=== block 1 ===
[src/rtl/rr_arbiter4_pkg.sv]
// Shared definitions for the four-requester round-robin arbiter:
// FSM state encodings, requester count and the default hold limit.
package rr_arbiter4_pkg;

   typedef enum logic {
      ST_IDLE  = 1'b0,
      ST_GRANT = 1'b1
   } state_t;

   localparam int NREQ         = 4;
   localparam int MAX_HOLD_DEF = 4;

endpackage

[src/rtl/decoder2x4.sv]
// 2-to-4 one-hot decoder: d[i] is high when {a,b} == i, with a as the MSB.
module decoder2x4 (
   input  logic       a,
   input  logic       b,
   output logic [3:0] d
);

   assign d[0] = ~a & ~b;
   assign d[1] = ~a &  b;
   assign d[2] =  a & ~b;
   assign d[3] =  a &  b;

endmodule

[src/rtl/rr_pick4.sv]
// Rotating-priority search: the first requester with req high in the order
// last+1, last+2, last+3, last+4 (mod 4) wins. Purely combinational.
module rr_pick4
   import rr_arbiter4_pkg::*;
(
   input  logic [NREQ-1:0] req,
   input  logic [1:0]      last,
   output logic [1:0]      win_idx,
   output logic            any_req
);

   // Walk the search order from farthest to nearest so the nearest hit is the last write.
   always_comb begin
      logic [1:0] cand;
      // NOTE: every output of a combinational block gets a default first so no latch is inferred.
      win_idx = last;
      cand    = last;
      for (int k = NREQ; k >= 1; k--) begin
         cand = last + 2'(k);
         if (req[cand]) win_idx = cand;
      end
      any_req = |req;
   end

endmodule

[src/rtl/rr_arbiter4.sv]
// Four-requester round-robin arbiter with a bounded hold time.
// The owner keeps the grant while requesting; after MAX_HOLD cycles it is
// forced to yield if anyone else is waiting. Grant outputs are registered.
// Optional macro RR_ARB_LOCK_EN adds a 'lock' input that suppresses the
// forced rotation while the owner is still requesting.
module rr_arbiter4
   import rr_arbiter4_pkg::*;
#(
   parameter int MAX_HOLD = MAX_HOLD_DEF,
   parameter int CW       = 4
) (
   input  logic            clk,
   input  logic            rst,
   input  logic [3:0]      req,
`ifdef RR_ARB_LOCK_EN
   input  logic            lock,
`endif
   output logic [3:0]      gnt,
   output logic [1:0]      gnt_idx,
   output logic            gnt_vld,
   output logic [CW-1:0]   busy_cnt
);

   state_t          state_q, state_d;
   logic [1:0]      last_q,  last_d;
   logic [1:0]      idx_q,   idx_d;
   logic            vld_q,   vld_d;
   logic [CW-1:0]   busy_q,  busy_d;
   logic [3:0]      gnt_q,   gnt_d;

   logic [1:0]      win_idx;
   logic            any_req;
   logic [3:0]      dec_out;
   logic            other_req;
   logic            at_limit;
   logic            hold_lock;

`ifdef RR_ARB_LOCK_EN
   assign hold_lock = lock;
`else
   assign hold_lock = 1'b0;
`endif

   rr_pick4 u_pick (
      .req     (req),
      .last    (last_q),
      .win_idx (win_idx),
      .any_req (any_req)
   );

   decoder2x4 u_dec (
      .a (idx_d[1]),
      .b (idx_d[0]),
      .d (dec_out)
   );

   // gnt_q is one-hot of the owner while granting, so masking it isolates the waiters.
   assign other_req = |(req & ~gnt_q);
   assign at_limit  = (busy_q == CW'(MAX_HOLD));
   assign gnt_d     = dec_out & {4{vld_d}};

   // Next-state decision: idle acquire, release/hand-off, forced rotation, or hold.
   always_comb begin
      state_d = state_q;
      last_d  = last_q;
      idx_d   = idx_q;
      vld_d   = vld_q;
      busy_d  = busy_q;
      case (state_q)
         ST_IDLE: begin
            if (any_req) begin
               state_d = ST_GRANT;
               idx_d   = win_idx;
               last_d  = win_idx;
               vld_d   = 1'b1;
               busy_d  = CW'(1);
            end else begin
               vld_d   = 1'b0;
               busy_d  = '0;
            end
         end
         ST_GRANT: begin
            if (!req[idx_q]) begin
               // Owner released: hand off directly, or fall back to idle.
               if (other_req) begin
                  idx_d   = win_idx;
                  last_d  = win_idx;
                  busy_d  = CW'(1);
               end else begin
                  state_d = ST_IDLE;
                  vld_d   = 1'b0;
                  busy_d  = '0;
               end
            end else if (at_limit && other_req && !hold_lock) begin
               // Hold limit reached with someone waiting: rotate past the owner.
               idx_d  = win_idx;
               last_d = win_idx;
               busy_d = CW'(1);
            end else begin
               busy_d = at_limit ? busy_q : busy_q + CW'(1);
            end
         end
         default: begin
            state_d = ST_IDLE;
            vld_d   = 1'b0;
            busy_d  = '0;
         end
      endcase
   end

   // State and registered outputs; last=3 makes requester 0 first after reset.
   always_ff @(posedge clk or posedge rst) begin
      if (rst) begin
         state_q <= ST_IDLE;
         last_q  <= 2'd3;
         idx_q   <= 2'd0;
         vld_q   <= 1'b0;
         busy_q  <= '0;
         gnt_q   <= 4'b0000;
      end else begin
         // NOTE: sequential state uses non-blocking assignments so all registers update together.
         state_q <= state_d;
         last_q  <= last_d;
         idx_q   <= idx_d;
         vld_q   <= vld_d;
         busy_q  <= busy_d;
         gnt_q   <= gnt_d;
      end
   end

   assign gnt      = gnt_q;
   assign gnt_idx  = idx_q;
   assign gnt_vld  = vld_q;
   assign busy_cnt = busy_q;

endmodule

[config.mk]
export PLATFORM = sky130hd
export DESIGN_NAME = rr_arbiter4
export DESIGN_NICKNAME = d
export VERILOG_FILES = /design/src/rtl/rr_arbiter4_pkg.sv /design/src/rtl/decoder2x4.sv /design/src/rtl/rr_pick4.sv /design/src/rtl/rr_arbiter4.sv
export SDC_FILE = /design/constraint.sdc
export NUM_CORES = 1
export LEC_CHECK = 0
export CAP_MARGIN = 30
export CORE_ASPECT_RATIO = 1.1
export CORE_MARGIN = 2
export CORE_UTILIZATION = 44
export CTS_CLUSTER_SIZE = 8
export DETAILED_ROUTE_END_ITERATION = 12
export PLACE_DENSITY = 0.78
export SLEW_MARGIN = 0
export SYNTH_ARGS = -nofsm -noshare
export SYNTH_HDL_FRONTEND = slang
export SYNTH_SLANG_ARGS = --single-unit
[constraint.sdc]
create_clock -name clk -period 1.85 [get_ports clk]
set_input_delay 0.2775 -clock clk [delete_from_list [all_inputs] [get_ports clk]]
set_output_delay 0.2775 -clock clk [all_outputs]
set_load 0.02 [all_outputs]
==> run_results.csv <==
group,metric,value,unit
outcome,status,"finished, final reports clean",
global_route,top_usage_layer,"met2",
setup_path,crit_type,"reg2reg",
global_route,grt.total_usage,21.7,%
setup_path,crit_fanout,4,
final_timing,period_minus_slack,1.78,ns
setup_path,cp-start-kind,"register",
clock_network,cts_tree,"yes",
clock_network,clock-sinks,14,
setup_path,cp.depth,5,
pwr,power.group.top,"combinational cells",
die,die_h,49.0,um
final_timing,finalClockSkew,0.00128,ns
final_timing,worst_pin_slew,0.546,ns
route,drt_pass1_iterations,4,
die,core,1760,um^2
global_route,grt_use_met2,32.6,%
setup_path,reg2regPathDepth,5,
final_timing,post-route-worst-setup-slack,0.0660,ns
logic_synthesis,netlist_area,811,um^2
die,die_w,44.9,um
logic_synthesis,yosysChipArea,811,um^2
setup_path,cp.required,2.07,ns
pwr,switching_power,0.844,mW
global_route,grt_pass1_wl,3460,um
route,met2_length,1090,um
layout,combGateArea,457,um^2
place,gp_congestion,0.806,
pwr,ir_worst_vdd,1.13,mV
pwr,total_power,2.08,mW
logic_synthesis,top_cells_by_count,"12 x dfrtp_1, 8 x nor2_1, 7 x a21oi_1, 5 x inv_1, 5 x nand2b_1",
run,tool_warnings,27,
worst_hold_path,hold_path.class,"in2async",
clock_network,clk_pin_slew,0.09,ns
setup_path,cp.arrival,2.00,ns
layout,syn_to_final_growth,49.7,%
setup_path,crit_path_max_incr_delay,0.58,ns
logic_synthesis,synth_cell_types,30,
logic_synthesis,synth_top_cell_by_count,"dfrtp_1",
pwr,powerDensity,1720,nW/um^2
place,io_buffers,16,
setup_path,cp_top_family,"flip-flops",
clock_network,cts_root_buffer,"clkbuf_4",
layout,num_antenna_cells,0,
logic_synthesis,fp_nets,87,
clock_network,cts_resized,2,
die,dieArea,2200,um^2
pwr,swShare,40.5,%
global_route,gr-total-overflow,0,
global_route,grt_max_degree,15,
setup_path,cp.buffers_inverters,0,
pwr,powerComb,1.33,mW
place,hpwlAfterDp,1540,um
logic_synthesis,syn_inst,79,
pwr,p_leak,0.560,nW
global_route,grt_use_met1,26.9,%
route,wl_met3,85,um
logic_synthesis,top_cell_area_share,37.0,%
final_timing,max_slew_margin,63.6,%
final_timing,slew_violations,0,
global_route,grt_pass1_vias,782,
logic_synthesis,yosysWarnings,0,
layout,nets,130,
logic_synthesis,synth_seq_share,43.5,%
logic_synthesis,synthTopCellsByArea,"dfrtp_1 37%, dfstp_2 6.5%, a21oi_1 4.3%",
-- area by class of cell --
class | instances | area share [%]
multi-input cells | 59 | 37.6
flip-flops and latches | 14 | 29.2
repair buffers | 39 | 27.6
clock buffers | 4 | 2.16
well taps | 18 | 1.86
inverters | 5 | 1.55
-- registers in the layout, summed over array words and instances (netlist names) --
signal    count
last_q        2
gnt_vld       1
state_q       1
busy_cnt      4
gnt_idx       2
gnt           4
-- kinds of logic after synthesis --
logic type	share of synthesized area (%)
and+or+nand+nor	21.0
AOI/OAI and AO/OA	23.1
DFF	43.5
buffers and inverters	2.93
muxes	5.25
adders and majority gates	3.09
xor gates and xnor gates	1.08
-- cell usage in the layout, fill, tap and decap left out, types with 2 or more instances in the layout --
cell type	synthesis	routed
clkdlybuf4s50_1	0	12
nand2b_1	5	5
dlymetal6s2s_1	0	2
inv_1	5	5
buf_4	0	23
nand3b_1	3	3
a21oi_2	0	2
o21a_1	4	4
ha_1	2	2
clkbuf_4	0	3
or3_1	2	2
o21ai_0	3	2
dlygate4sd2_1	0	2
dfrtp_1	12	11
a21oi_1	7	5
dfstp_2	2	2
nand3_1	3	3
a21o_2	2	2
mux2i_1	2	2
nand2_1	3	3
nor2_1	8	8
Figure 1. M1 wires (block 1).
Scale bar: 10 um. Supply wires on this layer in gray. Cells faint in the background.
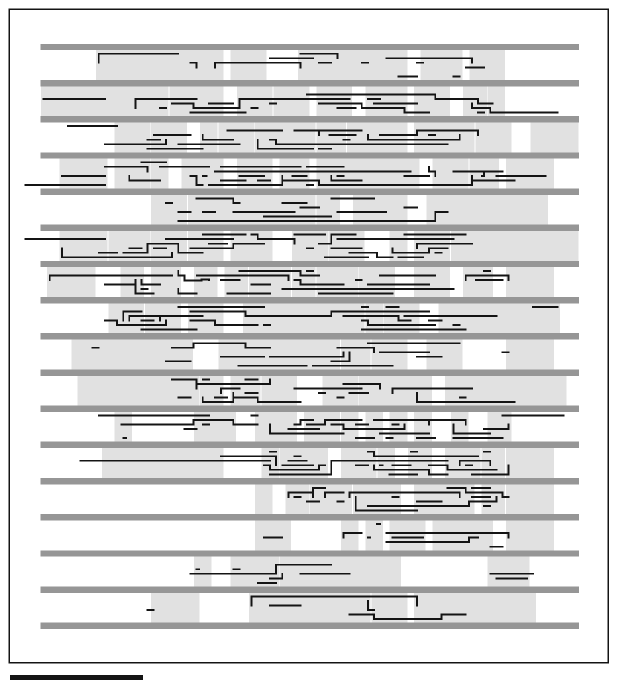
longest straight run: 19.3 um
nets with wire on the layer: 116
share of all routed wire: 43%
wire length on this layer: 917 um
main direction: horizontal

Figure 2. Sequential cells grouped by signal name (block 1).
Scale bar: 10 um. Other sequential cells in the stronger gray, the rest of the logic in the fainter gray.
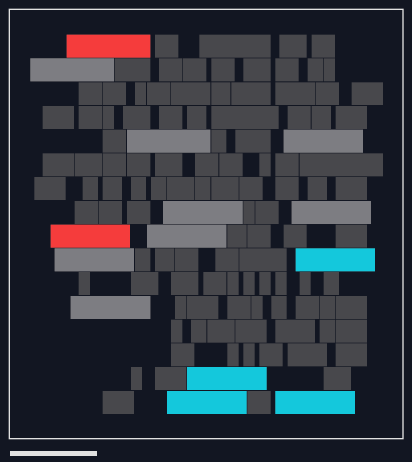
[red] gnt_idx | sequential cells: 2
[cyan] busy_cnt | sequential cells: 4
Flop area: 354 um^2
final core utilization: 68.9%


=== block 2 ===
Figure 3. Nets reached from selected ports (block 2).
Scale bar: 50 um.
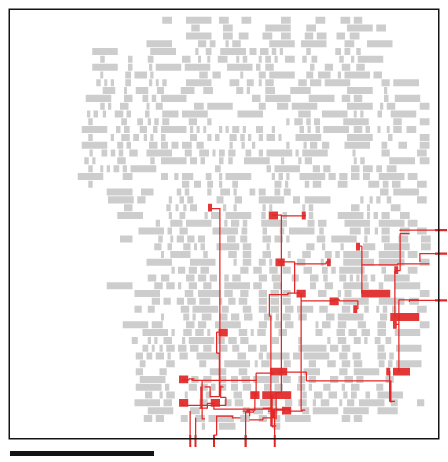
Figure 4. Sequential cells grouped by signal name (block 2).
Scale bar: 50 um. Other sequential cells in the stronger gray, the rest of the logic in the fainter gray.
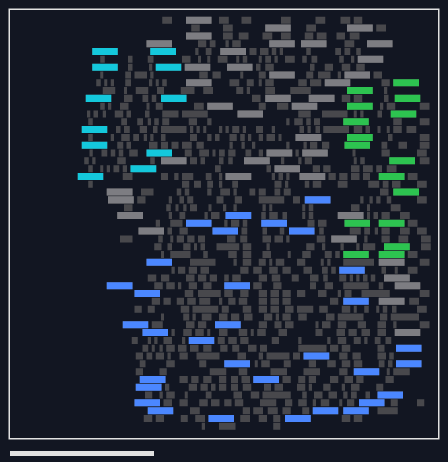
[src/rtl/gmii_tx_framer.sv]
// Purpose : GMII transmit framer; turns a valid/ready/last byte stream into 802.3
//           frames (preamble, SFD, payload, zero pad, CRC32 FCS, inter-frame gap).
// Latency : tx_* are registered; an accepted byte appears on tx_data one clock later.
//           s_ready is high only in SFD, DATA and DRAIN. The first byte of a frame is
//           held by the client while the preamble goes out.
//
// Ports:
//   clock, reset_n        - 125 MHz GMII user clock, asynchronous active-low reset
//   s_data/s_valid/s_last - client byte stream; s_ready returns acceptance
//   tx_data/tx_en/tx_er   - GMII transmit outputs (registered)
//   frame_done            - one-cycle pulse when a frame ends, good or aborted
//   frame_cnt/err_cnt     - saturating counts of good and aborted frames
module gmii_tx_framer #(
    parameter int PREAMBLE_LEN = 7,
    parameter int IFG_BYTES    = 12,
    parameter int MIN_FRAME    = 60,
    parameter int MAX_FRAME    = 1514,
    parameter int ADD_PAD      = 1,
    parameter int APPEND_FCS   = 1,
    parameter int CNT_W        = 16
) (
    input  logic             clock,
    input  logic             reset_n,
    input  logic [7:0]       s_data,
    input  logic             s_valid,
    input  logic             s_last,
    output logic             s_ready,
    output logic [7:0]       tx_data,
    output logic             tx_en,
    output logic             tx_er,
    output logic             frame_done,
    output logic [CNT_W-1:0] frame_cnt,
    output logic [CNT_W-1:0] err_cnt
);

    // The byte counter must reach MAX_FRAME+1 (oversize detection) and MIN_FRAME.
    localparam int LEN_MAX = (MAX_FRAME > MIN_FRAME) ? MAX_FRAME : MIN_FRAME;
    localparam int LEN_W   = $clog2(LEN_MAX + 2);
    localparam int IFG_W   = (IFG_BYTES > 1) ? $clog2(IFG_BYTES) : 1;

    localparam logic [31:0] CRC_POLY = 32'hEDB88320;
    localparam logic [31:0] CRC_INIT = 32'hFFFFFFFF;

    typedef enum logic [2:0] {
        ST_IDLE,
        ST_PREAMBLE,
        ST_SFD,
        ST_DATA,
        ST_PAD,
        ST_FCS,
        ST_DRAIN,
        ST_IFG
    } state_t;

    // Registered state
    state_t           r_state;
    logic [7:0]       r_tx_data;
    logic             r_tx_en;
    logic             r_tx_er;
    logic             r_frame_done;
    logic [CNT_W-1:0] r_frame_cnt;
    logic [CNT_W-1:0] r_err_cnt;
    logic [LEN_W-1:0] r_len;
    logic [2:0]       r_pre_cnt;
    logic [IFG_W-1:0] r_ifg_cnt;
    logic [1:0]       r_fcs_idx;
    logic [31:0]      r_crc;
    logic             r_abort;

    // Next-state values
    state_t           w_nxt_state;
    state_t           w_tail_state;
    logic [7:0]       w_nxt_tx_data;
    logic             w_nxt_tx_en;
    logic             w_nxt_tx_er;
    logic             w_nxt_frame_done;
    logic [LEN_W-1:0] w_nxt_len;
    logic [LEN_W-1:0] w_len_inc;
    logic [2:0]       w_nxt_pre_cnt;
    logic [IFG_W-1:0] w_nxt_ifg_cnt;
    logic [1:0]       w_nxt_fcs_idx;
    logic [31:0]      w_nxt_crc;
    logic             w_nxt_abort;
    logic             w_inc_frame;
    logic             w_inc_err;
    logic             w_ready;

    // Reflected CRC32, one byte per call, LSB of the byte first.
    function automatic logic [31:0] crc_byte(input logic [31:0] crc, input logic [7:0] d);
        logic [31:0] c;
        c = crc ^ {24'h000000, d};
        for (int i = 0; i < 8; i++) begin
            c = c[0] ? ((c >> 1) ^ CRC_POLY) : (c >> 1);
        end
        return c;
    endfunction

    assign w_ready      = (r_state == ST_SFD) || (r_state == ST_DATA) || (r_state == ST_DRAIN);
    assign w_len_inc    = r_len + 1'b1;
    assign w_tail_state = (APPEND_FCS != 0) ? ST_FCS : ST_IFG;

    always_comb begin
        w_nxt_state      = r_state;
        w_nxt_tx_data    = 8'h00;
        w_nxt_tx_en      = 1'b0;
        w_nxt_tx_er      = 1'b0;
        w_nxt_frame_done = 1'b0;
        w_nxt_len        = r_len;
        w_nxt_pre_cnt    = r_pre_cnt;
        w_nxt_ifg_cnt    = r_ifg_cnt;
        w_nxt_fcs_idx    = r_fcs_idx;
        w_nxt_crc        = r_crc;
        w_nxt_abort      = r_abort;
        w_inc_frame      = 1'b0;
        w_inc_err        = 1'b0;

        case (r_state)
            ST_IDLE: begin
                // The pending first byte is not taken here; it waits for SFD.
                if (s_valid) begin
                    w_nxt_tx_en   = 1'b1;
                    w_nxt_tx_data = 8'h55;
                    w_nxt_pre_cnt = 3'd1;
                    w_nxt_len     = '0;
                    w_nxt_crc     = CRC_INIT;
                    w_nxt_fcs_idx = 2'd0;
                    w_nxt_abort   = 1'b0;
                    w_nxt_state   = ST_PREAMBLE;
                end
            end

            ST_PREAMBLE: begin
                // r_pre_cnt counts 0x55 bytes already on the wire.
                w_nxt_tx_en = 1'b1;
                if (r_pre_cnt == 3'(PREAMBLE_LEN)) begin
                    w_nxt_tx_data = 8'hD5;
                    w_nxt_state   = ST_SFD;
                end else begin
                    w_nxt_tx_data = 8'h55;
                    w_nxt_pre_cnt = r_pre_cnt + 3'd1;
                end
            end

            // SFD is on the wire during ST_SFD, so the byte accepted here
            // follows it directly; SFD and DATA share the acceptance logic.
            ST_SFD, ST_DATA: begin
                w_nxt_tx_en = 1'b1;
                if (s_valid) begin
                    w_nxt_tx_data = s_data;
                    w_nxt_len     = w_len_inc;
                    w_nxt_crc     = crc_byte(r_crc, s_data);
                    w_nxt_ifg_cnt = '0;
                    w_nxt_fcs_idx = 2'd0;
                    if (r_len == LEN_W'(MAX_FRAME)) begin
                        // Byte MAX_FRAME+1: flag it on the wire and abort.
                        w_nxt_tx_er = 1'b1;
                        w_inc_err   = 1'b1;
                        w_nxt_abort = 1'b1;
                        w_nxt_state = s_last ? ST_IFG : ST_DRAIN;
                    end else if (s_last) begin
                        if ((ADD_PAD != 0) && (w_len_inc < LEN_W'(MIN_FRAME))) begin
                            w_nxt_state = ST_PAD;
                        end else begin
                            w_nxt_state = w_tail_state;
                        end
                    end else begin
                        w_nxt_state = ST_DATA;
                    end
                end else begin
                    // Underrun: one error symbol, then drop TX_EN.
                    w_nxt_tx_er = 1'b1;
                    w_inc_err   = 1'b1;
                    w_nxt_abort = 1'b1;
                    w_nxt_state = ST_DRAIN;
                end
            end

            ST_PAD: begin
                w_nxt_tx_en   = 1'b1;
                w_nxt_len     = w_len_inc;
                w_nxt_crc     = crc_byte(r_crc, 8'h00);
                w_nxt_ifg_cnt = '0;
                w_nxt_fcs_idx = 2'd0;
                if (w_len_inc == LEN_W'(MIN_FRAME)) begin
                    w_nxt_state = w_tail_state;
                end
            end

            ST_FCS: begin
                // Complemented CRC, least significant byte first; the register
                // is shifted down so the next byte is always in [7:0].
                w_nxt_tx_en   = 1'b1;
                w_nxt_tx_data = ~r_crc[7:0];
                w_nxt_crc     = {8'h00, r_crc[31:8]};
                w_nxt_fcs_idx = r_fcs_idx + 2'd1;
                w_nxt_ifg_cnt = '0;
                if (r_fcs_idx == 2'd3) begin
                    w_nxt_state = ST_IFG;
                end
            end

            ST_DRAIN: begin
                // An aborted frame ends when the client delivers s_last;
                // frame_done marks that point rather than the TX_EN fall.
                if (s_valid && s_last) begin
                    w_nxt_frame_done = 1'b1;
                    w_nxt_ifg_cnt    = '0;
                    w_nxt_state      = ST_IFG;
                end
            end

            ST_IFG: begin
                // TX_EN falls on the first IFG edge when coming from a
                // transmitting state; a drained frame has already pulsed.
                if (r_tx_en) begin
                    w_nxt_frame_done = 1'b1;
                    w_inc_frame      = !r_abort;
                end
                if (r_ifg_cnt == IFG_W'(IFG_BYTES - 1)) begin
                    w_nxt_state = ST_IDLE;
                end else begin
                    w_nxt_ifg_cnt = r_ifg_cnt + 1'b1;
                end
            end

            default: begin
                w_nxt_state = ST_IDLE;
            end
        endcase
    end

    always_ff @(posedge clock or negedge reset_n) begin
        if (!reset_n) begin
            r_state      <= ST_IDLE;
            r_tx_data    <= 8'h00;
            r_tx_en      <= 1'b0;
            r_tx_er      <= 1'b0;
            r_frame_done <= 1'b0;
            r_frame_cnt  <= '0;
            r_err_cnt    <= '0;
            r_len        <= '0;
            r_pre_cnt    <= 3'd0;
            r_ifg_cnt    <= '0;
            r_fcs_idx    <= 2'd0;
            r_crc        <= '0;
            r_abort      <= 1'b0;
        end else begin
            r_state      <= w_nxt_state;
            r_tx_data    <= w_nxt_tx_data;
            r_tx_en      <= w_nxt_tx_en;
            r_tx_er      <= w_nxt_tx_er;
            r_frame_done <= w_nxt_frame_done;
            r_len        <= w_nxt_len;
            r_pre_cnt    <= w_nxt_pre_cnt;
            r_ifg_cnt    <= w_nxt_ifg_cnt;
            r_fcs_idx    <= w_nxt_fcs_idx;
            r_crc        <= w_nxt_crc;
            r_abort      <= w_nxt_abort;
            // Status counters stick at all-ones.
            if (w_inc_frame && (r_frame_cnt != '1)) begin
                r_frame_cnt <= r_frame_cnt + 1'b1;
            end
            if (w_inc_err && (r_err_cnt != '1)) begin
                r_err_cnt <= r_err_cnt + 1'b1;
            end
        end
    end

    assign s_ready    = w_ready;
    assign tx_data    = r_tx_data;
    assign tx_en      = r_tx_en;
    assign tx_er      = r_tx_er;
    assign frame_done = r_frame_done;
    assign frame_cnt  = r_frame_cnt;
    assign err_cnt    = r_err_cnt;

endmodule

[config.mk]
export PLATFORM = sky130hd
export DESIGN_NAME = gmii_tx_framer
export DESIGN_NICKNAME = d
export VERILOG_FILES = /design/src/rtl/gmii_tx_framer.sv
export SDC_FILE = /design/constraint.sdc
export NUM_CORES = 1
export LEC_CHECK = 0
export CAP_MARGIN = 0
export CELL_PAD_IN_SITES_DETAIL_PLACEMENT = 1
export CELL_PAD_IN_SITES_GLOBAL_PLACEMENT = 1
export CORE_MARGIN = 2
export CORE_UTILIZATION = 30
export CTS_CLUSTER_SIZE = 30
export DETAILED_ROUTE_END_ITERATION = 8
export HOLD_SLACK_MARGIN = 0.02
export PLACE_DENSITY = 0.61
export SLEW_MARGIN = 30
export SYNTH_ARGS = -nofsm -noshare
export SYNTH_HDL_FRONTEND = slang
export SYNTH_SLANG_ARGS = --single-unit
[constraint.sdc]
create_clock -name clock -period 2.6 [get_ports clock]
set_input_delay 0.78 -clock clock [delete_from_list [all_inputs] [get_ports clock]]
set_output_delay 0.78 -clock clock [all_outputs]
set_load 0.02 [all_outputs]
==> run_results.csv <==
group,metric,value,unit
outcome,status,"finished, final reports clean",
clock_network,clk_pin_slew,0.07,ns
layout,largest_reg_flops,32,
route,drt_pass1_iterations,4,
clock_network,cts_resized,0,
route,ant_nets,0,
global_route,grt_pass1_vias,5819,
layout,regMostFlops,"r_crc",
route,met1_length,8600,um
layout,nonClkBufAreaFrac,13.6,%
final_timing,rsz0062_at_grt,"no",
clock_network,cts_max_level,3,
logic_synthesis,simple_gate_area_share,14.9,%
layout,syn_to_final_growth,25.4,%
logic_synthesis,synth_async_sr_flop_share,100,%
logic_synthesis,edf_count,0,
final_timing,setup_violations,0,
clock_network,clk_path_buf_depth,2,
global_route,top_usage_layer,"met2",
layout,combGateArea,3660,um^2
clock_network,cts_setup_buffers,0,
layout,comb_share,46.3,%
setup_path,crit_path_max_incr_delay,0.67,ns
logic_synthesis,syn_avg_cell_area,9.46,um^2
layout,clock_buffers,10,
logic_synthesis,yosysWarnings,0,
setup_path,cp_top_family,"buffers and inverters",
setup_path,cp.buffers_inverters,1,
logic_synthesis,top_cells_by_count,"104 x xnor2_1, 99 x dfrtp_1, 65 x nand2_1, 59 x nor2_1, 49 x xor2_1",
die,fp-row-count,53,
die,fp-utilization,30.3,%
setup_path,cp.arrival,1.78,ns
final_timing,max_slew_margin,50.0,%
logic_synthesis,top_cell_area_share,39.2,%
global_route,grt.total_usage,18.0,%
About Figure 3:
[red] s_data | bits: 8 | direction: input | end cells: 23 | buffers: 16 | wire: 770 um
IO buf count: 55
io pins: 56

About Figure 4:
[blue] r_crc | sequential cells: 32
[green] frame_cnt | sequential cells: 16
[cyan] r_len | sequential cells: 11 | where: top left

path summary, 6_finish.rpt:
path                                           from                       end  slack (ns)  cells past startpoint
min in group clock         r_fcs_idx[0]$_DFFE_PN0P_  r_fcs_idx[0]$_DFFE_PN0P_        0.49                      1
setup / recovery             r_state[1]$_DFFE_PN0P_                   s_ready        0.04                      2
setup reg to reg               r_crc[5]$_DFFE_PN0P_     r_crc[18]$_DFFE_PN0P_        0.14                      5
hold reg to reg            r_fcs_idx[0]$_DFFE_PN0P_  r_fcs_idx[0]$_DFFE_PN0P_        0.49                      1
max in group asynchronous                   reset_n  r_fcs_idx[1]$_DFFE_PN0P_        1.60                      2
hold / removal                              reset_n      r_crc[6]$_DFFE_PN0P_        0.40                      1
power breakdown:
group	switching [mW]	internal, mW	total, mW
clock	0.637	0.784	1.42
combinational	4.14	3.88	8.02
sequential	0.658	2.02	2.68
metrics by stage:
stage,hold WS [ns],instance area [um^2],total power [mW]
2_1_floorplan,0.445,6320,8.09
3_3_place_gp,0.464,7580,10.3
3_5_place_dp,0.478,7580,10.6
4_1_cts,0.421,7890,12.1
5_1_grt,0.439,7920,13.0
6_report,0.404,7920,12.1

=== block 3 ===
Figure 5. Sequential cells grouped by signal name (block 3).
Scale bar: 50 um. Other sequential cells in the stronger gray, the rest of the logic in the fainter gray.
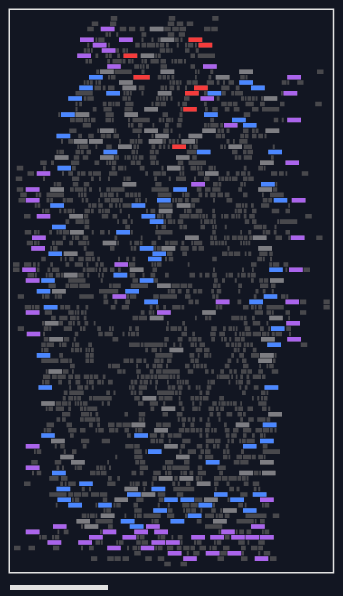
File: src/rtl/fact_engine.sv
// Iterative factorial engine: n! computed as a chain of LSB-first shift-add
// multiplications, one multiplier bit per cycle, with a sticky overflow flag.
module fact_engine #(
   parameter int N_W = 8,
   parameter int R_W = 64
) (
   input  logic           clk,
   input  logic           reset,
   input  logic           op_start,
   input  logic [N_W-1:0] op_n,
   output logic           op_busy,
   output logic           op_done,
   output logic [R_W-1:0] op_result,
   output logic           op_ovf
);

   localparam int P_W = R_W + N_W;
   localparam int C_W = (N_W > 1) ? $clog2(N_W) : 1;

   localparam logic [1:0] S_IDLE = 2'd0;
   localparam logic [1:0] S_MUL  = 2'd1;
   localparam logic [1:0] S_DONE = 2'd2;

   logic [1:0]     state_q, state_d;
   logic [N_W-1:0] k_q, k_d;
   logic [N_W-1:0] k_shift_q, k_shift_d;
   logic [P_W-1:0] acc_shift_q, acc_shift_d;
   logic [P_W-1:0] psum_q, psum_d;
   logic [C_W-1:0] bit_cnt_q, bit_cnt_d;
   logic           ovf_sticky_q, ovf_sticky_d;
   logic [R_W-1:0] result_q, result_d;
   logic           ovf_q, ovf_d;

   logic [P_W-1:0] psum_add;
   logic [N_W-1:0] k_dec;
   logic           ovf_step;

   // The running product "acc" lives only as the reload value of acc_shift:
   // at the end of each factor step the truncated psum goes straight back in.
   always_comb begin
      state_d      = state_q;
      k_d          = k_q;
      k_shift_d    = k_shift_q;
      acc_shift_d  = acc_shift_q;
      psum_d       = psum_q;
      bit_cnt_d    = bit_cnt_q;
      ovf_sticky_d = ovf_sticky_q;
      result_d     = result_q;
      ovf_d        = ovf_q;

      psum_add = psum_q + (k_shift_q[0] ? acc_shift_q : '0);
      k_dec    = k_q - N_W'(1);
      ovf_step = ovf_sticky_q | (|psum_add[P_W-1:R_W]);

      case (state_q)
         S_IDLE: begin
            if (op_start) begin
               k_d          = op_n;
               k_shift_d    = op_n;
               acc_shift_d  = P_W'(1);
               psum_d       = '0;
               bit_cnt_d    = '0;
               ovf_sticky_d = 1'b0;
               if (op_n <= N_W'(1)) begin
                  state_d  = S_DONE;
                  result_d = R_W'(1);
                  ovf_d    = 1'b0;
               end else begin
                  state_d = S_MUL;
               end
            end
         end

         S_MUL: begin
            if (bit_cnt_q == C_W'(N_W - 1)) begin
               ovf_sticky_d = ovf_step;
               k_d          = k_dec;
               if (k_dec == N_W'(1)) begin
                  state_d  = S_DONE;
                  result_d = psum_add[R_W-1:0];
                  ovf_d    = ovf_step;
               end else begin
                  acc_shift_d = P_W'(psum_add[R_W-1:0]);
                  k_shift_d   = k_dec;
                  psum_d      = '0;
                  bit_cnt_d   = '0;
               end
            end else begin
               psum_d      = psum_add;
               acc_shift_d = acc_shift_q << 1;
               k_shift_d   = k_shift_q >> 1;
               bit_cnt_d   = bit_cnt_q + C_W'(1);
            end
         end

         S_DONE: begin
            state_d = S_IDLE;
         end

         default: begin
            state_d = S_IDLE;
         end
      endcase
   end

   always_ff @(posedge clk) begin
      if (reset) begin
         state_q      <= S_IDLE;
         k_q          <= '0;
         k_shift_q    <= '0;
         acc_shift_q  <= '0;
         psum_q       <= '0;
         bit_cnt_q    <= '0;
         ovf_sticky_q <= 1'b0;
         result_q     <= '0;
         ovf_q        <= 1'b0;
      end else begin
         state_q      <= state_d;
         k_q          <= k_d;
         k_shift_q    <= k_shift_d;
         acc_shift_q  <= acc_shift_d;
         psum_q       <= psum_d;
         bit_cnt_q    <= bit_cnt_d;
         ovf_sticky_q <= ovf_sticky_d;
         result_q     <= result_d;
         ovf_q        <= ovf_d;
      end
   end

   assign op_busy   = (state_q == S_MUL);
   assign op_done   = (state_q == S_DONE);
   assign op_result = result_q;
   assign op_ovf    = ovf_q;

endmodule

File: config.mk
export PLATFORM = sky130hd
export DESIGN_NAME = fact_engine
export DESIGN_NICKNAME = d
export VERILOG_FILES = /design/src/rtl/fact_engine.sv
export SDC_FILE = /design/constraint.sdc
export NUM_CORES = 1
export LEC_CHECK = 0
export CAP_MARGIN = 20
export CORE_ASPECT_RATIO = 1.75
export CORE_UTILIZATION = 30
export CTS_CLUSTER_DIAMETER = 80
export DETAILED_ROUTE_END_ITERATION = 16
export PLACE_DENSITY = 0.51
export RECOVER_POWER = 50
export SLEW_MARGIN = 20
export SYNTH_ARGS = -nofsm -noshare
export SYNTH_HDL_FRONTEND = slang
export SYNTH_SLANG_ARGS = --single-unit
File: constraint.sdc
create_clock -name clk -period 4.5 [get_ports clk]
set_input_delay 0.9 -clock clk [delete_from_list [all_inputs] [get_ports clk]]
set_output_delay 0.9 -clock clk [all_outputs]
set_load 0.01 [all_outputs]
==> run_results.csv <==
group,metric,value,unit
layout,instances_no_fill,2309,
place,hpwlAfterDp,34800,um
final_timing,slew_violations,106,
logic_synthesis,synthAdderAreaFrac,6.94,%
setup_path,endpoint,"ovf_sticky_q$_SDFFE_PP0P_",
route,wl_met3,1480,um
pwr,p_leak,6.25,nW
outcome,violations,"max-capacitance violations, max-slew violations",
outcome,status,"finished with violations",
logic_synthesis,edf_count,0,
clock_network,ctsHoldBuffers,0,
final_timing,worst_pin_slew,1.99,ns
global_route,grt_use_met1,20.3,%
setup_path,r2r-end,"ovf_sticky_q$_SDFFE_PP0P_",
logic_synthesis,yosysWarnings,0,
die,die_w,164,um
setup_path,cp_top_family,"simple AND/OR/NAND/NOR gates",
run,max-cap-violations,2,
## Picture notes: Figure 5
[blue] acc_shift_q | sequential cells: 72 | where: widely spread
[red] k_shift_q | sequential cells: 8 | where: top middle
[purple] op_result | sequential cells: 64 | where: widely spread

## synth_stat cells (4+ instances only)
cell,number,area (um^2)
o211ai_1,8,60.1
a311oi_1,5,43.8
buf_1,8,30.0
a21oi_1,118,591
o21ai_0,77,385
xor2_1,30,263
and2_1,75,469
dfxtp_1,231,4620
nand2b_1,14,87.6
mux2i_1,21,210
a31oi_1,8,50.1
nor2_1,230,863
xnor2_1,44,385
nand3_1,40,200
o2111ai_1,4,35.0
or3_1,6,37.5
a22o_1,4,35.0
nor2b_1,10,62.6
o21ai_1,15,75.1
nand4_1,22,138
nand2_1,144,541
o21bai_1,15,113
o21a_1,9,67.6
a22oi_1,151,1130
inv_1,24,90.1
a21o_1,29,218
a32oi_1,6,52.6
o31ai_1,4,30.0
nor3_1,30,150
a211oi_1,25,188
buf_2,11,55.1
nor4_1,10,62.6
mux2_2,28,315
clkbuf_1,102,383
ha_1,75,938
## cell type report
cell class	instances	area, um^2	area share [%]
well taps	577	722	4.55
repair buffers	105	1000	6.31
clock buffers	36	717	4.52
inverters	24	90.1	0.568
multi-input cells	1329	8610	54.3
flip-flops and latches	231	4630	29.2
clock inverters	7	97.6	0.615

=== block 4 ===
Figure 6. Wiring by layer (block 4).
Two of the layers only.
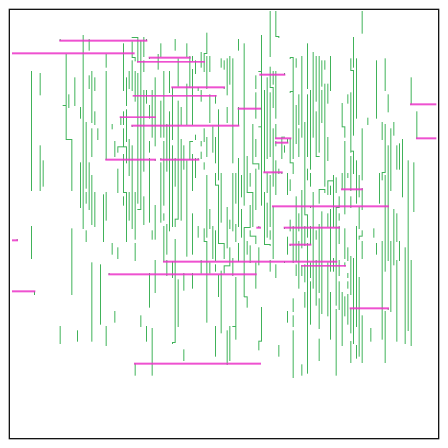
===== src/rtl/round_referee_pkg.sv =====
// Shared types and constants for the reaction-game round referee.
package round_referee_pkg;

    localparam int unsigned LFSR_W = 16;
    localparam logic [LFSR_W-1:0] LFSR_TAPS         = 16'hB400;
    localparam logic [LFSR_W-1:0] LFSR_SEED_DEFAULT = 16'hACE1;

    typedef enum logic [2:0] {
        IDLE,
        WAIT,
        ARMED,
        RESULT,
        HOLD
    } state_t;

    // One Galois step: shift right, fold taps in when the bit shifted out is 1.
    function automatic logic [LFSR_W-1:0] lfsr_next(input logic [LFSR_W-1:0] cur);
        lfsr_next = (cur >> 1) ^ (cur[0] ? LFSR_TAPS : '0);
    endfunction

endpackage


===== src/rtl/rr_lfsr.sv =====
// Free-running 16-bit Galois LFSR supplying the random start delay.
module rr_lfsr
    import round_referee_pkg::*;
#(
    parameter logic [LFSR_W-1:0] SEED = LFSR_SEED_DEFAULT
) (
    input  logic              clk,
    input  logic              rst,
    output logic [LFSR_W-1:0] lfsr
);

    always_ff @(posedge clk or posedge rst) begin
        if (rst) begin
            lfsr <= SEED;
        end else begin
            lfsr <= lfsr_next(lfsr);
        end
    end

endmodule


===== src/rtl/round_referee.sv =====
// Round sequencer: release wait, random delay, go LEDs, first-press arbitration, result pulse.
// Optional build macro ROUND_REFEREE_FALSE_START_EN awards a press during WAIT to the opponent.
module round_referee
    import round_referee_pkg::*;
#(
    parameter int unsigned       DELAY_MIN = 1000,
    parameter int unsigned       DELAY_W   = 10,
    parameter int unsigned       TIMEOUT   = 4095,
    parameter logic [LFSR_W-1:0] LFSR_SEED = 16'hACE1
) (
    input  logic clk,
    input  logic rst,
    input  logic pb_l,
    input  logic pb_r,
    output logic leds_on,
    output logic winrnd,
    output logic right,
    output logic tie
);

    localparam int unsigned CNT_W = $clog2(DELAY_MIN + (1 << DELAY_W));
    localparam int unsigned TMR_W = $clog2(TIMEOUT + 1);

    state_t             state, state_d;
    logic [CNT_W-1:0]   cnt, cnt_d;
    logic [TMR_W-1:0]   tmr, tmr_d;
    logic               pend_right, pend_right_d;
    logic               pend_tie, pend_tie_d;
    logic               leds_on_d, winrnd_d, right_d, tie_d;
    logic [LFSR_W-1:0]  lfsr;
    logic               any_pb;
    logic [CNT_W-1:0]   cnt_load;
    logic               unused_lfsr_hi;

    rr_lfsr #(
        .SEED (LFSR_SEED)
    ) u_lfsr (
        .clk  (clk),
        .rst  (rst),
        .lfsr (lfsr)
    );

    assign any_pb         = pb_l | pb_r;
    assign cnt_load       = CNT_W'(DELAY_MIN) + CNT_W'(lfsr[DELAY_W-1:0]);
    assign unused_lfsr_hi = ^lfsr[LFSR_W-1:DELAY_W];

    always_ff @(posedge clk or posedge rst) begin
        if (rst) begin
            state      <= IDLE;
            cnt        <= '0;
            tmr        <= '0;
            pend_right <= 1'b0;
            pend_tie   <= 1'b0;
            leds_on    <= 1'b0;
            winrnd     <= 1'b0;
            right      <= 1'b0;
            tie        <= 1'b0;
        end else begin
            state      <= state_d;
            cnt        <= cnt_d;
            tmr        <= tmr_d;
            pend_right <= pend_right_d;
            pend_tie   <= pend_tie_d;
            leds_on    <= leds_on_d;
            winrnd     <= winrnd_d;
            right      <= right_d;
            tie        <= tie_d;
        end
    end

    always_comb begin
        state_d      = state;
        cnt_d        = cnt;
        tmr_d        = tmr;
        pend_right_d = pend_right;
        pend_tie_d   = pend_tie;
        winrnd_d     = 1'b0;
        right_d      = right;
        tie_d        = tie;

        case (state)
            IDLE: begin
                if (!any_pb) begin
                    state_d = WAIT;
                    cnt_d   = cnt_load;
                end
            end
            WAIT: begin
                if (any_pb) begin
`ifdef ROUND_REFEREE_FALSE_START_EN
                    state_d      = RESULT;
                    pend_right_d = pb_l & ~pb_r;
                    pend_tie_d   = pb_l & pb_r;
`else
                    state_d      = IDLE;
`endif
                end else if (cnt <= CNT_W'(1)) begin
                    // WAIT occupies exactly cnt cycles before the LEDs light.
                    state_d = ARMED;
                    tmr_d   = '0;
                end else begin
                    cnt_d = cnt - CNT_W'(1);
                end
            end
            ARMED: begin
                if (any_pb) begin
                    state_d      = RESULT;
                    pend_right_d = pb_r & ~pb_l;
                    pend_tie_d   = pb_l & pb_r;
                end else if (tmr == TMR_W'(TIMEOUT - 1)) begin
                    state_d = IDLE;
                end else begin
                    tmr_d = tmr + TMR_W'(1);
                end
            end
            RESULT: begin
                state_d  = HOLD;
                winrnd_d = 1'b1;
                right_d  = pend_right;
                tie_d    = pend_tie;
            end
            HOLD: begin
                if (!any_pb) begin
                    state_d = IDLE;
                end
            end
            default: begin
                state_d = IDLE;
            end
        endcase

        leds_on_d = (state_d == ARMED);
    end

endmodule


===== config.mk =====
export PLATFORM = sky130hd
export DESIGN_NAME = round_referee
export DESIGN_NICKNAME = d
export VERILOG_FILES = /design/src/rtl/round_referee_pkg.sv /design/src/rtl/rr_lfsr.sv /design/src/rtl/round_referee.sv
export SDC_FILE = /design/constraint.sdc
export NUM_CORES = 1
export LEC_CHECK = 0
export CORE_MARGIN = 3
export CORE_UTILIZATION = 60
export DETAILED_ROUTE_END_ITERATION = 12
export GPL_ROUTABILITY_DRIVEN = 0
export GPL_TIMING_DRIVEN = 0
export HOLD_SLACK_MARGIN = 0.08
export PLACE_DENSITY = 0.89
export SYNTH_ARGS = -nofsm -noshare
export SYNTH_HDL_FRONTEND = slang
export SYNTH_SLANG_ARGS = --single-unit

===== constraint.sdc =====
create_clock -name clk -period 2.5 [get_ports clk]
set_clock_uncertainty 0.2 [all_clocks]
set_input_delay 0.375 -clock clk [delete_from_list [all_inputs] [get_ports clk]]
set_output_delay 0.375 -clock clk [all_outputs]
set_load 0.01 [all_outputs]

==> run_results.csv <==
group,metric,value,unit
layout,regMostFlops,"u_lfsr.lfsr",
layout,num_antenna_cells,0,
layout,drive_above_1_share,15.5,%
layout,reg_top3,"u_lfsr.lfsr x16, tmr x12, cnt x11",
setup_path,crit_type,"reg2reg",
logic_synthesis,synth_cell_types,48,
clock_network,cts_tree,"yes",
route,drt_first_iter_violations,186,
layout,fillCellCount,255,
setup_path,crit_start,"cnt[6]$_DFFE_PP0P_",
logic_synthesis,top_cell_area_share,42.7,%
setup_path,endpoint,"tmr[8]$_DFFE_PP0P_",
final_timing,finalSetupTns,0,ns
logic_synthesis,fp_nets,231,
global_route,antenna_found_initial,0,
route,drcViolationCount,0,
layout,instances_no_fill,286,
logic_synthesis,synth_async_sr_flop_share,100,%
layout,largest_reg_flops,16,
route,ant_nets,0,
setup_path,cp.buffers_inverters,1,
pwr,p_comb_share,7.3,%
layout,layout_top_cells,"40 x dfrtp_1, 25 x nor2_1, 19 x o21ai_0",
logic_synthesis,ys.flop_type,"dfrtp_1",
clock_network,clk_latency,0.30,ns
clock_network,cts_max_level,2,
layout,postLayoutCoreUtil,70.2,%
logic_synthesis,yosysChipArea,2340,um^2
outcome,status,"finished, final reports clean",
logic_synthesis,synthAdderAreaFrac,2.67,%
pwr,swShare,23.4,%
final_timing,setup_violations,0,
layout,num-multi-input-gates,156,
pwr,power.group.top,"sequential cells",
pwr,p_int,1.14,mW
die,io_pins,8,
place,dp_cells,278,
final_timing,post-route-period-util,92.7,%
## Picture notes: Figure 6
[green] metal 2 | wire length: 2110 um
[magenta] metal 3 | wire length: 251 um

[synth_stat cells (all sizes together), types with 2 or more instances]
| cell type | instances |
|---|---|
| dfrtp | 40 |
| nor2 | 25 |
| o21ai | 19 |
| nand2 | 16 |
| xnor2 | 13 |
| a21oi | 10 |
| inv | 10 |
| dfstp | 8 |
| nand3 | 8 |
| a211oi | 7 |
| clkbuf | 5 |
| ha | 5 |
| a22oi | 4 |
| nand4 | 4 |
| nor4 | 4 |
| xor2 | 4 |
| and2 | 3 |
| buf | 3 |
| nor3 | 3 |
| nor3b | 3 |
| a2111oi | 2 |
| a21o | 2 |
| and4 | 2 |
| mux2 | 2 |
| nor4b | 2 |
| o22ai | 2 |
[what timing repair did]
item	in CTS	in global routing
gates resized	0	1
endpoints found under the setup margin	0	9
setup buffers	0	0
[layer usage]
metal / up-vias / share of wire [%] / GRT usage [%]
li1: 825 / - / -
met1: 825 / 45 / 27.5
met2: 56 / 48 / 33.0
met3: 6 / 5.7 / 5.42
met4: 0 / 1.2 / 6.95
met5: - / 0 / 0

=== block 5 ===
Figure 7. Nets reached from selected ports (block 5).
Scale bar: 10 um.
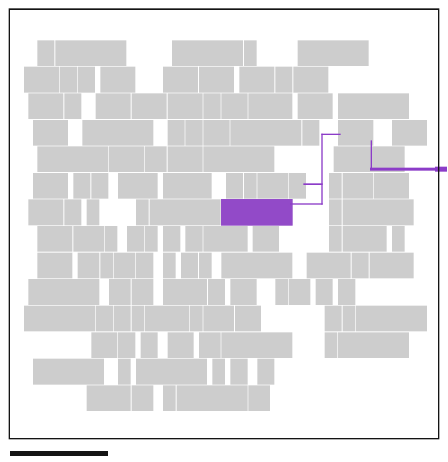
Figure 8. Sequential cells grouped by signal name (block 5).
Scale bar: 10 um. Other sequential cells in the stronger gray, the rest of the logic in the fainter gray.
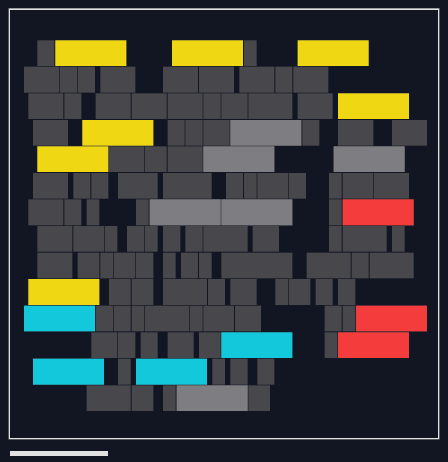
[config.mk]
export PLATFORM = sky130hd
export DESIGN_NAME = vector_serializer
export DESIGN_NICKNAME = d
export VERILOG_FILES = /design/src/rtl/vector_serializer.sv
export SDC_FILE = /design/constraint.sdc
export NUM_CORES = 1
export LEC_CHECK = 0
export CORE_MARGIN = 1
export CORE_UTILIZATION = 55
export DETAILED_ROUTE_END_ITERATION = 8
export PLACE_DENSITY = 0.91
export SYNTH_ARGS = -nofsm -noshare
export SYNTH_HDL_FRONTEND = slang
export SYNTH_SLANG_ARGS = --single-unit
[constraint.sdc]
create_clock -name iClk -period 3.2 [get_ports iClk]
set_input_delay 0.48 -clock iClk [delete_from_list [all_inputs] [get_ports iClk]]
set_output_delay 0.48 -clock iClk [all_outputs]
set_load 0.02 [all_outputs]
[src/rtl/vector_serializer.sv]
// vector_serializer: parallel-to-serial transmitter feeding an 8-bit collector.
// Accepts one word per valid/ready transfer and shifts it out one bit per
// clock, marking the first and last bit. An optional idle gap follows each
// frame so the frame period lines up with the downstream collector.
module vector_serializer #(
  parameter int WIDTH      = 8,  // bits per frame, 2..32
  parameter bit LSB_FIRST  = 1,  // 1: bit 0 first, 0: bit WIDTH-1 first
  parameter int GAP        = 1,  // idle cycles after each frame, 0..15
  parameter bit IDLE_LEVEL = 0   // line level whenever no data bit is sent
) (
  input  logic             iClk,
  input  logic             iRst_n,
  input  logic [WIDTH-1:0] iData,
  input  logic             iValid,
  output logic             oReady,
  output logic             oSignal,
  output logic             oFrame,
  output logic             oFirst,
  output logic             oDone
);

  localparam int CW = $clog2(WIDTH);
  localparam logic [CW-1:0] LAST_BIT   = CW'(WIDTH - 1);
  localparam logic [CW-1:0] PENULT_BIT = CW'(WIDTH - 2);
  localparam logic [3:0]    LAST_GAP   = (GAP > 0) ? 4'(GAP - 1) : 4'd0;
  localparam bit            NO_GAP     = (GAP == 0);

  // The state always describes what oSignal is showing in the current cycle,
  // so a transfer in the final cycle of a frame starts the next frame with
  // no bubble.
  typedef enum logic [1:0] {
    S_IDLE,
    S_SHIFT,
    S_GAP
  } state_t;

  state_t           state;
  logic [WIDTH-1:0] shift_reg;  // bits still to be sent, next bit at the head
  logic [CW-1:0]    bit_cnt;    // index of the bit currently on oSignal
  logic [3:0]       gap_cnt;    // index of the gap cycle currently running
  logic             last_bit;
  logic             last_gap;
  logic             take;

  // Bit that leaves the shifter next, depending on transmit order.
  function automatic logic head_bit(input logic [WIDTH-1:0] v);
    return LSB_FIRST ? v[0] : v[WIDTH-1];
  endfunction

  // Shifter contents once the head bit has been sent.
  function automatic logic [WIDTH-1:0] advance(input logic [WIDTH-1:0] v);
    return LSB_FIRST ? (v >> 1) : (v << 1);
  endfunction

  // Ready in idle and in the final cycle of a frame; held low during reset.
  always_comb begin
    // NOTE: oReady depends combinationally on iRst_n so no transfer can be
    // signalled upstream while the block is being reset.
    last_bit = (state == S_SHIFT) && (bit_cnt == LAST_BIT);
    last_gap = (state == S_GAP) && (gap_cnt == LAST_GAP);
    oReady   = iRst_n && ((state == S_IDLE) || (last_bit && NO_GAP) || last_gap);
    take     = iValid && oReady;
  end

  // Frame sequencer with registered serial outputs.
  always_ff @(posedge iClk) begin
    // NOTE: every register here uses <= so all state updates in one edge see
    // the same pre-edge values regardless of statement order.
    if (!iRst_n) begin
      state     <= S_IDLE;
      shift_reg <= '0;
      bit_cnt   <= '0;
      gap_cnt   <= '0;
      oSignal   <= IDLE_LEVEL;
      oFrame    <= 1'b0;
      oFirst    <= 1'b0;
      oDone     <= 1'b0;
    end else if (take) begin
      // Put the first bit on the line right away; keep the rest queued.
      state     <= S_SHIFT;
      shift_reg <= advance(iData);
      bit_cnt   <= '0;
      gap_cnt   <= '0;
      oSignal   <= head_bit(iData);
      oFrame    <= 1'b1;
      oFirst    <= 1'b1;
      oDone     <= 1'b0;
    end else begin
      case (state)
        S_IDLE: begin
          oSignal <= IDLE_LEVEL;
          oFrame  <= 1'b0;
          oFirst  <= 1'b0;
          oDone   <= 1'b0;
        end
        S_SHIFT: begin
          if (!last_bit) begin
            bit_cnt   <= bit_cnt + 1'b1;
            shift_reg <= advance(shift_reg);
            oSignal   <= head_bit(shift_reg);
            oFirst    <= 1'b0;
            oDone     <= (bit_cnt == PENULT_BIT);
          end else begin
            bit_cnt <= '0;
            oSignal <= IDLE_LEVEL;
            oFrame  <= 1'b0;
            oFirst  <= 1'b0;
            oDone   <= 1'b0;
            if (NO_GAP) begin
              state <= S_IDLE;
            end else begin
              state   <= S_GAP;
              gap_cnt <= '0;
            end
          end
        end
        S_GAP: begin
          if (!last_gap) begin
            gap_cnt <= gap_cnt + 1'b1;
          end else begin
            gap_cnt <= '0;
            state   <= S_IDLE;
          end
        end
        default: begin
          state   <= S_IDLE;
          oSignal <= IDLE_LEVEL;
          oFrame  <= 1'b0;
          oFirst  <= 1'b0;
          oDone   <= 1'b0;
        end
      endcase
    end
  end

endmodule

==> run_results.csv <==
group,metric,value,unit
die,fp-utilization,61.1,%
global_route,grt_pass1_vias,747,
route,wl_met3,70,um
route,topRoutingLayerUsed,"met4",
setup_path,cp.buffers_inverters,3,
pwr,clk-power,0.146,mW
place,dp_slack,0.542,ns
global_route,antenna_found_initial,0,
layout,syn_to_final_growth,19.2,%
final_timing,post-route-worst-setup-slack,0.517,ns
final_timing,setup_violations,0,
logic_synthesis,simple_gate_area_share,19.7,%
pwr,p_leak,0.432,nW
route,wirelength,1850,um
pwr,clkPwrFrac,30.1,%
layout,largest_reg_flops,7,
final_timing,post-route-period-util,83.8,%
logic_synthesis,synth.largest_area_cell,"dfxtp_1",
logic_synthesis,synth_seq_share,41.6,%
route,via_count,799,
pwr,powerComb,0.0703,mW
setup_path,crit_type,"in2out",
clock_network,clk_path_buf_depth,2,
setup_path,crit_path_max_incr_delay,0.69,ns
place,hpwlAfterDp,1390,um
setup_path,cp.required,2.72,ns
logic_synthesis,yosysChipArea,963,um^2
place,place_area,1110,um^2
run,max-cap-violations,0,
outcome,status,"finished, final reports clean",
## Picture notes: Figure 7
[purple] oFrame | bits: 1 | direction: output | end cells: 1 | buffers: 1 | wire: 23.6 um
io pins: 16
IO buf count: 15

## Picture notes: Figure 8
[cyan] gap_cnt | sequential cells: 4
[red] bit_cnt | sequential cells: 3
[yellow] shift_reg | sequential cells: 7
not colored: 6

## final cells by class
class                      count  area (um^2)  share of cell area [%]
inverter                       6         22.5                    1.96
sequential                    20          400                    34.9
clock buffer                   4         36.3                    3.16
timing repair buffer          15          150                    13.1
multi-input combinational     78          519                    45.2
tap                           16         20.0                    1.74
## final timing paths
| path | slack, ns | cells past startpoint | start | to |
|---|---|---|---|---|
| max reg2reg | 1.23 | 6 | gap_cnt[0]$_SDFFE_PP0P_ | oSignal$_SDFFE_PN0P_ |
| max | 0.52 | 4 | iRst_n | oReady |
| min | 0.49 | 2 | shift_reg[6]$_SDFFE_PN0P_ | shift_reg[6]$_SDFFE_PN0P_ |
| min reg2reg | 0.49 | 2 | shift_reg[6]$_SDFFE_PN0P_ | shift_reg[6]$_SDFFE_PN0P_ |
## cell usage after synthesis (all sizes together), types with 3 or more instances
| cell | count |
|---|---|
| nand2 | 5 |
| mux2i | 6 |
| buf | 3 |
| nor3 | 3 |
| ha | 5 |
| a21oi | 17 |
| o21ai | 12 |
| nor2b | 3 |
| inv | 6 |
| dfxtp | 20 |
| nor2 | 12 |

=== block 6 ===
Figure 9. M1 wires (block 6).
Scale bar: 20 um. Supply wires on this layer in gray. Cells faint in the background.
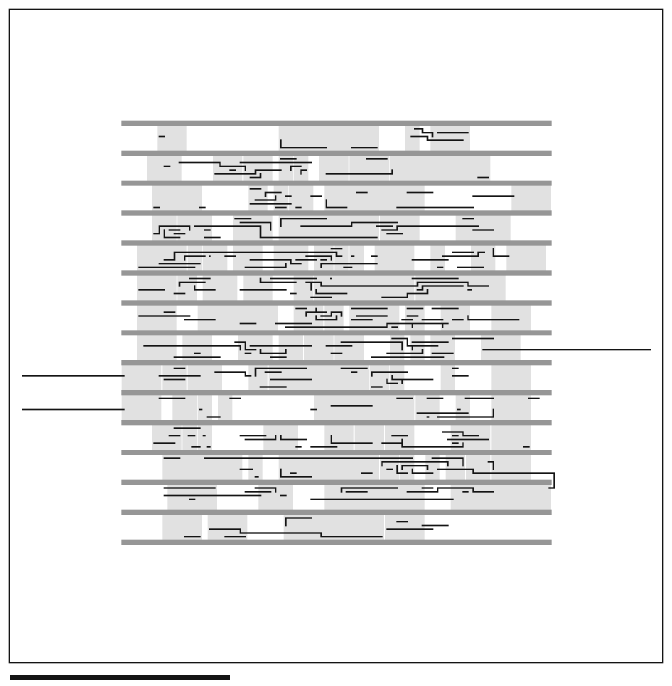
Figure 10. Nets reached from selected ports (block 6).
Scale bar: 20 um.
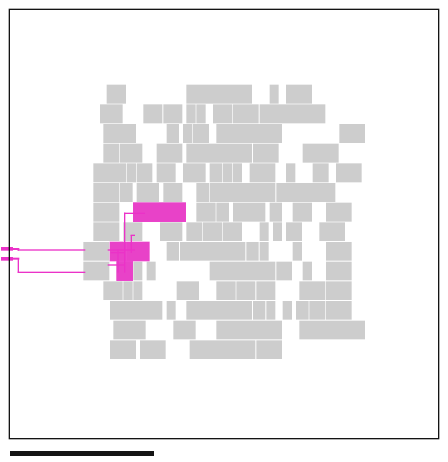
**src/rtl/vend_pkg.sv**
```systemverilog
// Shared types and constants for the vending controller: state encoding,
// coin-type encoding, coin unit values and the credit width.
package vend_pkg;

  localparam int CREDIT_W = 4;

  typedef enum logic [1:0] {
    ST_IDLE     = 2'b00,
    ST_COLLECT  = 2'b01,
    ST_DISPENSE = 2'b10,
    ST_CHANGE   = 2'b11
  } state_e;

  typedef enum logic [1:0] {
    COIN_NONE    = 2'b00,
    COIN_NICKEL  = 2'b01,
    COIN_DIME    = 2'b10,
    COIN_QUARTER = 2'b11
  } coin_e;

  localparam logic [CREDIT_W-1:0] NICKEL_UNITS  = 4'd1;
  localparam logic [CREDIT_W-1:0] DIME_UNITS    = 4'd2;
  localparam logic [CREDIT_W-1:0] QUARTER_UNITS = 4'd5;

  // Value of a coin in 5-cent units; "none" is worth nothing.
  function automatic logic [CREDIT_W-1:0] coin_units(input logic [1:0] coin_type);
    logic [CREDIT_W-1:0] units;
    units = '0;
    case (coin_type)
      COIN_NICKEL:  units = NICKEL_UNITS;
      COIN_DIME:    units = DIME_UNITS;
      COIN_QUARTER: units = QUARTER_UNITS;
      default:      units = '0;
    endcase
    return units;
  endfunction

endpackage

```
**src/rtl/adder_4bit.sv**
```systemverilog
// Plain 4-bit ripple adder with carry in/out, used for credit accumulation.
module adder_4bit (
  input  logic [3:0] a_i,
  input  logic [3:0] b_i,
  input  logic       cin_i,
  output logic [3:0] sum_o,
  output logic       cout_o
);

  assign {cout_o, sum_o} = 5'(a_i) + 5'(b_i) + 5'(cin_i);

endmodule

```
**src/rtl/vend_ctrl.sv**
```systemverilog
// Coin-operated vending controller: accumulates credit, dispenses one item
// at PRICE, returns change with a handshake and rejects coins that would
// overflow the 4-bit credit or arrive while busy.
// Optional refund-on-cancel in COLLECT is enabled by defining VEND_CANCEL_EN.
module vend_ctrl
  import vend_pkg::*;
#(
  parameter int unsigned PRICE = 4
) (
  input  logic       i_clk,
  input  logic       i_rst_n,
  input  logic       i_coin_valid,
  input  logic [1:0] i_coin_type,
  input  logic       i_cancel,
  input  logic       i_change_ack,
  output logic [3:0] o_credit,
  output logic       o_dispense,
  output logic [3:0] o_change,
  output logic       o_change_valid,
  output logic       o_coin_reject,
  output logic       o_busy
);

  localparam logic [CREDIT_W-1:0] PRICE_C = CREDIT_W'(PRICE);

  state_e              state_q, state_d;
  logic [CREDIT_W-1:0] credit_q, credit_d;
  logic [CREDIT_W-1:0] change_q, change_d;
  logic                reject_q, reject_d;

  logic                coin_real;
  logic [CREDIT_W-1:0] coin_val;
  logic [CREDIT_W-1:0] sum;
  logic                carry;
  logic [CREDIT_W-1:0] credit_eff;

`ifndef VEND_CANCEL_EN
  // Cancel has no function in this build; the input is deliberately left dangling.
  logic unused_cancel;
  assign unused_cancel = i_cancel;
`endif

  // A strobe with type "none" is not a coin at all: no credit, no reject.
  assign coin_real = i_coin_valid && (i_coin_type != COIN_NONE);
  assign coin_val  = coin_units(i_coin_type);

  adder_4bit u_adder (
    .a_i    (credit_q),
    .b_i    (coin_val),
    .cin_i  (1'b0),
    .sum_o  (sum),
    .cout_o (carry)
  );

  // State, credit, pending change and reject pulse registers.
  always_ff @(posedge i_clk or negedge i_rst_n) begin
    if (!i_rst_n) begin
      state_q  <= ST_IDLE;
      credit_q <= '0;
      change_q <= '0;
      reject_q <= 1'b0;
    end else begin
      state_q  <= state_d;
      credit_q <= credit_d;
      change_q <= change_d;
      reject_q <= reject_d;
    end
  end

  // Next-state, credit update and coin accept/reject decisions.
  always_comb begin
    state_d    = state_q;
    credit_d   = credit_q;
    change_d   = change_q;
    reject_d   = 1'b0;
    credit_eff = credit_q;
    case (state_q)
      ST_IDLE: begin
        credit_d = '0;
        change_d = '0;
        if (coin_real) begin
          if (carry) begin
            reject_d = 1'b1;
          end else begin
            credit_d = sum;
            state_d  = ST_COLLECT;
          end
        end
      end
      ST_COLLECT: begin
`ifdef VEND_CANCEL_EN
        // Cancel wins over a coin in the same cycle: refund everything held.
        if (i_cancel) begin
          state_d  = ST_CHANGE;
          change_d = credit_q;
          reject_d = coin_real;
        end else begin
`else
        begin
`endif
          if (coin_real) begin
            if (carry) begin
              reject_d = 1'b1;
            end else begin
              credit_eff = sum;
            end
          end
          credit_d = credit_eff;
          // Checked on held credit too, so a large first coin still vends.
          if (credit_eff >= PRICE_C) begin
            state_d = ST_DISPENSE;
          end
        end
      end
      ST_DISPENSE: begin
        reject_d = coin_real;
        if (credit_q > PRICE_C) begin
          state_d  = ST_CHANGE;
          change_d = credit_q - PRICE_C;
        end else begin
          state_d  = ST_IDLE;
          credit_d = '0;
        end
      end
      ST_CHANGE: begin
        reject_d = coin_real;
        if (i_change_ack) begin
          state_d  = ST_IDLE;
          credit_d = '0;
          change_d = '0;
        end
      end
      default: begin
        state_d  = ST_IDLE;
        credit_d = '0;
        change_d = '0;
      end
    endcase
  end

  assign o_credit       = credit_q;
  assign o_dispense     = (state_q == ST_DISPENSE);
  assign o_change_valid = (state_q == ST_CHANGE);
  assign o_change       = (state_q == ST_CHANGE) ? change_q : '0;
  assign o_coin_reject  = reject_q;
  assign o_busy         = (state_q == ST_DISPENSE) || (state_q == ST_CHANGE);

endmodule

```
**config.mk**
```make
export PLATFORM = sky130hd
export DESIGN_NAME = vend_ctrl
export DESIGN_NICKNAME = d
export VERILOG_FILES = /design/src/rtl/vend_pkg.sv /design/src/rtl/adder_4bit.sv /design/src/rtl/vend_ctrl.sv
export SDC_FILE = /design/constraint.sdc
export NUM_CORES = 1
export LEC_CHECK = 0
export ABC_AREA = 0
export CORE_MARGIN = 10
export CORE_UTILIZATION = 50
export CTS_BUF_LIST = sky130_fd_sc_hd__clkbuf_4 sky130_fd_sc_hd__clkbuf_8
export DETAILED_ROUTE_END_ITERATION = 8
export PLACE_DENSITY = 0.81
export SLEW_MARGIN = 20
export SYNTH_ARGS = -nofsm -noshare
export SYNTH_HDL_FRONTEND = slang
export SYNTH_HIERARCHICAL = 1
export SYNTH_SLANG_ARGS = --single-unit
```
**constraint.sdc**
```tcl
create_clock -name i_clk -period 2.9 [get_ports i_clk]
set_input_delay 0.58 -clock i_clk [delete_from_list [all_inputs] [get_ports i_clk]]
set_output_delay 0.58 -clock i_clk [all_outputs]
set_load 0.01 [all_outputs]
```
==> run_results.csv <==
group,metric,value,unit
clock_network,clk_latency,0.25,ns
logic_synthesis,ys_top_logic_family,"AND-OR/OR-AND gates",
final_timing,finalSetupTns,0,ns
layout,clock_buffers,4,
pwr,p_int,0.566,mW
place,dp_cells,116,
layout,seq_share,27.2,%
global_route,grt.total_usage,10.2,%
worst_hold_path,hold_path.class,"reg2reg",
place,dp_slack,-0.123,ns
logic_synthesis,yosys_register_bits,11,
logic_synthesis,synth.largest_area_cell,"dfrtp_1",
pwr,pg_seq,0.302,mW
route,met2_length,863,um
layout,syn_to_final_growth,31.3,%
global_route,grt_max_degree,13,
global_route,grt_pass1_vias,650,
final_timing,fmax,367,MHz
logic_synthesis,synthAdderAreaFrac,11.7,%
run,tool_warnings,27,
logic_synthesis,top_cells_by_count,"11 x dfrtp_1, 8 x inv_1, 6 x o21ai_0, 5 x nand2_1, 5 x nor2_1",
run,max-cap-violations,0,
logic_synthesis,ys.flop_type,"dfrtp_1",
place,hpwlAfterDp,1430,um
global_route,grt_use_met2,17.1,%
final_timing,post-route-worst-setup-slack,0.177,ns
route,drcViolationCount,0,
pwr,total_power,0.964,mW
logic_synthesis,yosysWarnings,6,
clock_network,cts_setup_buffers,0,
pwr,p_leak,0.488,nW
pwr,power.group.top,"combinational cells",
route,met1_length,656,um
outcome,status,"finished, final reports clean",
logic_synthesis,top_cell_area_share,35.7,%
logic_synthesis,synth_cell_types,32,
clock_network,cts_max_level,1,
layout,drive_above_1_share,12.5,%
logic_synthesis,simple_gate_area_share,18.2,%
logic_synthesis,synth_top_cell_by_count,"dfrtp_1",
setup_path,crit_type,"in2reg",
global_route,grt_pass1_wl,2820,um
layout,clock_area_share,2.97,%
route,drt_pass1_iterations,4,
place,place_area,982,um^2
layout,num_antenna_cells,0,
layout,postLayoutCoreUtil,68.0,%
logic_synthesis,yosysChipArea,771,um^2
final_timing,holdWs,0.506,ns
global_route,top_usage_layer,"met2",
logic_synthesis,mux_share,5.19,%
clock_network,cts_root_buffer,"clkbuf_4",
layout,nonClkBufAreaFrac,19.8,%
## Picture notes: Figure 9
longest straight run: 18.9 um
share of all routed wire: 39%
nets with wire on the layer: 106
main direction: horizontal
via count: 653
DRT Wirelength: 1690 um
GR Util met1: 10.1%

## Picture notes: Figure 10
[magenta] i_coin_type | bits: 2 | direction: input | end cells: 4 | buffers: 3 | wire: 46.5 um
IO buf count: 17
io pins: 19

path summary, 6_finish.rpt:
kind | start | slack (ns) | endpoint | cells after the start
max in group asynchronous | i_rst_n | 1.94 | o_credit[3]$_DFFE_PN0P_ | 1
min in group asynchronous | i_rst_n | 0.64 | o_credit[2]$_DFFE_PN0P_ | 1
min | change_q[0]$_DFFE_PN0P_ | 0.51 | change_q[0]$_DFFE_PN0P_ | 2
min reg2reg | change_q[0]$_DFFE_PN0P_ | 0.51 | change_q[0]$_DFFE_PN0P_ | 2
max | i_coin_type[0] | 0.18 | state_q[1]$_DFFE_PN0P_ | 10
max reg2reg | o_credit[0]$_DFFE_PN0P_ | 0.50 | state_q[1]$_DFFE_PN0P_ | 9
critical path, cell delays in order:
cell,delay (ns)
clkdlybuf4s50_1,0.47
fa_1,0.44
inv_1,0.08
fa_1,0.21
nor2b_1,0.06
o21ai_0,0.15
nand2b_1,0.09
or4_1,0.55
a21oi_1,0.15
o21ai_0,0.08
registers in the layout, indices dropped and copies added, names as in the netlist:
name,count
state_q,2
change_q,4
o_credit,4
o_coin_reject,1

=== block 7 ===
Figure 11. Track usage over the die (block 7).
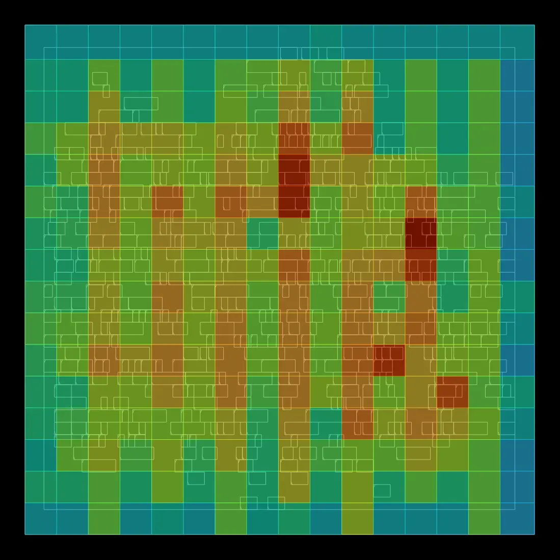
File: src/rtl/popcount_pkg.sv
// Shared types and helpers for the streaming popcount block.
//   cnt_w(width) : bit width needed to hold a count of 0..width
//   state_e      : FSM states of popcount_stream
package popcount_pkg;

   typedef enum logic [1:0] {
      IDLE  = 2'd0,
      COUNT = 2'd1,
      DONE  = 2'd2
   } state_e;

   function automatic int unsigned cnt_w(input int unsigned width);
      return $clog2(width + 1);
   endfunction

endpackage

File: src/rtl/popcount_chunk.sv
// Combinational population count of one CHUNK-bit slice.
// Ports:
//   data  : CHUNK-bit slice to count
//   count : number of ones in data, cnt_w(CHUNK) bits wide
module popcount_chunk
   import popcount_pkg::*;
#(
   parameter int unsigned CHUNK = 8,
   localparam int unsigned PW = cnt_w(CHUNK)
) (
   input  logic [CHUNK-1:0] data,
   output logic [PW-1:0]    count
);

   always_comb begin
      count = '0;
      for (int unsigned i = 0; i < CHUNK; i++) begin
         count = count + PW'(data[i]);
      end
   end

endmodule

File: src/rtl/popcount_stream.sv
// Multi-cycle population counter for wide words, CHUNK bits per cycle, with
// valid/ready handshakes on both sides and an optional saturating running total.
// Ports:
//   clk, reset           : clock, synchronous active-high reset
//   in_valid / in_ready  : input handshake; in_ready is high only in IDLE
//   in_data              : word to count
//   in_zeros             : 1 = count zeros, 0 = count ones (sampled at accept)
//   in_acc               : 1 = add result to running total (sampled at accept)
//   acc_clear            : synchronous clear of running total and sticky flag
//   out_valid / out_ready: output handshake; out_valid is high in DONE
//   out_count            : count of the accepted word, stable while out_valid
//   out_total            : saturating running total, always visible
//   out_sat              : sticky saturation flag
module popcount_stream
   import popcount_pkg::*;
#(
   parameter int unsigned WIDTH = 32,
   parameter int unsigned CHUNK = 8,
   parameter int unsigned ACC_W = 16,
   localparam int unsigned CW = cnt_w(WIDTH)
) (
   input  logic             clk,
   input  logic             reset,
   input  logic             in_valid,
   output logic             in_ready,
   input  logic [WIDTH-1:0] in_data,
   input  logic             in_zeros,
   input  logic             in_acc,
   input  logic             acc_clear,
   output logic             out_valid,
   input  logic             out_ready,
   output logic [CW-1:0]    out_count,
   output logic [ACC_W-1:0] out_total,
   output logic             out_sat
);

   localparam int unsigned N  = WIDTH / CHUNK;
   localparam int unsigned KW = (N > 1) ? $clog2(N) : 1;
   localparam int unsigned PW = cnt_w(CHUNK);

   localparam logic [KW-1:0]  K_LAST  = KW'(N - 1);
   localparam logic [ACC_W:0] TOT_MAX = {1'b0, {ACC_W{1'b1}}};

   state_e             state_q, state_d;
   logic [WIDTH-1:0]   word_q, word_d;
   logic               acc_q, acc_d;
   logic [KW-1:0]      k_q, k_d;
   logic [CW-1:0]      partial_q, partial_d;
   logic [CW-1:0]      count_q, count_d;
   logic [ACC_W-1:0]   total_q, total_d;
   logic               sat_q, sat_d;

   logic [PW-1:0]      chunk_cnt;
   logic [CW-1:0]      sum_next;
   logic               acc_upd;
   logic [ACC_W-1:0]   total_base;
   logic               sat_base;
   logic [ACC_W:0]     total_sum;

   // The latched word is shifted down one chunk per cycle, so the chunk being
   // counted (word[k*CHUNK +: CHUNK]) always sits in the low bits.
   popcount_chunk #(
      .CHUNK (CHUNK)
   ) u_chunk (
      .data  (word_q[CHUNK-1:0]),
      .count (chunk_cnt)
   );

   assign sum_next = partial_q + CW'(chunk_cnt);

   // A clear in the same cycle as an accumulate acts first, so the add starts
   // from zero and the sticky flag only reflects this word.
   assign total_base = acc_clear ? '0 : total_q;
   assign sat_base   = acc_clear ? 1'b0 : sat_q;
   assign total_sum  = {1'b0, total_base} + (ACC_W + 1)'(sum_next);

   always_comb begin
      state_d   = state_q;
      word_d    = word_q;
      acc_d     = acc_q;
      k_d       = k_q;
      partial_d = partial_q;
      count_d   = count_q;
      acc_upd   = 1'b0;

      unique case (state_q)
         IDLE: begin
            if (in_valid) begin
               word_d    = in_zeros ? ~in_data : in_data;
               acc_d     = in_acc;
               partial_d = '0;
               k_d       = '0;
               state_d   = COUNT;
            end
         end
         COUNT: begin
            partial_d = sum_next;
            k_d       = k_q + 1'b1;
            word_d    = word_q >> CHUNK;
            if (k_q == K_LAST) begin
               count_d = sum_next;
               acc_upd = acc_q;
               state_d = DONE;
            end
         end
         DONE: begin
            if (out_ready) begin
               state_d = IDLE;
            end
         end
         default: begin
            state_d = IDLE;
         end
      endcase
   end

   always_comb begin
      total_d = total_q;
      sat_d   = sat_q;
      if (acc_upd) begin
         if (total_sum > TOT_MAX) begin
            total_d = {ACC_W{1'b1}};
            sat_d   = 1'b1;
         end else begin
            total_d = total_sum[ACC_W-1:0];
            sat_d   = sat_base;
         end
      end else if (acc_clear) begin
         total_d = '0;
         sat_d   = 1'b0;
      end
   end

   always_ff @(posedge clk) begin
      if (reset) begin
         state_q   <= IDLE;
         word_q    <= '0;
         acc_q     <= 1'b0;
         k_q       <= '0;
         partial_q <= '0;
         count_q   <= '0;
         total_q   <= '0;
         sat_q     <= 1'b0;
      end else begin
         state_q   <= state_d;
         word_q    <= word_d;
         acc_q     <= acc_d;
         k_q       <= k_d;
         partial_q <= partial_d;
         count_q   <= count_d;
         total_q   <= total_d;
         sat_q     <= sat_d;
      end
   end

   assign in_ready  = (state_q == IDLE);
   assign out_valid = (state_q == DONE);
   assign out_count = count_q;
   assign out_total = total_q;
   assign out_sat   = sat_q;

endmodule

File: config.mk
export PLATFORM = sky130hd
export DESIGN_NAME = popcount_stream
export DESIGN_NICKNAME = d
export VERILOG_FILES = /design/src/rtl/popcount_pkg.sv /design/src/rtl/popcount_chunk.sv /design/src/rtl/popcount_stream.sv
export SDC_FILE = /design/constraint.sdc
export NUM_CORES = 1
export LEC_CHECK = 0
export CORE_MARGIN = 4
export CORE_UTILIZATION = 35
export CTS_CLUSTER_DIAMETER = 50
export DETAILED_ROUTE_END_ITERATION = 8
export SETUP_SLACK_MARGIN = 0.1
export SLEW_MARGIN = 5
export SYNTH_ARGS = -nofsm -noshare
export SYNTH_HDL_FRONTEND = slang
export SYNTH_SLANG_ARGS = --single-unit
File: constraint.sdc
create_clock -name clk -period 5.7 [get_ports clk]
set_input_delay 1.14 -clock clk [delete_from_list [all_inputs] [get_ports clk]]
set_output_delay 1.14 -clock clk [all_outputs]
set_load 0.01 [all_outputs]
==> run_results.csv <==
group,metric,value,unit
global_route,antenna_found_initial,0,
logic_synthesis,syn_avg_cell_area,8.27,um^2
logic_synthesis,simple_gate_area_share,21.3,%
place,place_area,4430,um^2
logic_synthesis,ys_top_logic_family,"simple AND/OR/NAND/NOR gates",
pwr,seq_power_share,44.1,%
logic_synthesis,edf_count,0,
setup_path,crit_top_cell,"fa_1",
setup_path,cp-start-kind,"register",
global_route,grt.total_usage,15.1,%
route,met2_length,4420,um
outcome,status,"finished, final reports clean",
pwr,clk-power,0.413,mW
route,drt_pass1_iterations,4,
logic_synthesis,xor_share,9.44,%
logic_synthesis,mux_share,1.65,%
logic_synthesis,ys_cells,449,
final_timing,rsz0062_at_grt,"no",
layout,postLayoutCoreUtil,45.3,%
clock_network,cts_root_buffer,"clkbuf_8",
setup_path,reg2regPathDepth,19,
logic_synthesis,ys.flop_type,"dfxtp_1",
global_route,top_usage_layer,"met2",
route,avgRoutedWirePerCell,14.7,um
About Figure 11:
grt met3 use: 3.28%
GRT met2 Usage: 23.9%

==> final timing paths <==
path / from / endpoint / slack [ns]
min reg2reg: out_count[0]$_SDFFE_PP0P_ / out_count[0]$_SDFFE_PP0P_ / 0.46
min: out_count[0]$_SDFFE_PP0P_ / out_count[0]$_SDFFE_PP0P_ / 0.46
max: word_q[1]$_SDFFE_PP0P_ / out_total[7]$_SDFF_PP0_ / 0.40
max reg2reg: word_q[1]$_SDFFE_PP0P_ / out_total[7]$_SDFF_PP0_ / 0.40
==> final cells by class <==
type / instances / area share [%]
Timing Repair Buffer: 70 / 14.4
Clock inverter: 7 / 1.71
Clock buffer: 9 / 2.65
Sequential cell: 66 / 28.3
Tap cell: 136 / 3.64
Multi-Input combinational cell: 332 / 47.5
Inverter: 22 / 1.77
==> flip-flops by register name, indices dropped and copies added, names as in the netlist <==
signal / flops
word_q: 32
out_total: 16
state_q: 2
partial_q: 6
out_sat: 1
k_q: 2
out_count: 6
acc_q: 1
==> placed cells by master (no fill, tap or decap), drive strengths merged, types with 13 or more instances in the layout <==
cell type,n
a21oi,28
dfxtp,66
nand2,34
inv,21
xnor2,38
nand3,14
clkdlybuf4s50,61
a31oi,13
a221oi,26
nor2,77

=== block 8 ===
## src/rtl/hazard_ctrl_pkg.sv

```systemverilog
// Shared configuration for the pipeline hazard sequencer: FSM encodings,
// RAM-owner codes and the pipeline NOP word.
package hazard_ctrl_pkg;

    typedef enum logic [1:0] {
        ST_RUN     = 2'd0,
        ST_WAIT    = 2'd1,
        ST_RELEASE = 2'd2
    } state_t;

    localparam logic RAM_IF  = 1'b0;
    localparam logic RAM_MEM = 1'b1;

    // Instruction word loaded into IF/ID on flush.
    localparam logic [15:0] NOP_INSTR = 16'h0000;

endpackage

```

## src/rtl/hazard_detect.sv

```systemverilog
// Load-use hazard compare: the ID instruction reads a register that the
// load currently in EX will write.
module hazard_detect
    import hazard_ctrl_pkg::*;
(
    input  logic [2:0] id_rx,
    input  logic [2:0] id_ry,
    input  logic       id_use_rx,
    input  logic       id_use_ry,
    input  logic       ex_mem_read,
    input  logic [2:0] ex_rd,
    output logic       load_use
);

    assign load_use = ex_mem_read &
                      ((id_use_rx & (id_rx == ex_rd)) |
                       (id_use_ry & (id_ry == ex_rd)));

endmodule

```

## src/rtl/hazard_ctrl.sv

```systemverilog
// Stall/flush sequencer for the five-stage pipeline; also arbitrates the
// shared RAM port between instruction fetch and the MEM stage.
module hazard_ctrl
    import hazard_ctrl_pkg::*;
#(
    parameter int WAIT_CYCLES = 2,
    parameter int CNT_W       = 4
) (
    input  logic       Clk,
    input  logic       Rst,
    input  logic [2:0] IdRx,
    input  logic [2:0] IdRy,
    input  logic       IdUseRx,
    input  logic       IdUseRy,
    input  logic       ExMemRead,
    input  logic [2:0] ExRd,
    input  logic       MemReq,
    input  logic       BranchTaken,
    output logic       PcWrite,
    output logic       PcSel,
    output logic       IfIdWrite,
    output logic       IfIdRst,
    output logic       IdExWrite,
    output logic       IdExRst,
    output logic       ExMemWrite,
    output logic       MemWbRst,
    output logic       RamSel,
    output logic       MemAck,
    output logic       Stalling
);

    state_t           state_q, state_d;
    logic [CNT_W-1:0] cnt_q, cnt_d;
    logic             load_use;

    hazard_detect u_detect (
        .id_rx       (IdRx),
        .id_ry       (IdRy),
        .id_use_rx   (IdUseRx),
        .id_use_ry   (IdUseRy),
        .ex_mem_read (ExMemRead),
        .ex_rd       (ExRd),
        .load_use    (load_use)
    );

    always_ff @(posedge Clk or negedge Rst) begin
        if (!Rst) begin
            state_q <= ST_RUN;
            cnt_q   <= '0;
        end else begin
            state_q <= state_d;
            cnt_q   <= cnt_d;
        end
    end

    always_comb begin
        state_d    = state_q;
        cnt_d      = cnt_q;
        PcWrite    = 1'b1;
        PcSel      = 1'b0;
        IfIdWrite  = 1'b1;
        IfIdRst    = 1'b0;
        IdExWrite  = 1'b1;
        IdExRst    = 1'b0;
        ExMemWrite = 1'b1;
        MemWbRst   = 1'b0;
        RamSel     = RAM_IF;
        MemAck     = 1'b0;
        Stalling   = 1'b0;

        case (state_q)
            ST_RUN: begin
                // The fetch in this cycle still completes; MEM takes the port next cycle.
                if (MemReq) begin
                    state_d = ST_WAIT;
                    cnt_d   = CNT_W'(WAIT_CYCLES - 1);
                end
                if (BranchTaken) begin
                    PcSel   = 1'b1;
                    IfIdRst = 1'b1;
                    IdExRst = 1'b1;
                end else if (load_use) begin
                    PcWrite   = 1'b0;
                    IfIdWrite = 1'b0;
                    IdExRst   = 1'b1;
                end
            end
            ST_WAIT: begin
                RamSel     = RAM_MEM;
                Stalling   = 1'b1;
                PcWrite    = 1'b0;
                IfIdWrite  = 1'b0;
                IdExWrite  = 1'b0;
                ExMemWrite = 1'b0;
                if (cnt_q != '0) begin
                    MemWbRst = 1'b1;
                    cnt_d    = cnt_q - CNT_W'(1);
                end else begin
                    MemAck  = 1'b1;
                    state_d = ST_RELEASE;
                end
            end
            ST_RELEASE: begin
                Stalling = 1'b1;
                state_d  = ST_RUN;
                if (BranchTaken) begin
                    PcSel   = 1'b1;
                    IfIdRst = 1'b1;
                    IdExRst = 1'b1;
                end else if (load_use) begin
                    PcWrite   = 1'b0;
                    IfIdWrite = 1'b0;
                    IdExRst   = 1'b1;
                end else begin
                    // Fetch slot was lost to MEM: squash it and refetch the same PC.
                    PcWrite = 1'b0;
                    IfIdRst = 1'b1;
                end
            end
            default: state_d = ST_RUN;
        endcase

        if (!Rst) begin
            PcWrite    = 1'b0;
            PcSel      = 1'b0;
            IfIdWrite  = 1'b0;
            IfIdRst    = 1'b1;
            IdExWrite  = 1'b0;
            IdExRst    = 1'b1;
            ExMemWrite = 1'b0;
            MemWbRst   = 1'b1;
            RamSel     = RAM_IF;
            MemAck     = 1'b0;
            Stalling   = 1'b0;
        end
    end

endmodule

```

## config.mk

```make
export PLATFORM = sky130hd
export DESIGN_NAME = hazard_ctrl
export DESIGN_NICKNAME = d
export VERILOG_FILES = /design/src/rtl/hazard_ctrl_pkg.sv /design/src/rtl/hazard_detect.sv /design/src/rtl/hazard_ctrl.sv
export SDC_FILE = /design/constraint.sdc
export NUM_CORES = 1
export LEC_CHECK = 0
export ABC_AREA = 1
export CORE_MARGIN = 2
export CORE_UTILIZATION = 35
export CTS_BUF_LIST = sky130_fd_sc_hd__clkbuf_4 sky130_fd_sc_hd__clkbuf_8
export DETAILED_ROUTE_END_ITERATION = 7
export PLACE_DENSITY = 0.71
export SYNTH_ARGS = -nofsm -noshare
export SYNTH_HDL_FRONTEND = slang
export SYNTH_SLANG_ARGS = --single-unit
```

## constraint.sdc

```tcl
create_clock -name Clk -period 1.4 [get_ports Clk]
set_clock_uncertainty 0.1 [all_clocks]
set_input_delay 0.14 -clock Clk [delete_from_list [all_inputs] [get_ports Clk]]
set_output_delay 0.14 -clock Clk [all_outputs]
set_load 0.01 [all_outputs]
```

Figure 12. Track usage over the die (block 8).
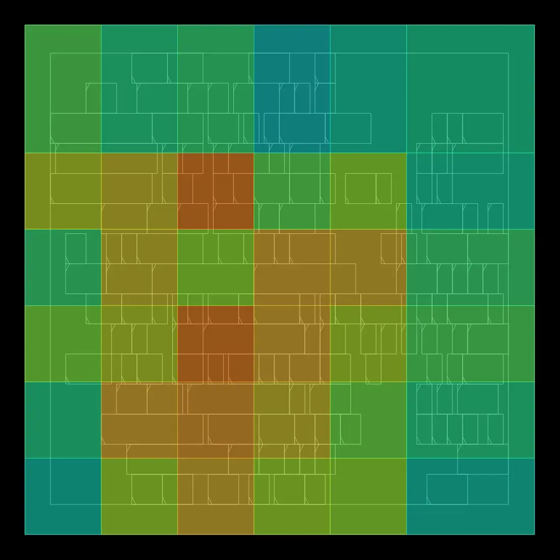
busiest grt layer: met2
GR Util met1: 15.9%
Total Routing Usage GR: 17.8%
GRT met2 Usage: 36.1%

==> run_results.csv <==
group,metric,value,unit
outcome,status,"finished with violations",
outcome,violations,"negative setup slack",
die,io_pins,27,
global_route,antenna_found_initial,0,
final_timing,worst_pin_slew,0.244,ns
place,dp_slack,-0.629,ns
logic_synthesis,top_cells_by_count,"29 x nand2_1, 21 x inv_1, 14 x nor2_1, 6 x dfrtp_1, 6 x ha_1",
place,place_area,1010,um^2
logic_synthesis,ys_cells,100,
logic_synthesis,yosys_register_bits,6,
clock_network,clock-sinks,6,
pwr,ir_worst_vdd,1.15,mV
setup_path,worst_setup_path_end_kind,"register",
route,drcViolationCount,0,
clock_network,clk_pin_slew,0.05,ns
layout,instances_no_fill,166,
run,max-cap-violations,0,
logic_synthesis,edf_count,0,
die,core,1690,um^2
place,hpwlAfterDp,1230,um
logic_synthesis,ys.flop_type,"dfrtp_1",
setup_path,worstPathCellList,"buf_4 -> buf_4 -> ha_4 -> buf_4 -> inv_2 -> nand2_2 -> a21oi_4 -> nand3_1 -> o21ai_1",
layout,syn_to_final_growth,83.2,%
final_timing,post-route-worst-setup-slack,-0.319,ns
die,fp-utilization,36.7,%
setup_path,r2r_slack,-0.32,ns
logic_synthesis,simple_gate_area_share,34.1,%
logic_synthesis,netlist_area,619,um^2
logic_synthesis,fp_nets,122,
route,via_count,781,
setup_path,cp.buffers_inverters,4,
pwr,p_leak,0.625,nW
layout,numSequentialCells,6,
logic_synthesis,top_cell_area_share,24.2,%
logic_synthesis,ys_top_logic_family,"simple AND/OR/NAND/NOR gates",
layout,postLayoutCoreUtil,67.2,%
layout,combGateArea,464,um^2
final_timing,setup_violations,17,
clock_network,cts_resized,64,
logic_synthesis,synth.largest_area_cell,"dfrtp_1",
layout,drive_above_1_share,40.9,%
pwr,powerDensity,1910,nW/um^2
global_route,gr-total-overflow,0,
layout,num-multi-input-gates,71,
setup_path,critPathSlowestCell,"dfrtp_1",
final_timing,post-route-period-util,123,%
layout,dominant_cells,"multi-input combinational cells",
layout,layout_top_cells,"27 x nand2_1, 19 x buf_4, 14 x inv_1",
worst_hold_path,hold_path.class,"in2async",
-- metal layers --
metal	wire length (um)	vias to the layer above	global-route usage (%)
li1	-	401	-
met1	687	355	15.9
met2	922	21	36.1
met3	108	4	2.75
met4	33	0	10.3
met5	0	-	0
-- path summary, 6_finish.rpt --
| check | start | end | cells after the start |
|---|---|---|---|
| max in group asynchronous | Rst | cnt_q[2]$_DFFE_PN0P_ | 2 |
| max | state_q[0]$_DFFE_PN0P_ | cnt_q[2]$_DFFE_PN0P_ | 9 |
| max reg2reg | state_q[0]$_DFFE_PN0P_ | cnt_q[2]$_DFFE_PN0P_ | 9 |
| min | Rst | cnt_q[3]$_DFFE_PN0P_ | 2 |
| min reg2reg | cnt_q[3]$_DFFE_PN0P_ | cnt_q[3]$_DFFE_PN0P_ | 2 |
| min in group Clk | cnt_q[3]$_DFFE_PN0P_ | cnt_q[3]$_DFFE_PN0P_ | 2 |
-- where the power goes --
group          internal [mW]  switching [mW]
registers              0.252          0.0534
logic                  0.867           0.834
clock network         0.0973          0.0684
total                   1.22           0.956
-- sequential cells by signal, indices dropped and copies added, names as in the netlist --
| signal | flops |
|---|---|
| cnt_q | 4 |
| state_q | 2 |

=== block 9 ===
Figure 13. Wiring by layer (block 9).
Two of the layers only.
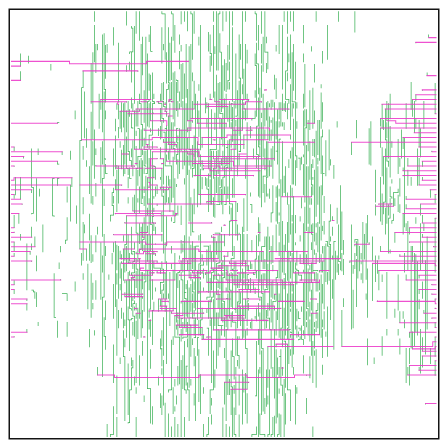
Figure 14. Nets reached from selected ports (block 9).
Scale bar: 20 um.
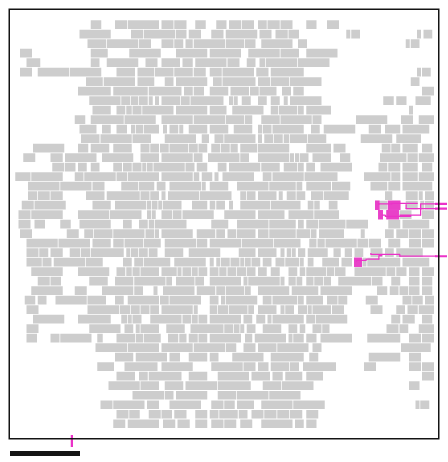
Figure 15. Track usage over the die (block 9).
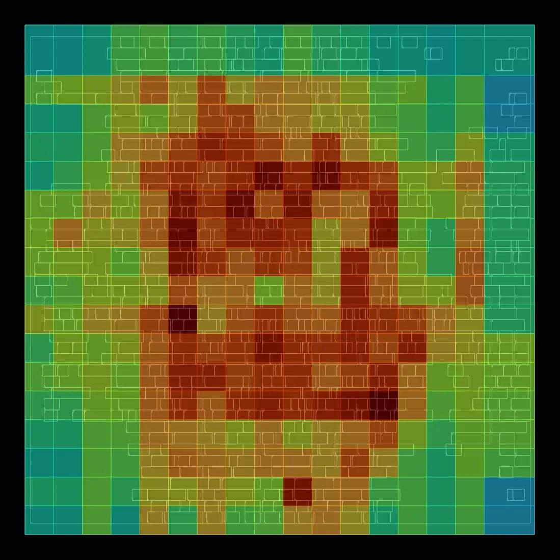
===== config.mk =====
export PLATFORM = sky130hd
export DESIGN_NAME = user_gpio_wb_bank
export DESIGN_NICKNAME = d
export VERILOG_FILES = /design/src/rtl/user_gpio_wb_bank.sv
export SDC_FILE = /design/constraint.sdc
export NUM_CORES = 1
export LEC_CHECK = 0
export ABC_AREA = 0
export CAP_MARGIN = 20
export CORE_UTILIZATION = 45
export CTS_BUF_LIST = sky130_fd_sc_hd__clkbuf_2 sky130_fd_sc_hd__clkbuf_4 sky130_fd_sc_hd__clkbuf_8
export CTS_CLUSTER_SIZE = 20
export DETAILED_ROUTE_END_ITERATION = 8
export GPL_ROUTABILITY_DRIVEN = 0
export GPL_TIMING_DRIVEN = 0
export PLACE_DENSITY = 0.89
export SYNTH_ARGS = -nofsm -noshare
export SYNTH_HDL_FRONTEND = slang
export SYNTH_SLANG_ARGS = --single-unit

===== constraint.sdc =====
create_clock -name wb_clk_i -period 1.85 [get_ports wb_clk_i]
set_input_delay 0.2775 -clock wb_clk_i [delete_from_list [all_inputs] [get_ports wb_clk_i]]
set_output_delay 0.2775 -clock wb_clk_i [all_outputs]
set_load 0.02 [all_outputs]

===== src/rtl/user_gpio_wb_bank.sv =====
// Wishbone-slave GPIO bank: per-pin output data/enable, synchronised inputs, edge IRQs.
// Optional per-pin input debounce is compiled in with `define USER_GPIO_DEBOUNCE_EN.
module user_gpio_wb_bank #(
  parameter int          NUM_IO          = 16,
  parameter logic [31:0] BASE_ADR        = 32'h3000_0000,
  parameter int          SYNC_STAGES     = 2,
  parameter int          DEBOUNCE_CYCLES = 8
) (
  input  logic              wb_clk_i,
  input  logic              wb_rst_ni,
  input  logic              wbs_stb_i,
  input  logic              wbs_cyc_i,
  input  logic              wbs_we_i,
  input  logic [3:0]        wbs_sel_i,
  input  logic [31:0]       wbs_adr_i,
  input  logic [31:0]       wbs_dat_i,
  output logic              wbs_ack_o,
  output logic [31:0]       wbs_dat_o,
  input  logic [NUM_IO-1:0] io_in,
  output logic [NUM_IO-1:0] io_out,
  output logic [NUM_IO-1:0] io_oeb,
  output logic [NUM_IO-1:0] la_data_out,
  output logic [2:0]        user_irq
);

  localparam int HALF = NUM_IO / 2;

  localparam logic [3:0] W_OUT   = 4'd0;
  localparam logic [3:0] W_OEB   = 4'd1;
  localparam logic [3:0] W_IN    = 4'd2;
  localparam logic [3:0] W_IEN   = 4'd3;
  localparam logic [3:0] W_IEDGE = 4'd4;
  localparam logic [3:0] W_ISTAT = 4'd5;
  localparam logic [3:0] W_ID    = 4'd6;

  if (NUM_IO < 1 || NUM_IO > 32) begin : g_bad_num_io
    $error("NUM_IO must be 1..32");
  end
  if (SYNC_STAGES < 2 || SYNC_STAGES > 4) begin : g_bad_sync
    $error("SYNC_STAGES must be 2..4");
  end
  if (DEBOUNCE_CYCLES < 2 || DEBOUNCE_CYCLES > 255) begin : g_bad_dbnc
    $error("DEBOUNCE_CYCLES must be 2..255");
  end

  logic              ack_q, ack_d;
  logic [31:0]       dat_q, dat_d;
  logic [NUM_IO-1:0] out_q, out_d;
  logic [NUM_IO-1:0] oeb_q, oeb_d;
  logic [NUM_IO-1:0] ien_q, ien_d;
  logic [NUM_IO-1:0] iedge_q, iedge_d;
  logic [NUM_IO-1:0] istat_q, istat_d;
  logic [NUM_IO-1:0] prev_q;
  logic              primed_q;
  logic              err_q, err_d;
  logic [1:0]        irq_q, irq_d;
  logic [NUM_IO-1:0] sync_q [SYNC_STAGES];

  logic [NUM_IO-1:0] sync_out, cond, evt, w1c, pend, lo_mask;
  logic [NUM_IO-1:0] wdat, wmask;
  logic [31:0]       be, rdata;
  logic [3:0]        word;
  logic              req, acc, wr;
  logic              unused_bits;

  assign unused_bits = ^{wbs_adr_i[1:0], wbs_dat_i};

  // Request only inside the 64-byte window; ack_q gating yields one ack per two cycles.
  assign req  = wbs_cyc_i & wbs_stb_i & (wbs_adr_i[31:6] == BASE_ADR[31:6]);
  assign acc  = req & ~ack_q;
  assign wr   = acc & wbs_we_i;
  assign word = wbs_adr_i[5:2];

  for (genvar gi = 0; gi < 4; gi++) begin : g_be
    assign be[gi*8 +: 8] = {8{wbs_sel_i[gi]}};
  end

  assign wmask    = be[NUM_IO-1:0];
  assign wdat     = wbs_dat_i[NUM_IO-1:0];
  assign sync_out = sync_q[SYNC_STAGES-1];

  for (genvar gi = 0; gi < NUM_IO; gi++) begin : g_lo
    assign lo_mask[gi] = (gi < HALF);
  end

`ifdef USER_GPIO_DEBOUNCE_EN
  localparam logic       DBNC_BIT = 1'b1;
  localparam logic [7:0] LIMIT    = 8'(DEBOUNCE_CYCLES - 1);

  for (genvar gi = 0; gi < NUM_IO; gi++) begin : g_dbnc
    logic [7:0] cnt_q, cnt_d;
    logic       cond_q, cond_d;

    always_comb begin
      cnt_d  = '0;
      cond_d = cond_q;
      if (sync_out[gi] != cond_q) begin
        if (cnt_q == LIMIT) cond_d = sync_out[gi];
        else                cnt_d  = cnt_q + 8'd1;
      end
    end

    always_ff @(posedge wb_clk_i or negedge wb_rst_ni) begin
      if (!wb_rst_ni) begin
        cnt_q  <= '0;
        cond_q <= 1'b0;
      end else begin
        cnt_q  <= cnt_d;
        cond_q <= cond_d;
      end
    end

    assign cond[gi] = cond_q;
  end
`else
  localparam logic DBNC_BIT = 1'b0;
  assign cond = sync_out;
`endif

  assign evt  = primed_q ? ((iedge_q & ~cond & prev_q) | (~iedge_q & cond & ~prev_q)) : '0;
  assign pend = istat_q & ien_q;

  always_comb begin
    rdata = '0;
    case (word)
      W_OUT:   rdata = 32'(out_q);
      W_OEB:   rdata = 32'(oeb_q);
      W_IN:    rdata = 32'(cond);
      W_IEN:   rdata = 32'(ien_q);
      W_IEDGE: rdata = 32'(iedge_q);
      W_ISTAT: rdata = 32'(istat_q);
      W_ID: begin
        rdata    = {16'hC0DE, 8'(NUM_IO), 8'h01};
        rdata[8] = DBNC_BIT;
      end
      default: rdata = '0;
    endcase
  end

  always_comb begin
    ack_d   = acc;
    dat_d   = (acc & ~wbs_we_i) ? rdata : '0;
    out_d   = out_q;
    oeb_d   = oeb_q;
    ien_d   = ien_q;
    iedge_d = iedge_q;
    w1c     = '0;
    err_d   = err_q;
    if (wr) begin
      case (word)
        W_OUT:   out_d   = (out_q   & ~wmask) | (wdat & wmask);
        W_OEB:   oeb_d   = (oeb_q   & ~wmask) | (wdat & wmask);
        W_IEN:   ien_d   = (ien_q   & ~wmask) | (wdat & wmask);
        W_IEDGE: iedge_d = (iedge_q & ~wmask) | (wdat & wmask);
        W_ISTAT: begin
          w1c = wdat & wmask;
          if (wbs_dat_i[31] && wbs_sel_i[3]) err_d = 1'b0;
        end
        default: err_d = 1'b1;  // IN, ID and the unmapped tail are not writable
      endcase
    end
    // A new event on the same bit outranks a simultaneous clear.
    istat_d = (istat_q & ~w1c) | evt;
    irq_d   = {|(pend & ~lo_mask), |(pend & lo_mask)};
  end

  always_ff @(posedge wb_clk_i or negedge wb_rst_ni) begin
    if (!wb_rst_ni) begin
      ack_q    <= 1'b0;
      dat_q    <= '0;
      out_q    <= '0;
      oeb_q    <= '1;
      ien_q    <= '0;
      iedge_q  <= '0;
      istat_q  <= '0;
      prev_q   <= '0;
      primed_q <= 1'b0;
      err_q    <= 1'b0;
      irq_q    <= '0;
      for (int i = 0; i < SYNC_STAGES; i++) sync_q[i] <= '0;
    end else begin
      ack_q    <= ack_d;
      dat_q    <= dat_d;
      out_q    <= out_d;
      oeb_q    <= oeb_d;
      ien_q    <= ien_d;
      iedge_q  <= iedge_d;
      istat_q  <= istat_d;
      prev_q   <= cond;
      primed_q <= 1'b1;
      err_q    <= err_d;
      irq_q    <= irq_d;
      sync_q[0] <= io_in;
      for (int i = 1; i < SYNC_STAGES; i++) sync_q[i] <= sync_q[i-1];
    end
  end

  assign wbs_ack_o   = ack_q;
  assign wbs_dat_o   = dat_q;
  assign io_out      = out_q;
  assign io_oeb      = oeb_q;
  assign la_data_out = cond;
  assign user_irq    = {err_q, irq_q};

endmodule


==> run_results.csv <==
group,metric,value,unit
layout,seq_share,40.4,%
clock_network,clock-sinks,150,
clock_network,clk_pin_slew,0.07,ns
logic_synthesis,syn_avg_cell_area,13.2,um^2
final_timing,post-route-period-util,108,%
route,ant_nets,0,
final_timing,period_minus_slack,2.01,ns
die,fp-utilization,46.5,%
run,max-cap-violations,0,
route,drt_pass1_iterations,7,
layout,dominant_cells,"flip-flops and latches",
worst_hold_path,hold_path.class,"in2reg",
final_timing,holdWs,0.248,ns
layout,nets,785,
die,io_pins,173,
layout,combGateArea,2830,um^2
final_timing,fmax,499,MHz
die,dieArea,15000,um^2
layout,instances_no_fill,889,
layout,final_area,9360,um^2
logic_synthesis,yosysWarnings,0,
pwr,total_power,6.20,mW
place,place_area,8340,um^2
clock_network,clk_path_buf_depth,2,
setup_path,crit_path_max_incr_delay,0.47,ns
final_timing,max_slew_margin,54.5,%
setup_path,crit_type,"in2reg",
final_timing,post-route-worst-setup-slack,-0.156,ns
logic_synthesis,yosys_register_bits,150,
outcome,status,"finished with violations",
setup_path,critPathSlowestCell,"clkdlybuf4s50_1",
setup_path,cp.depth,7,
place,hpwlAfterDp,12300,um
route,drcViolationCount,0,
logic_synthesis,yosysChipArea,6530,um^2
logic_synthesis,synth.largest_area_cell,"dfrtp_1",
layout,fillCellCount,946,
layout,lay_top_count,"dfrtp_1",
layout,drive_above_1_share,31.3,%
final_timing,finalClockSkew,0.0114,ns
logic_synthesis,synth_async_sr_flop_share,100,%
setup_path,cp.buffers_inverters,3,
die,nWellTaps,180,
final_timing,finalSetupTns,-5.77,ns
final_timing,rsz0062_at_grt,"yes",
worst_hold_path,min_to,"sync_q[24]$_DFF_PN0_",
die,die_h,122,um
setup_path,cp.required,2.19,ns
outcome,violations,"negative setup slack",
logic_synthesis,netlist_area,6530,um^2
clock_network,cts_root_buffer,"clkbuf_8",
final_timing,setup_violations,62,
place,dp_cells,828,
layout,nonClkBufAreaFrac,23.2,%
run,tool_warnings,47,
logic_synthesis,ys.flop_type,"dfrtp_1",
pwr,powerDensity,662,nW/um^2
setup_path,worstPathCellList,"clkdlybuf4s50_1 -> nor4_4 -> nand4_4 -> buf_8 -> nor4b_4 -> buf_12 -> mux2_4",
logic_synthesis,syn_inst,494,
setup_path,cp.arrival,2.35,ns
layout,syn_to_final_growth,43.3,%
## Picture notes: Figure 13
[green] metal 2 | wire length: 9110 um
[magenta] metal 3 | wire length: 2130 um
DRT Wirelength: 19300 um
WL/cell: 21.7 um
Total Routing Usage GR: 26.5%
via count: 5324

## Picture notes: Figure 14
[magenta] wbs_sel_i | bits: 4 | direction: input | end cells: 5 | buffers: 3 | wire: 71.8 um

## Picture notes: Figure 15
GR Util met1: 33.1%
GRT met2 Usage: 41.6%

-- where the power goes --
group	total [mW]	internal [mW]	switching, mW
combinational	0.548	0.259	0.289
sequential	3.37	3.33	0.0411
clock	2.28	1.13	1.15
-- synthesized netlist by cell type, types with 5 or more instances --
| cell type | n |
|---|---|
| a22oi_1 | 51 |
| a31oi_1 | 16 |
| and3b_1 | 14 |
| buf_4 | 32 |
| clkbuf_1 | 14 |
| dfrtp_1 | 134 |
| dfstp_2 | 16 |
| mux2_2 | 62 |
| nand2_1 | 39 |
| nor2_1 | 5 |
| nor3b_1 | 17 |
| nor4_4 | 10 |
| o21ai_0 | 19 |
| o31ai_1 | 16 |
-- routing by layer --
metal,part of all wire (%),up-vias,global-route usage [%]
met2,47,399,41.6
met1,38,2624,33.1
li1,-,2223,-
met4,3.6,0,12.8
met5,0,-,0
met3,11,78,8.32
-- cell families after synthesis --
kind of cell | synth area share (%)
AOI/OAI and AO/OA | 11.6
buffers and inverters | 4.85
DFF | 57.8
muxes | 11.4
other | 0.115
and+or+nand+nor | 14.3

=== block 10 ===
===== config.mk =====
export PLATFORM = sky130hd
export DESIGN_NAME = seg_scan_ctrl
export DESIGN_NICKNAME = d
export VERILOG_FILES = /design/src/rtl/seg_pkg.sv /design/src/rtl/seg_hex_decode.sv /design/src/rtl/seg_scan_ctrl.sv
export SDC_FILE = /design/constraint.sdc
export NUM_CORES = 1
export LEC_CHECK = 0
export ABC_AREA = 0
export CAP_MARGIN = 5
export CELL_PAD_IN_SITES_DETAIL_PLACEMENT = 0
export CELL_PAD_IN_SITES_GLOBAL_PLACEMENT = 1
export CORE_UTILIZATION = 49
export DETAILED_ROUTE_END_ITERATION = 7
export PLACE_DENSITY = 0.84
export SLEW_MARGIN = 25
export SYNTH_ARGS = -nofsm -noshare
export SYNTH_HDL_FRONTEND = slang
export SYNTH_SLANG_ARGS = --single-unit

===== constraint.sdc =====
create_clock -name clk -period 8.45 [get_ports clk]
set_input_delay 1.69 -clock clk [delete_from_list [all_inputs] [get_ports clk]]
set_output_delay 1.69 -clock clk [all_outputs]
set_load 0.02 [all_outputs]

===== src/rtl/seg_pkg.sv =====
// Shared constants for 7-segment display blocks: entry layout, blank pattern,
// hex glyph table and scan FSM state encodings.
package seg_pkg;

    localparam int DIGIT_W   = 5;
    localparam int BLANK_BIT = 4;

    localparam logic [6:0]         SEG_BLANK   = 7'b0000000;
    localparam logic [DIGIT_W-1:0] ENTRY_BLANK = 5'h10;

    // Segment order is {a,b,c,d,e,f,g}, active-high.
    localparam logic [6:0] HEX_SEG [16] = '{
        7'b1111110, 7'b0110000, 7'b1101101, 7'b1111001,
        7'b0110011, 7'b1011011, 7'b1011111, 7'b1110000,
        7'b1111111, 7'b1111011, 7'b1110111, 7'b0011111,
        7'b1001110, 7'b0111101, 7'b1001111, 7'b1000111
    };

    localparam logic [0:0] ST_BLANK = 1'b0;
    localparam logic [0:0] ST_DRIVE = 1'b1;

endpackage


===== src/rtl/seg_hex_decode.sv =====
// Combinational decode of one digit-table entry into a segment pattern;
// the blank flag overrides the hex value.
module seg_hex_decode
    import seg_pkg::*;
(
    input  logic [DIGIT_W-1:0] entry,
    output logic [6:0]         seg
);

    always_comb begin
        seg = HEX_SEG[entry[3:0]];
        if (entry[BLANK_BIT]) begin
            seg = SEG_BLANK;
        end
    end

endmodule


===== src/rtl/seg_scan_ctrl.sv =====
// Multiplexed 7-segment scan controller with a double-buffered digit table,
// per-slot blanking guard and frame-aligned shadow-to-active commits.
module seg_scan_ctrl
    import seg_pkg::*;
#(
    parameter int NUM_DIGITS = 8,
    parameter int SCAN_DIV   = 100000,
    parameter int BLANK_CYC  = 1000
) (
    input  logic                  clk,
    input  logic                  rst,
    input  logic                  wr_en,
    input  logic [2:0]            wr_addr,
    input  logic [4:0]            wr_data,
    input  logic                  commit,
    output logic                  commit_pending,
    output logic [6:0]            seg,
    output logic [NUM_DIGITS-1:0] sel,
    output logic                  frame_start
);

    localparam int CNT_W = (SCAN_DIV > 1) ? $clog2(SCAN_DIV) : 1;
    localparam int DIG_W = $clog2(NUM_DIGITS);

    localparam logic [CNT_W-1:0] CNT_MAX     = CNT_W'(SCAN_DIV - 1);
    localparam logic [CNT_W-1:0] BLANK_START = CNT_W'(BLANK_CYC);
    localparam logic [DIG_W-1:0] DIG_MAX     = DIG_W'(NUM_DIGITS - 1);

    logic [CNT_W-1:0]   cnt, cnt_next;
    logic [DIG_W-1:0]   digit, digit_next;
    logic [0:0]         state, state_next;
    logic [DIGIT_W-1:0] shadow [NUM_DIGITS];
    logic [DIGIT_W-1:0] active [NUM_DIGITS];

    logic               cnt_wrap;
    logic               boundary;
    logic               copy_now;
    logic               wr_valid;
    logic [DIGIT_W-1:0] next_entry;
    logic [6:0]         dec_seg;

    always_comb begin
        cnt_wrap   = (cnt == CNT_MAX);
        boundary   = cnt_wrap && (digit == DIG_MAX);
        copy_now   = boundary && commit_pending;
        wr_valid   = wr_en && (32'(wr_addr) < NUM_DIGITS);
        cnt_next   = cnt_wrap ? '0 : cnt + CNT_W'(1);
        digit_next = digit;
        if (cnt_wrap) begin
            digit_next = (digit == DIG_MAX) ? '0 : digit + DIG_W'(1);
        end
        // Outputs are registered, so look at the entry the next cycle will show,
        // including a copy landing on this very edge.
        next_entry = copy_now ? shadow[digit_next] : active[digit_next];
    end

    always_comb begin
        state_next = state;
        case (state)
            ST_BLANK: if (BLANK_CYC == 0 || cnt_next == BLANK_START) state_next = ST_DRIVE;
            default:  if (cnt_wrap && BLANK_CYC != 0) state_next = ST_BLANK;
        endcase
    end

    seg_hex_decode u_decode (
        .entry (next_entry),
        .seg   (dec_seg)
    );

    always_ff @(posedge clk) begin
        if (rst) begin
            cnt            <= '0;
            digit          <= '0;
            state          <= ST_BLANK;
            seg            <= SEG_BLANK;
            sel            <= '0;
            commit_pending <= 1'b0;
            frame_start    <= 1'b0;
            for (int i = 0; i < NUM_DIGITS; i++) begin
                shadow[i] <= ENTRY_BLANK;
                active[i] <= ENTRY_BLANK;
            end
        end else begin
            cnt         <= cnt_next;
            digit       <= digit_next;
            state       <= state_next;
            frame_start <= boundary;
            if (state_next == ST_DRIVE) begin
                sel <= NUM_DIGITS'(1) << digit_next;
                seg <= dec_seg;
            end else begin
                sel <= '0;
                seg <= SEG_BLANK;
            end
            // Copy reads the pre-edge shadow, so a same-edge write waits for the next commit.
            if (copy_now) begin
                active <= shadow;
            end
            if (wr_valid) begin
                shadow[wr_addr[DIG_W-1:0]] <= wr_data;
            end
            commit_pending <= commit || (commit_pending && !boundary);
        end
    end

endmodule


==> run_results.csv <==
group,metric,value,unit
outcome,status,"finished, final reports clean",
final_timing,post-route-period-util,46.9,%
layout,final_area,6410,um^2
setup_path,cp.arrival,4.40,ns
layout,nNonClkBuffers,37,
layout,reg_top3,"active x40, shadow x40, cnt x17",
setup_path,crit_type,"reg2reg",
pwr,clkPwrFrac,56.9,%
route,wl_met3,701,um
die,dieArea,11500,um^2
pwr,powerComb,0.0369,mW
logic_synthesis,netlist_area,5420,um^2
pwr,powerDensity,219,nW/um^2
pwr,p_comb_share,2.6,%
global_route,grt_pass1_wl,20900,um
layout,fillCellCount,936,
place,gp_congestion,0.816,
final_timing,holdWs,0.453,ns
==> synthesized netlist by cell type (all sizes together), types with 2 or more instances <==
| cell type | n |
|---|---|
| a211o | 11 |
| a211oi | 8 |
| a21boi | 2 |
| a21o | 2 |
| a21oi | 53 |
| a221oi | 2 |
| a22oi | 2 |
| a31oi | 5 |
| and2 | 2 |
| and3 | 5 |
| and4 | 3 |
| buf | 17 |
| clkbuf | 26 |
| dfxtp | 118 |
| ha | 10 |
| inv | 19 |
| mux2 | 8 |
| mux2i | 54 |
| nand2 | 94 |
| nand2b | 4 |
| nand3 | 5 |
| nand4 | 5 |
| nand4b | 4 |
| nor2 | 86 |
| nor2b | 2 |
| nor3 | 13 |
| nor3b | 2 |
| nor4 | 4 |
| o211ai | 6 |
| o21ai | 9 |
| o221ai | 16 |
| o31ai | 2 |
| or2 | 3 |
| or3 | 3 |
| xnor2 | 5 |
| xor2 | 12 |
==> metal layers <==
metal / global-route usage [%] / vias up
met2: 36.1 / 123
li1: - / 2221
met1: 31.7 / 2119
met4: 10.6 / 0
met5: 0 / -
met3: 7.42 / 16
Figure 16. Sequential cells grouped by signal name (block 10).
Scale bar: 20 um. Other sequential cells in the stronger gray, the rest of the logic in the fainter gray.
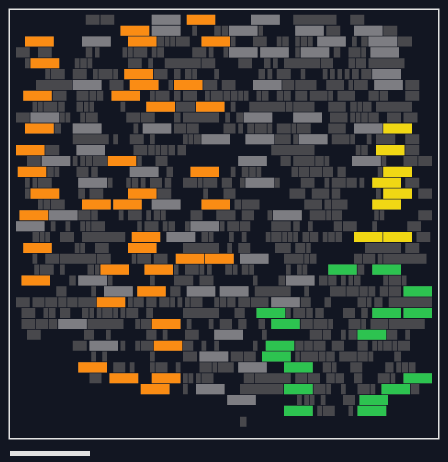
[orange] shadow | sequential cells: 40
[yellow] sel | sequential cells: 8 | where: right middle
[green] cnt | sequential cells: 17 | where: bottom right
not colored: 53
Seq/total area: 36.9%
Flop area: 2360 um^2
final core utilization: 59.4%
sequential logic power: 0.568 mW

Figure 17. M1 wires (block 10).
Scale bar: 20 um. Supply wires on this layer in gray. Cells faint in the background.
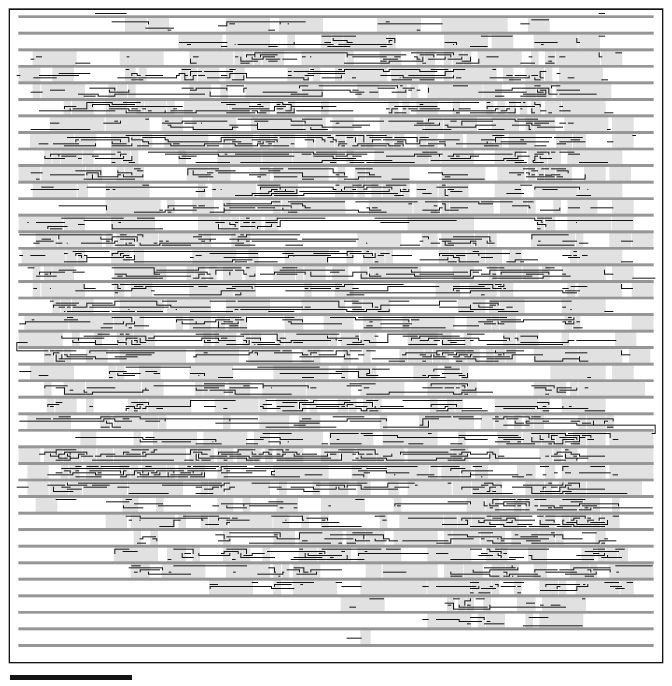
main direction: horizontal
nets with wire on the layer: 621
longest straight run: 36.3 um

Figure 18. Track usage over the die (block 10).
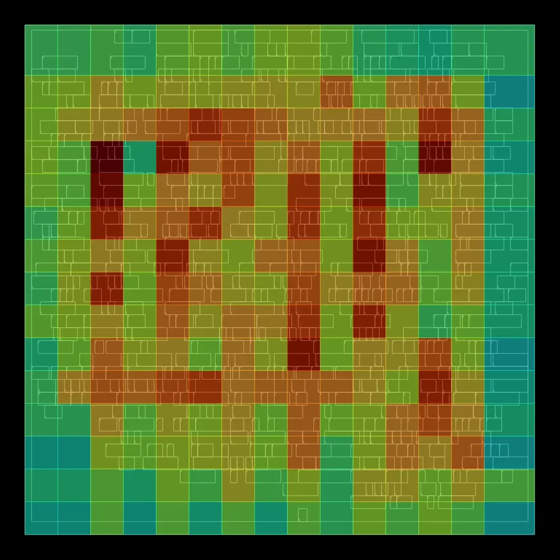
GRT met2 Usage: 36.1%
GR Util met1: 31.7%
WL/cell: 16.3 um


=== block 11 ===
Figure 19. Wiring by layer (block 11).
Two of the layers only.
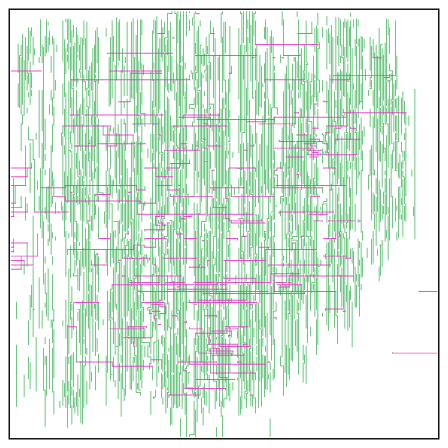
Figure 20. M1 wires (block 11).
Scale bar: 50 um. Supply wires on this layer in gray. Cells faint in the background.
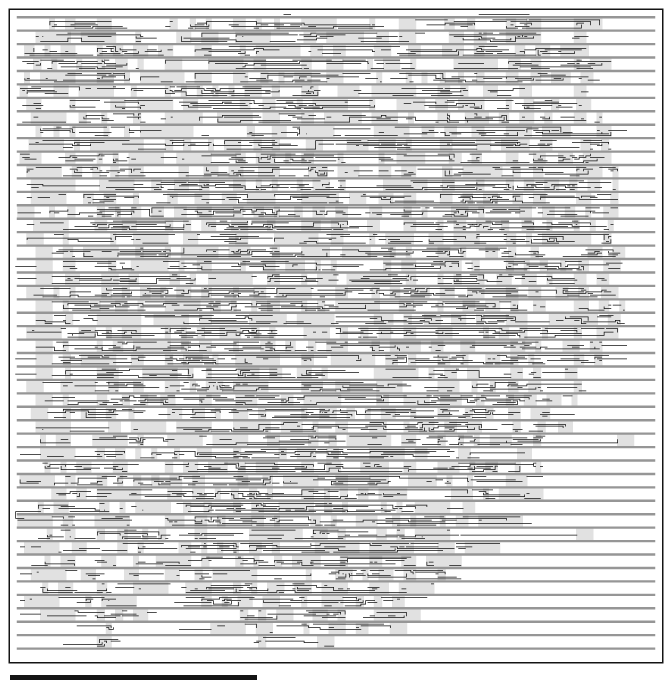
Figure 21. Track usage over the die (block 11).
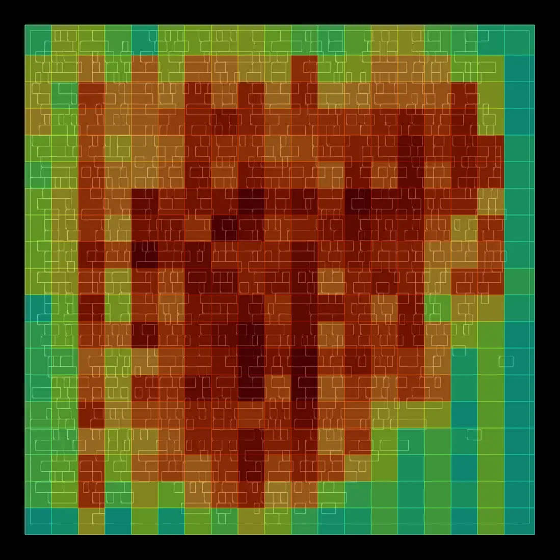
--- src/rtl/motor_ramp_sequencer.sv ---
// Motor speed ramp sequencer: slews motor_speed toward commanded targets, brakes and waits a dead time on reversal.
// Optional command watchdog is compiled in when MOTOR_RAMP_WATCHDOG_EN is defined.
module motor_ramp_sequencer #(
  parameter int COUNTER_WIDTH = 16,
  parameter int TICK_CYCLES   = 50000,
  parameter int RAMP_STEP     = 256,
  parameter int DEAD_CYCLES   = 1000,
  parameter int WDOG_TICKS    = 500
) (
  input  logic                     clk,
  input  logic                     rst,
  input  logic                     cmd_valid,
  output logic                     cmd_ready,
  input  logic                     cmd_dir,
  input  logic [COUNTER_WIDTH-1:0] cmd_speed,
  output logic                     motor_dir,
  output logic [COUNTER_WIDTH-1:0] motor_speed,
  output logic                     busy,
  output logic                     at_speed,
  output logic                     wdog_trip
);

  localparam int PW = (TICK_CYCLES > 1) ? $clog2(TICK_CYCLES) : 1;
  localparam int DW = (DEAD_CYCLES > 1) ? $clog2(DEAD_CYCLES) : 1;
  localparam logic [PW-1:0] TICK_LAST = PW'(TICK_CYCLES - 1);
  localparam logic [DW-1:0] DEAD_LAST = DW'(DEAD_CYCLES - 1);
  localparam logic [COUNTER_WIDTH-1:0] STEP = COUNTER_WIDTH'(RAMP_STEP);

  typedef enum logic [2:0] {IDLE, RAMP, HOLD, BRAKE, DEAD} state_t;

  state_t                   state, state_nxt;
  logic [PW-1:0]            presc;
  logic                     tick;
  logic [DW-1:0]            dead_cnt, dead_cnt_nxt;
  logic [COUNTER_WIDTH-1:0] speed_nxt, tgt_speed, tgt_speed_nxt;
  logic                     dir_nxt, tgt_dir, tgt_dir_nxt;
  logic                     accept, reversal, wdog_fire;

  // Saturating move of cur toward goal by at most STEP; lands exactly on goal, never past it.
  function automatic logic [COUNTER_WIDTH-1:0] step_toward(
    input logic [COUNTER_WIDTH-1:0] cur,
    input logic [COUNTER_WIDTH-1:0] goal
  );
    if (cur < goal)
      return (goal - cur > STEP) ? cur + STEP : goal;
    else
      return (cur - goal > STEP) ? cur - STEP : goal;
  endfunction

  assign cmd_ready = (state != DEAD);
  assign accept    = cmd_valid && cmd_ready;
  assign reversal  = accept && (cmd_dir != motor_dir) && (motor_speed != '0);
  assign tick      = (presc == TICK_LAST);

  always_ff @(posedge clk) begin
    if (rst || tick) presc <= '0;
    else             presc <= presc + 1'b1;
  end

`ifdef MOTOR_RAMP_WATCHDOG_EN
  localparam int WW = $clog2(WDOG_TICKS + 1);
  localparam logic [WW-1:0] WDOG_LIMIT = WW'(WDOG_TICKS);

  logic [WW-1:0] wdog_cnt;
  logic          wdog_trip_q;

  // Fires once per silence period; the sticky flag keeps it from re-arming until a command arrives.
  assign wdog_fire = (wdog_cnt == WDOG_LIMIT) && (state != IDLE) && !wdog_trip_q && !accept;
  assign wdog_trip = wdog_trip_q;

  always_ff @(posedge clk) begin
    if (rst) begin
      wdog_cnt    <= '0;
      wdog_trip_q <= 1'b0;
    end else if (accept) begin
      wdog_cnt    <= '0;
      wdog_trip_q <= 1'b0;
    end else begin
      if (tick && wdog_cnt != WDOG_LIMIT) wdog_cnt <= wdog_cnt + 1'b1;
      if (wdog_fire) wdog_trip_q <= 1'b1;
    end
  end
`else
  assign wdog_fire = 1'b0;
  assign wdog_trip = 1'b0;
`endif

  always_comb begin
    state_nxt     = state;
    speed_nxt     = motor_speed;
    dir_nxt       = motor_dir;
    tgt_speed_nxt = tgt_speed;
    tgt_dir_nxt   = tgt_dir;
    dead_cnt_nxt  = '0;
    busy          = 1'b0;
    at_speed      = 1'b0;

    if (accept) begin
      tgt_speed_nxt = cmd_speed;
      tgt_dir_nxt   = cmd_dir;
    end else if (wdog_fire) begin
      tgt_speed_nxt = '0;
    end

    case (state)
      IDLE: begin
        if (accept && cmd_speed != '0) begin
          dir_nxt   = cmd_dir;
          state_nxt = RAMP;
        end
      end
      RAMP: begin
        busy = 1'b1;
        // Steps always use the target held before this edge.
        if (tick) speed_nxt = step_toward(motor_speed, tgt_speed);
        if (reversal) begin
          state_nxt = BRAKE;
        end else if (accept && cmd_dir != motor_dir) begin
          dir_nxt   = cmd_dir;
          speed_nxt = motor_speed;
        end else if (!accept && !wdog_fire && motor_speed == tgt_speed) begin
          state_nxt = (tgt_speed != '0) ? HOLD : IDLE;
        end
      end
      HOLD: begin
        at_speed = 1'b1;
        if (reversal)                                  state_nxt = BRAKE;
        else if (accept && cmd_speed != motor_speed)   state_nxt = RAMP;
        else if (wdog_fire)                            state_nxt = RAMP;
      end
      BRAKE: begin
        busy = 1'b1;
        if (tick) speed_nxt = step_toward(motor_speed, '0);
        if (motor_speed == '0) state_nxt = DEAD;
      end
      DEAD: begin
        busy = 1'b1;
        if (dead_cnt == DEAD_LAST) begin
          dir_nxt   = tgt_dir;
          state_nxt = (tgt_speed != '0) ? RAMP : IDLE;
        end else begin
          dead_cnt_nxt = dead_cnt + 1'b1;
        end
      end
      default: state_nxt = IDLE;
    endcase
  end

  always_ff @(posedge clk) begin
    if (rst) begin
      state       <= IDLE;
      motor_speed <= '0;
      motor_dir   <= 1'b0;
      tgt_speed   <= '0;
      tgt_dir     <= 1'b0;
      dead_cnt    <= '0;
    end else begin
      state       <= state_nxt;
      motor_speed <= speed_nxt;
      motor_dir   <= dir_nxt;
      tgt_speed   <= tgt_speed_nxt;
      tgt_dir     <= tgt_dir_nxt;
      dead_cnt    <= dead_cnt_nxt;
    end
  end

endmodule

--- config.mk ---
export PLATFORM = sky130hd
export DESIGN_NAME = motor_ramp_sequencer
export DESIGN_NICKNAME = d
export VERILOG_FILES = /design/src/rtl/motor_ramp_sequencer.sv
export SDC_FILE = /design/constraint.sdc
export NUM_CORES = 1
export LEC_CHECK = 0
export CELL_PAD_IN_SITES_DETAIL_PLACEMENT = 2
export CELL_PAD_IN_SITES_GLOBAL_PLACEMENT = 2
export CORE_UTILIZATION = 32
export DETAILED_ROUTE_END_ITERATION = 10
export PLACE_DENSITY = 0.83
export SETUP_SLACK_MARGIN = 0.05
export SLEW_MARGIN = 20
export SYNTH_ARGS = -nofsm -noshare
export SYNTH_HDL_FRONTEND = slang
export SYNTH_SLANG_ARGS = --single-unit
--- constraint.sdc ---
create_clock -name clk -period 3.42 [get_ports clk]
set_clock_uncertainty 0.1 [all_clocks]
set_input_delay 0.684 -clock clk [delete_from_list [all_inputs] [get_ports clk]]
set_output_delay 0.684 -clock clk [all_outputs]
set_load 0.005 [all_outputs]
==> run_results.csv <==
group,metric,value,unit
setup_path,cp-start-kind,"register",
global_route,grt_max_degree,19,
layout,combGateArea,4130,um^2
logic_synthesis,xor_share,9.55,%
clock_network,cts_root_buffer,"clkbuf_16",
die,nWellTaps,220,
final_timing,post-route-worst-setup-slack,-0.365,ns
setup_path,worst_setup_path_end_kind,"register",
route,drt_first_iter_violations,567,
die,core,16500,um^2
setup_path,crit_fanout,6,
setup_path,cp.arrival,3.94,ns
final_timing,setup_violations,16,
clock_network,clock-sinks,63,
outcome,status,"finished with violations",
setup_path,reg2regPathDepth,13,
pwr,seq_power_share,29.2,%
outcome,violations,"negative setup slack",
About Figure 19:
[green] metal 2 | wire length: 15000 um
[magenta] metal 3 | wire length: 1610 um

About Figure 20:
wire length on this layer: 11300 um
nets with wire on the layer: 798
DRT Wirelength: 30300 um
via count: 6359
GR Util met1: 34.4%

About Figure 21:
WL/cell: 29.6 um
busiest grt layer: met2
Total Routing Usage GR: 30.8%

## synth_stat cells, types with 7 or more instances
cell	instances	area share (%)
a21oi_1	68	6.3
nand2_1	66	4.6
nor2_1	65	4.5
dfxtp_1	63	23
inv_1	45	3.1
xor2_1	38	6.2
ha_1	36	8.3
o21ai_0	23	2.1
xnor2_1	21	3.4
nand3_1	19	1.8
clkbuf_1	14	0.97
nand4_1	14	1.6
nor4_1	14	1.6
and3_1	13	1.5
o21ai_1	12	1.1
nor3_1	11	1.0
a21o_1	9	1.2
a32o_1	9	1.7
buf_6	9	1.9
buf_2	7	0.65
nand2b_1	7	0.81
## worst register-to-register path: stages (launching register included)
cell,delay [ns]
dfxtp_2,0.39
inv_1,0.13
ha_4,0.26
clkbuf_4,0.19
a21oi_2,0.24
o21ai_2,0.10
a211o_1,0.35
o41a_1,0.52
a21o_1,0.28
or3_4,0.44
nand2_4,0.14
buf_4,0.13
a311oi_1,0.13
nor3b_2,0.30
## flip-flops by register name (all words and copies together), names as in the netlist
register / count
motor_dir: 1
tgt_speed: 16
motor_speed: 16
dead_cnt: 10
tgt_dir: 1
state: 3
presc: 16


==> gallery <==
Track usage over the die.
Plate I
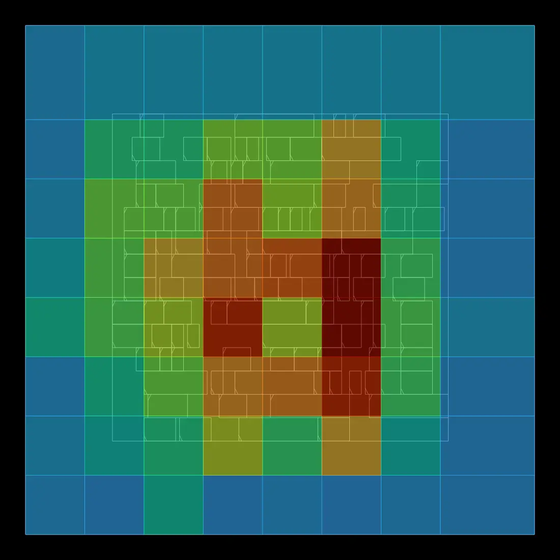
Plate II
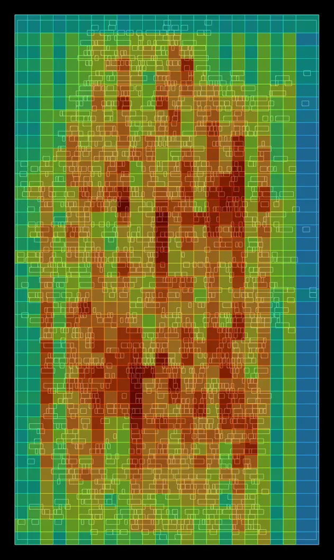
Plate III
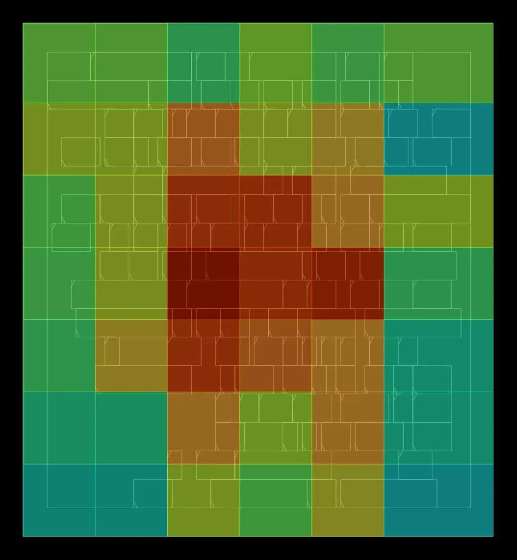
Plate IV
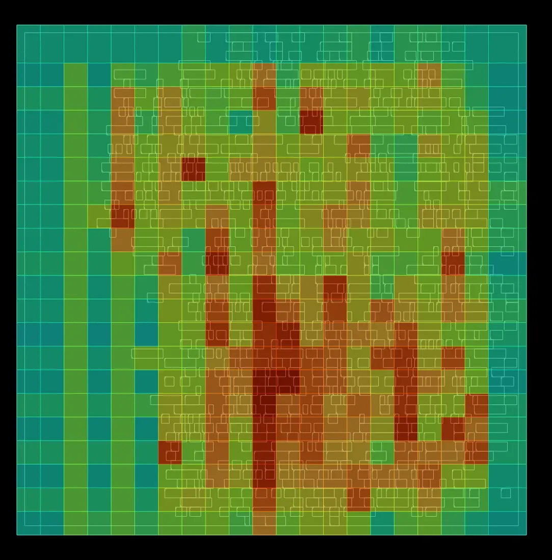
block 3 -> Plate II
block 6 -> Plate I
block 1 -> Plate III
block 2 -> Plate IV


## Gallery

Nets reached from selected ports.
image #1
Scale bar: 20 um.
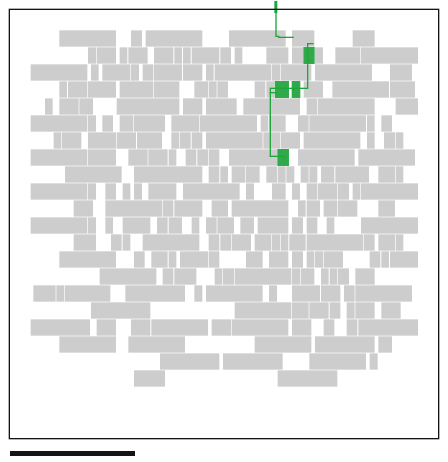
image #2
Scale bar: 10 um.
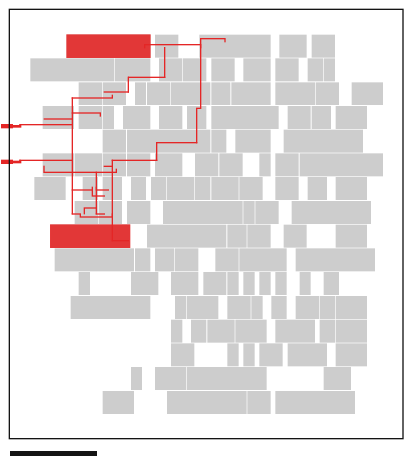
image #3
Scale bar: 50 um.
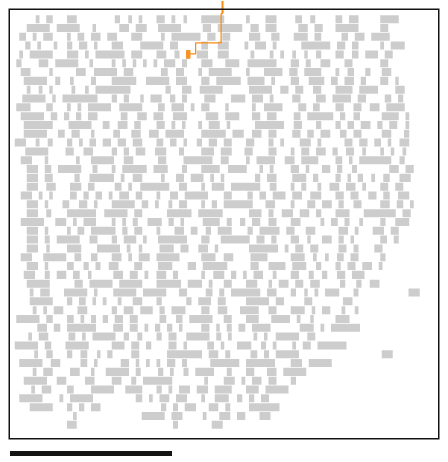
image #4
Scale bar: 50 um.
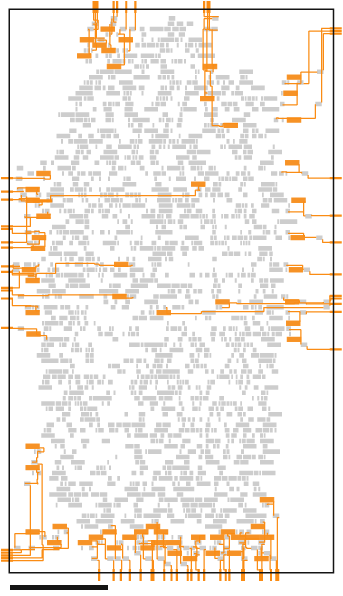
image #5
Scale bar: 20 um.
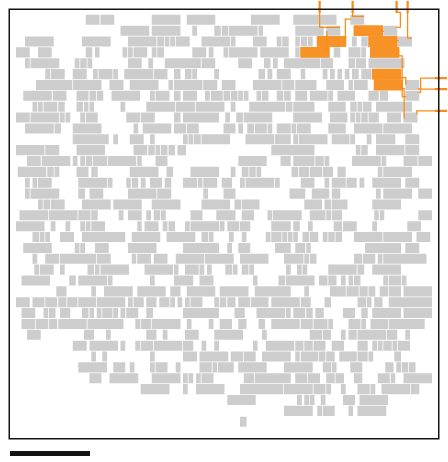
image #6
Scale bar: 10 um.
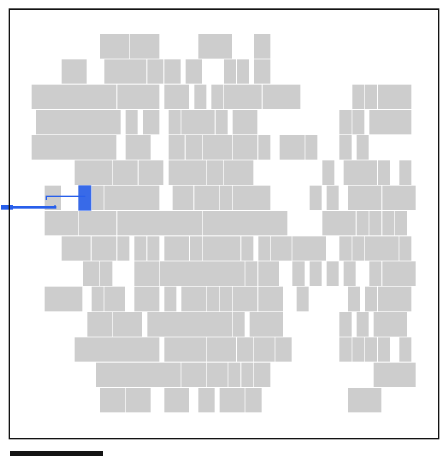
The one with the most cells is image #4.
The one with the largest die is image #4.
- image #2 = block 1
- image #4 = block 3
- image #1 = block 4
- image #5 = block 10
- image #3 = block 11
- image #6 = block 8

Key to image #3:
[orange] wdog_trip | bits: 1 | direction: output | end cells: 1 | buffers: 0 | wire: 23.2 um

No activity file was given, so power comes from the tool's default toggle rates.
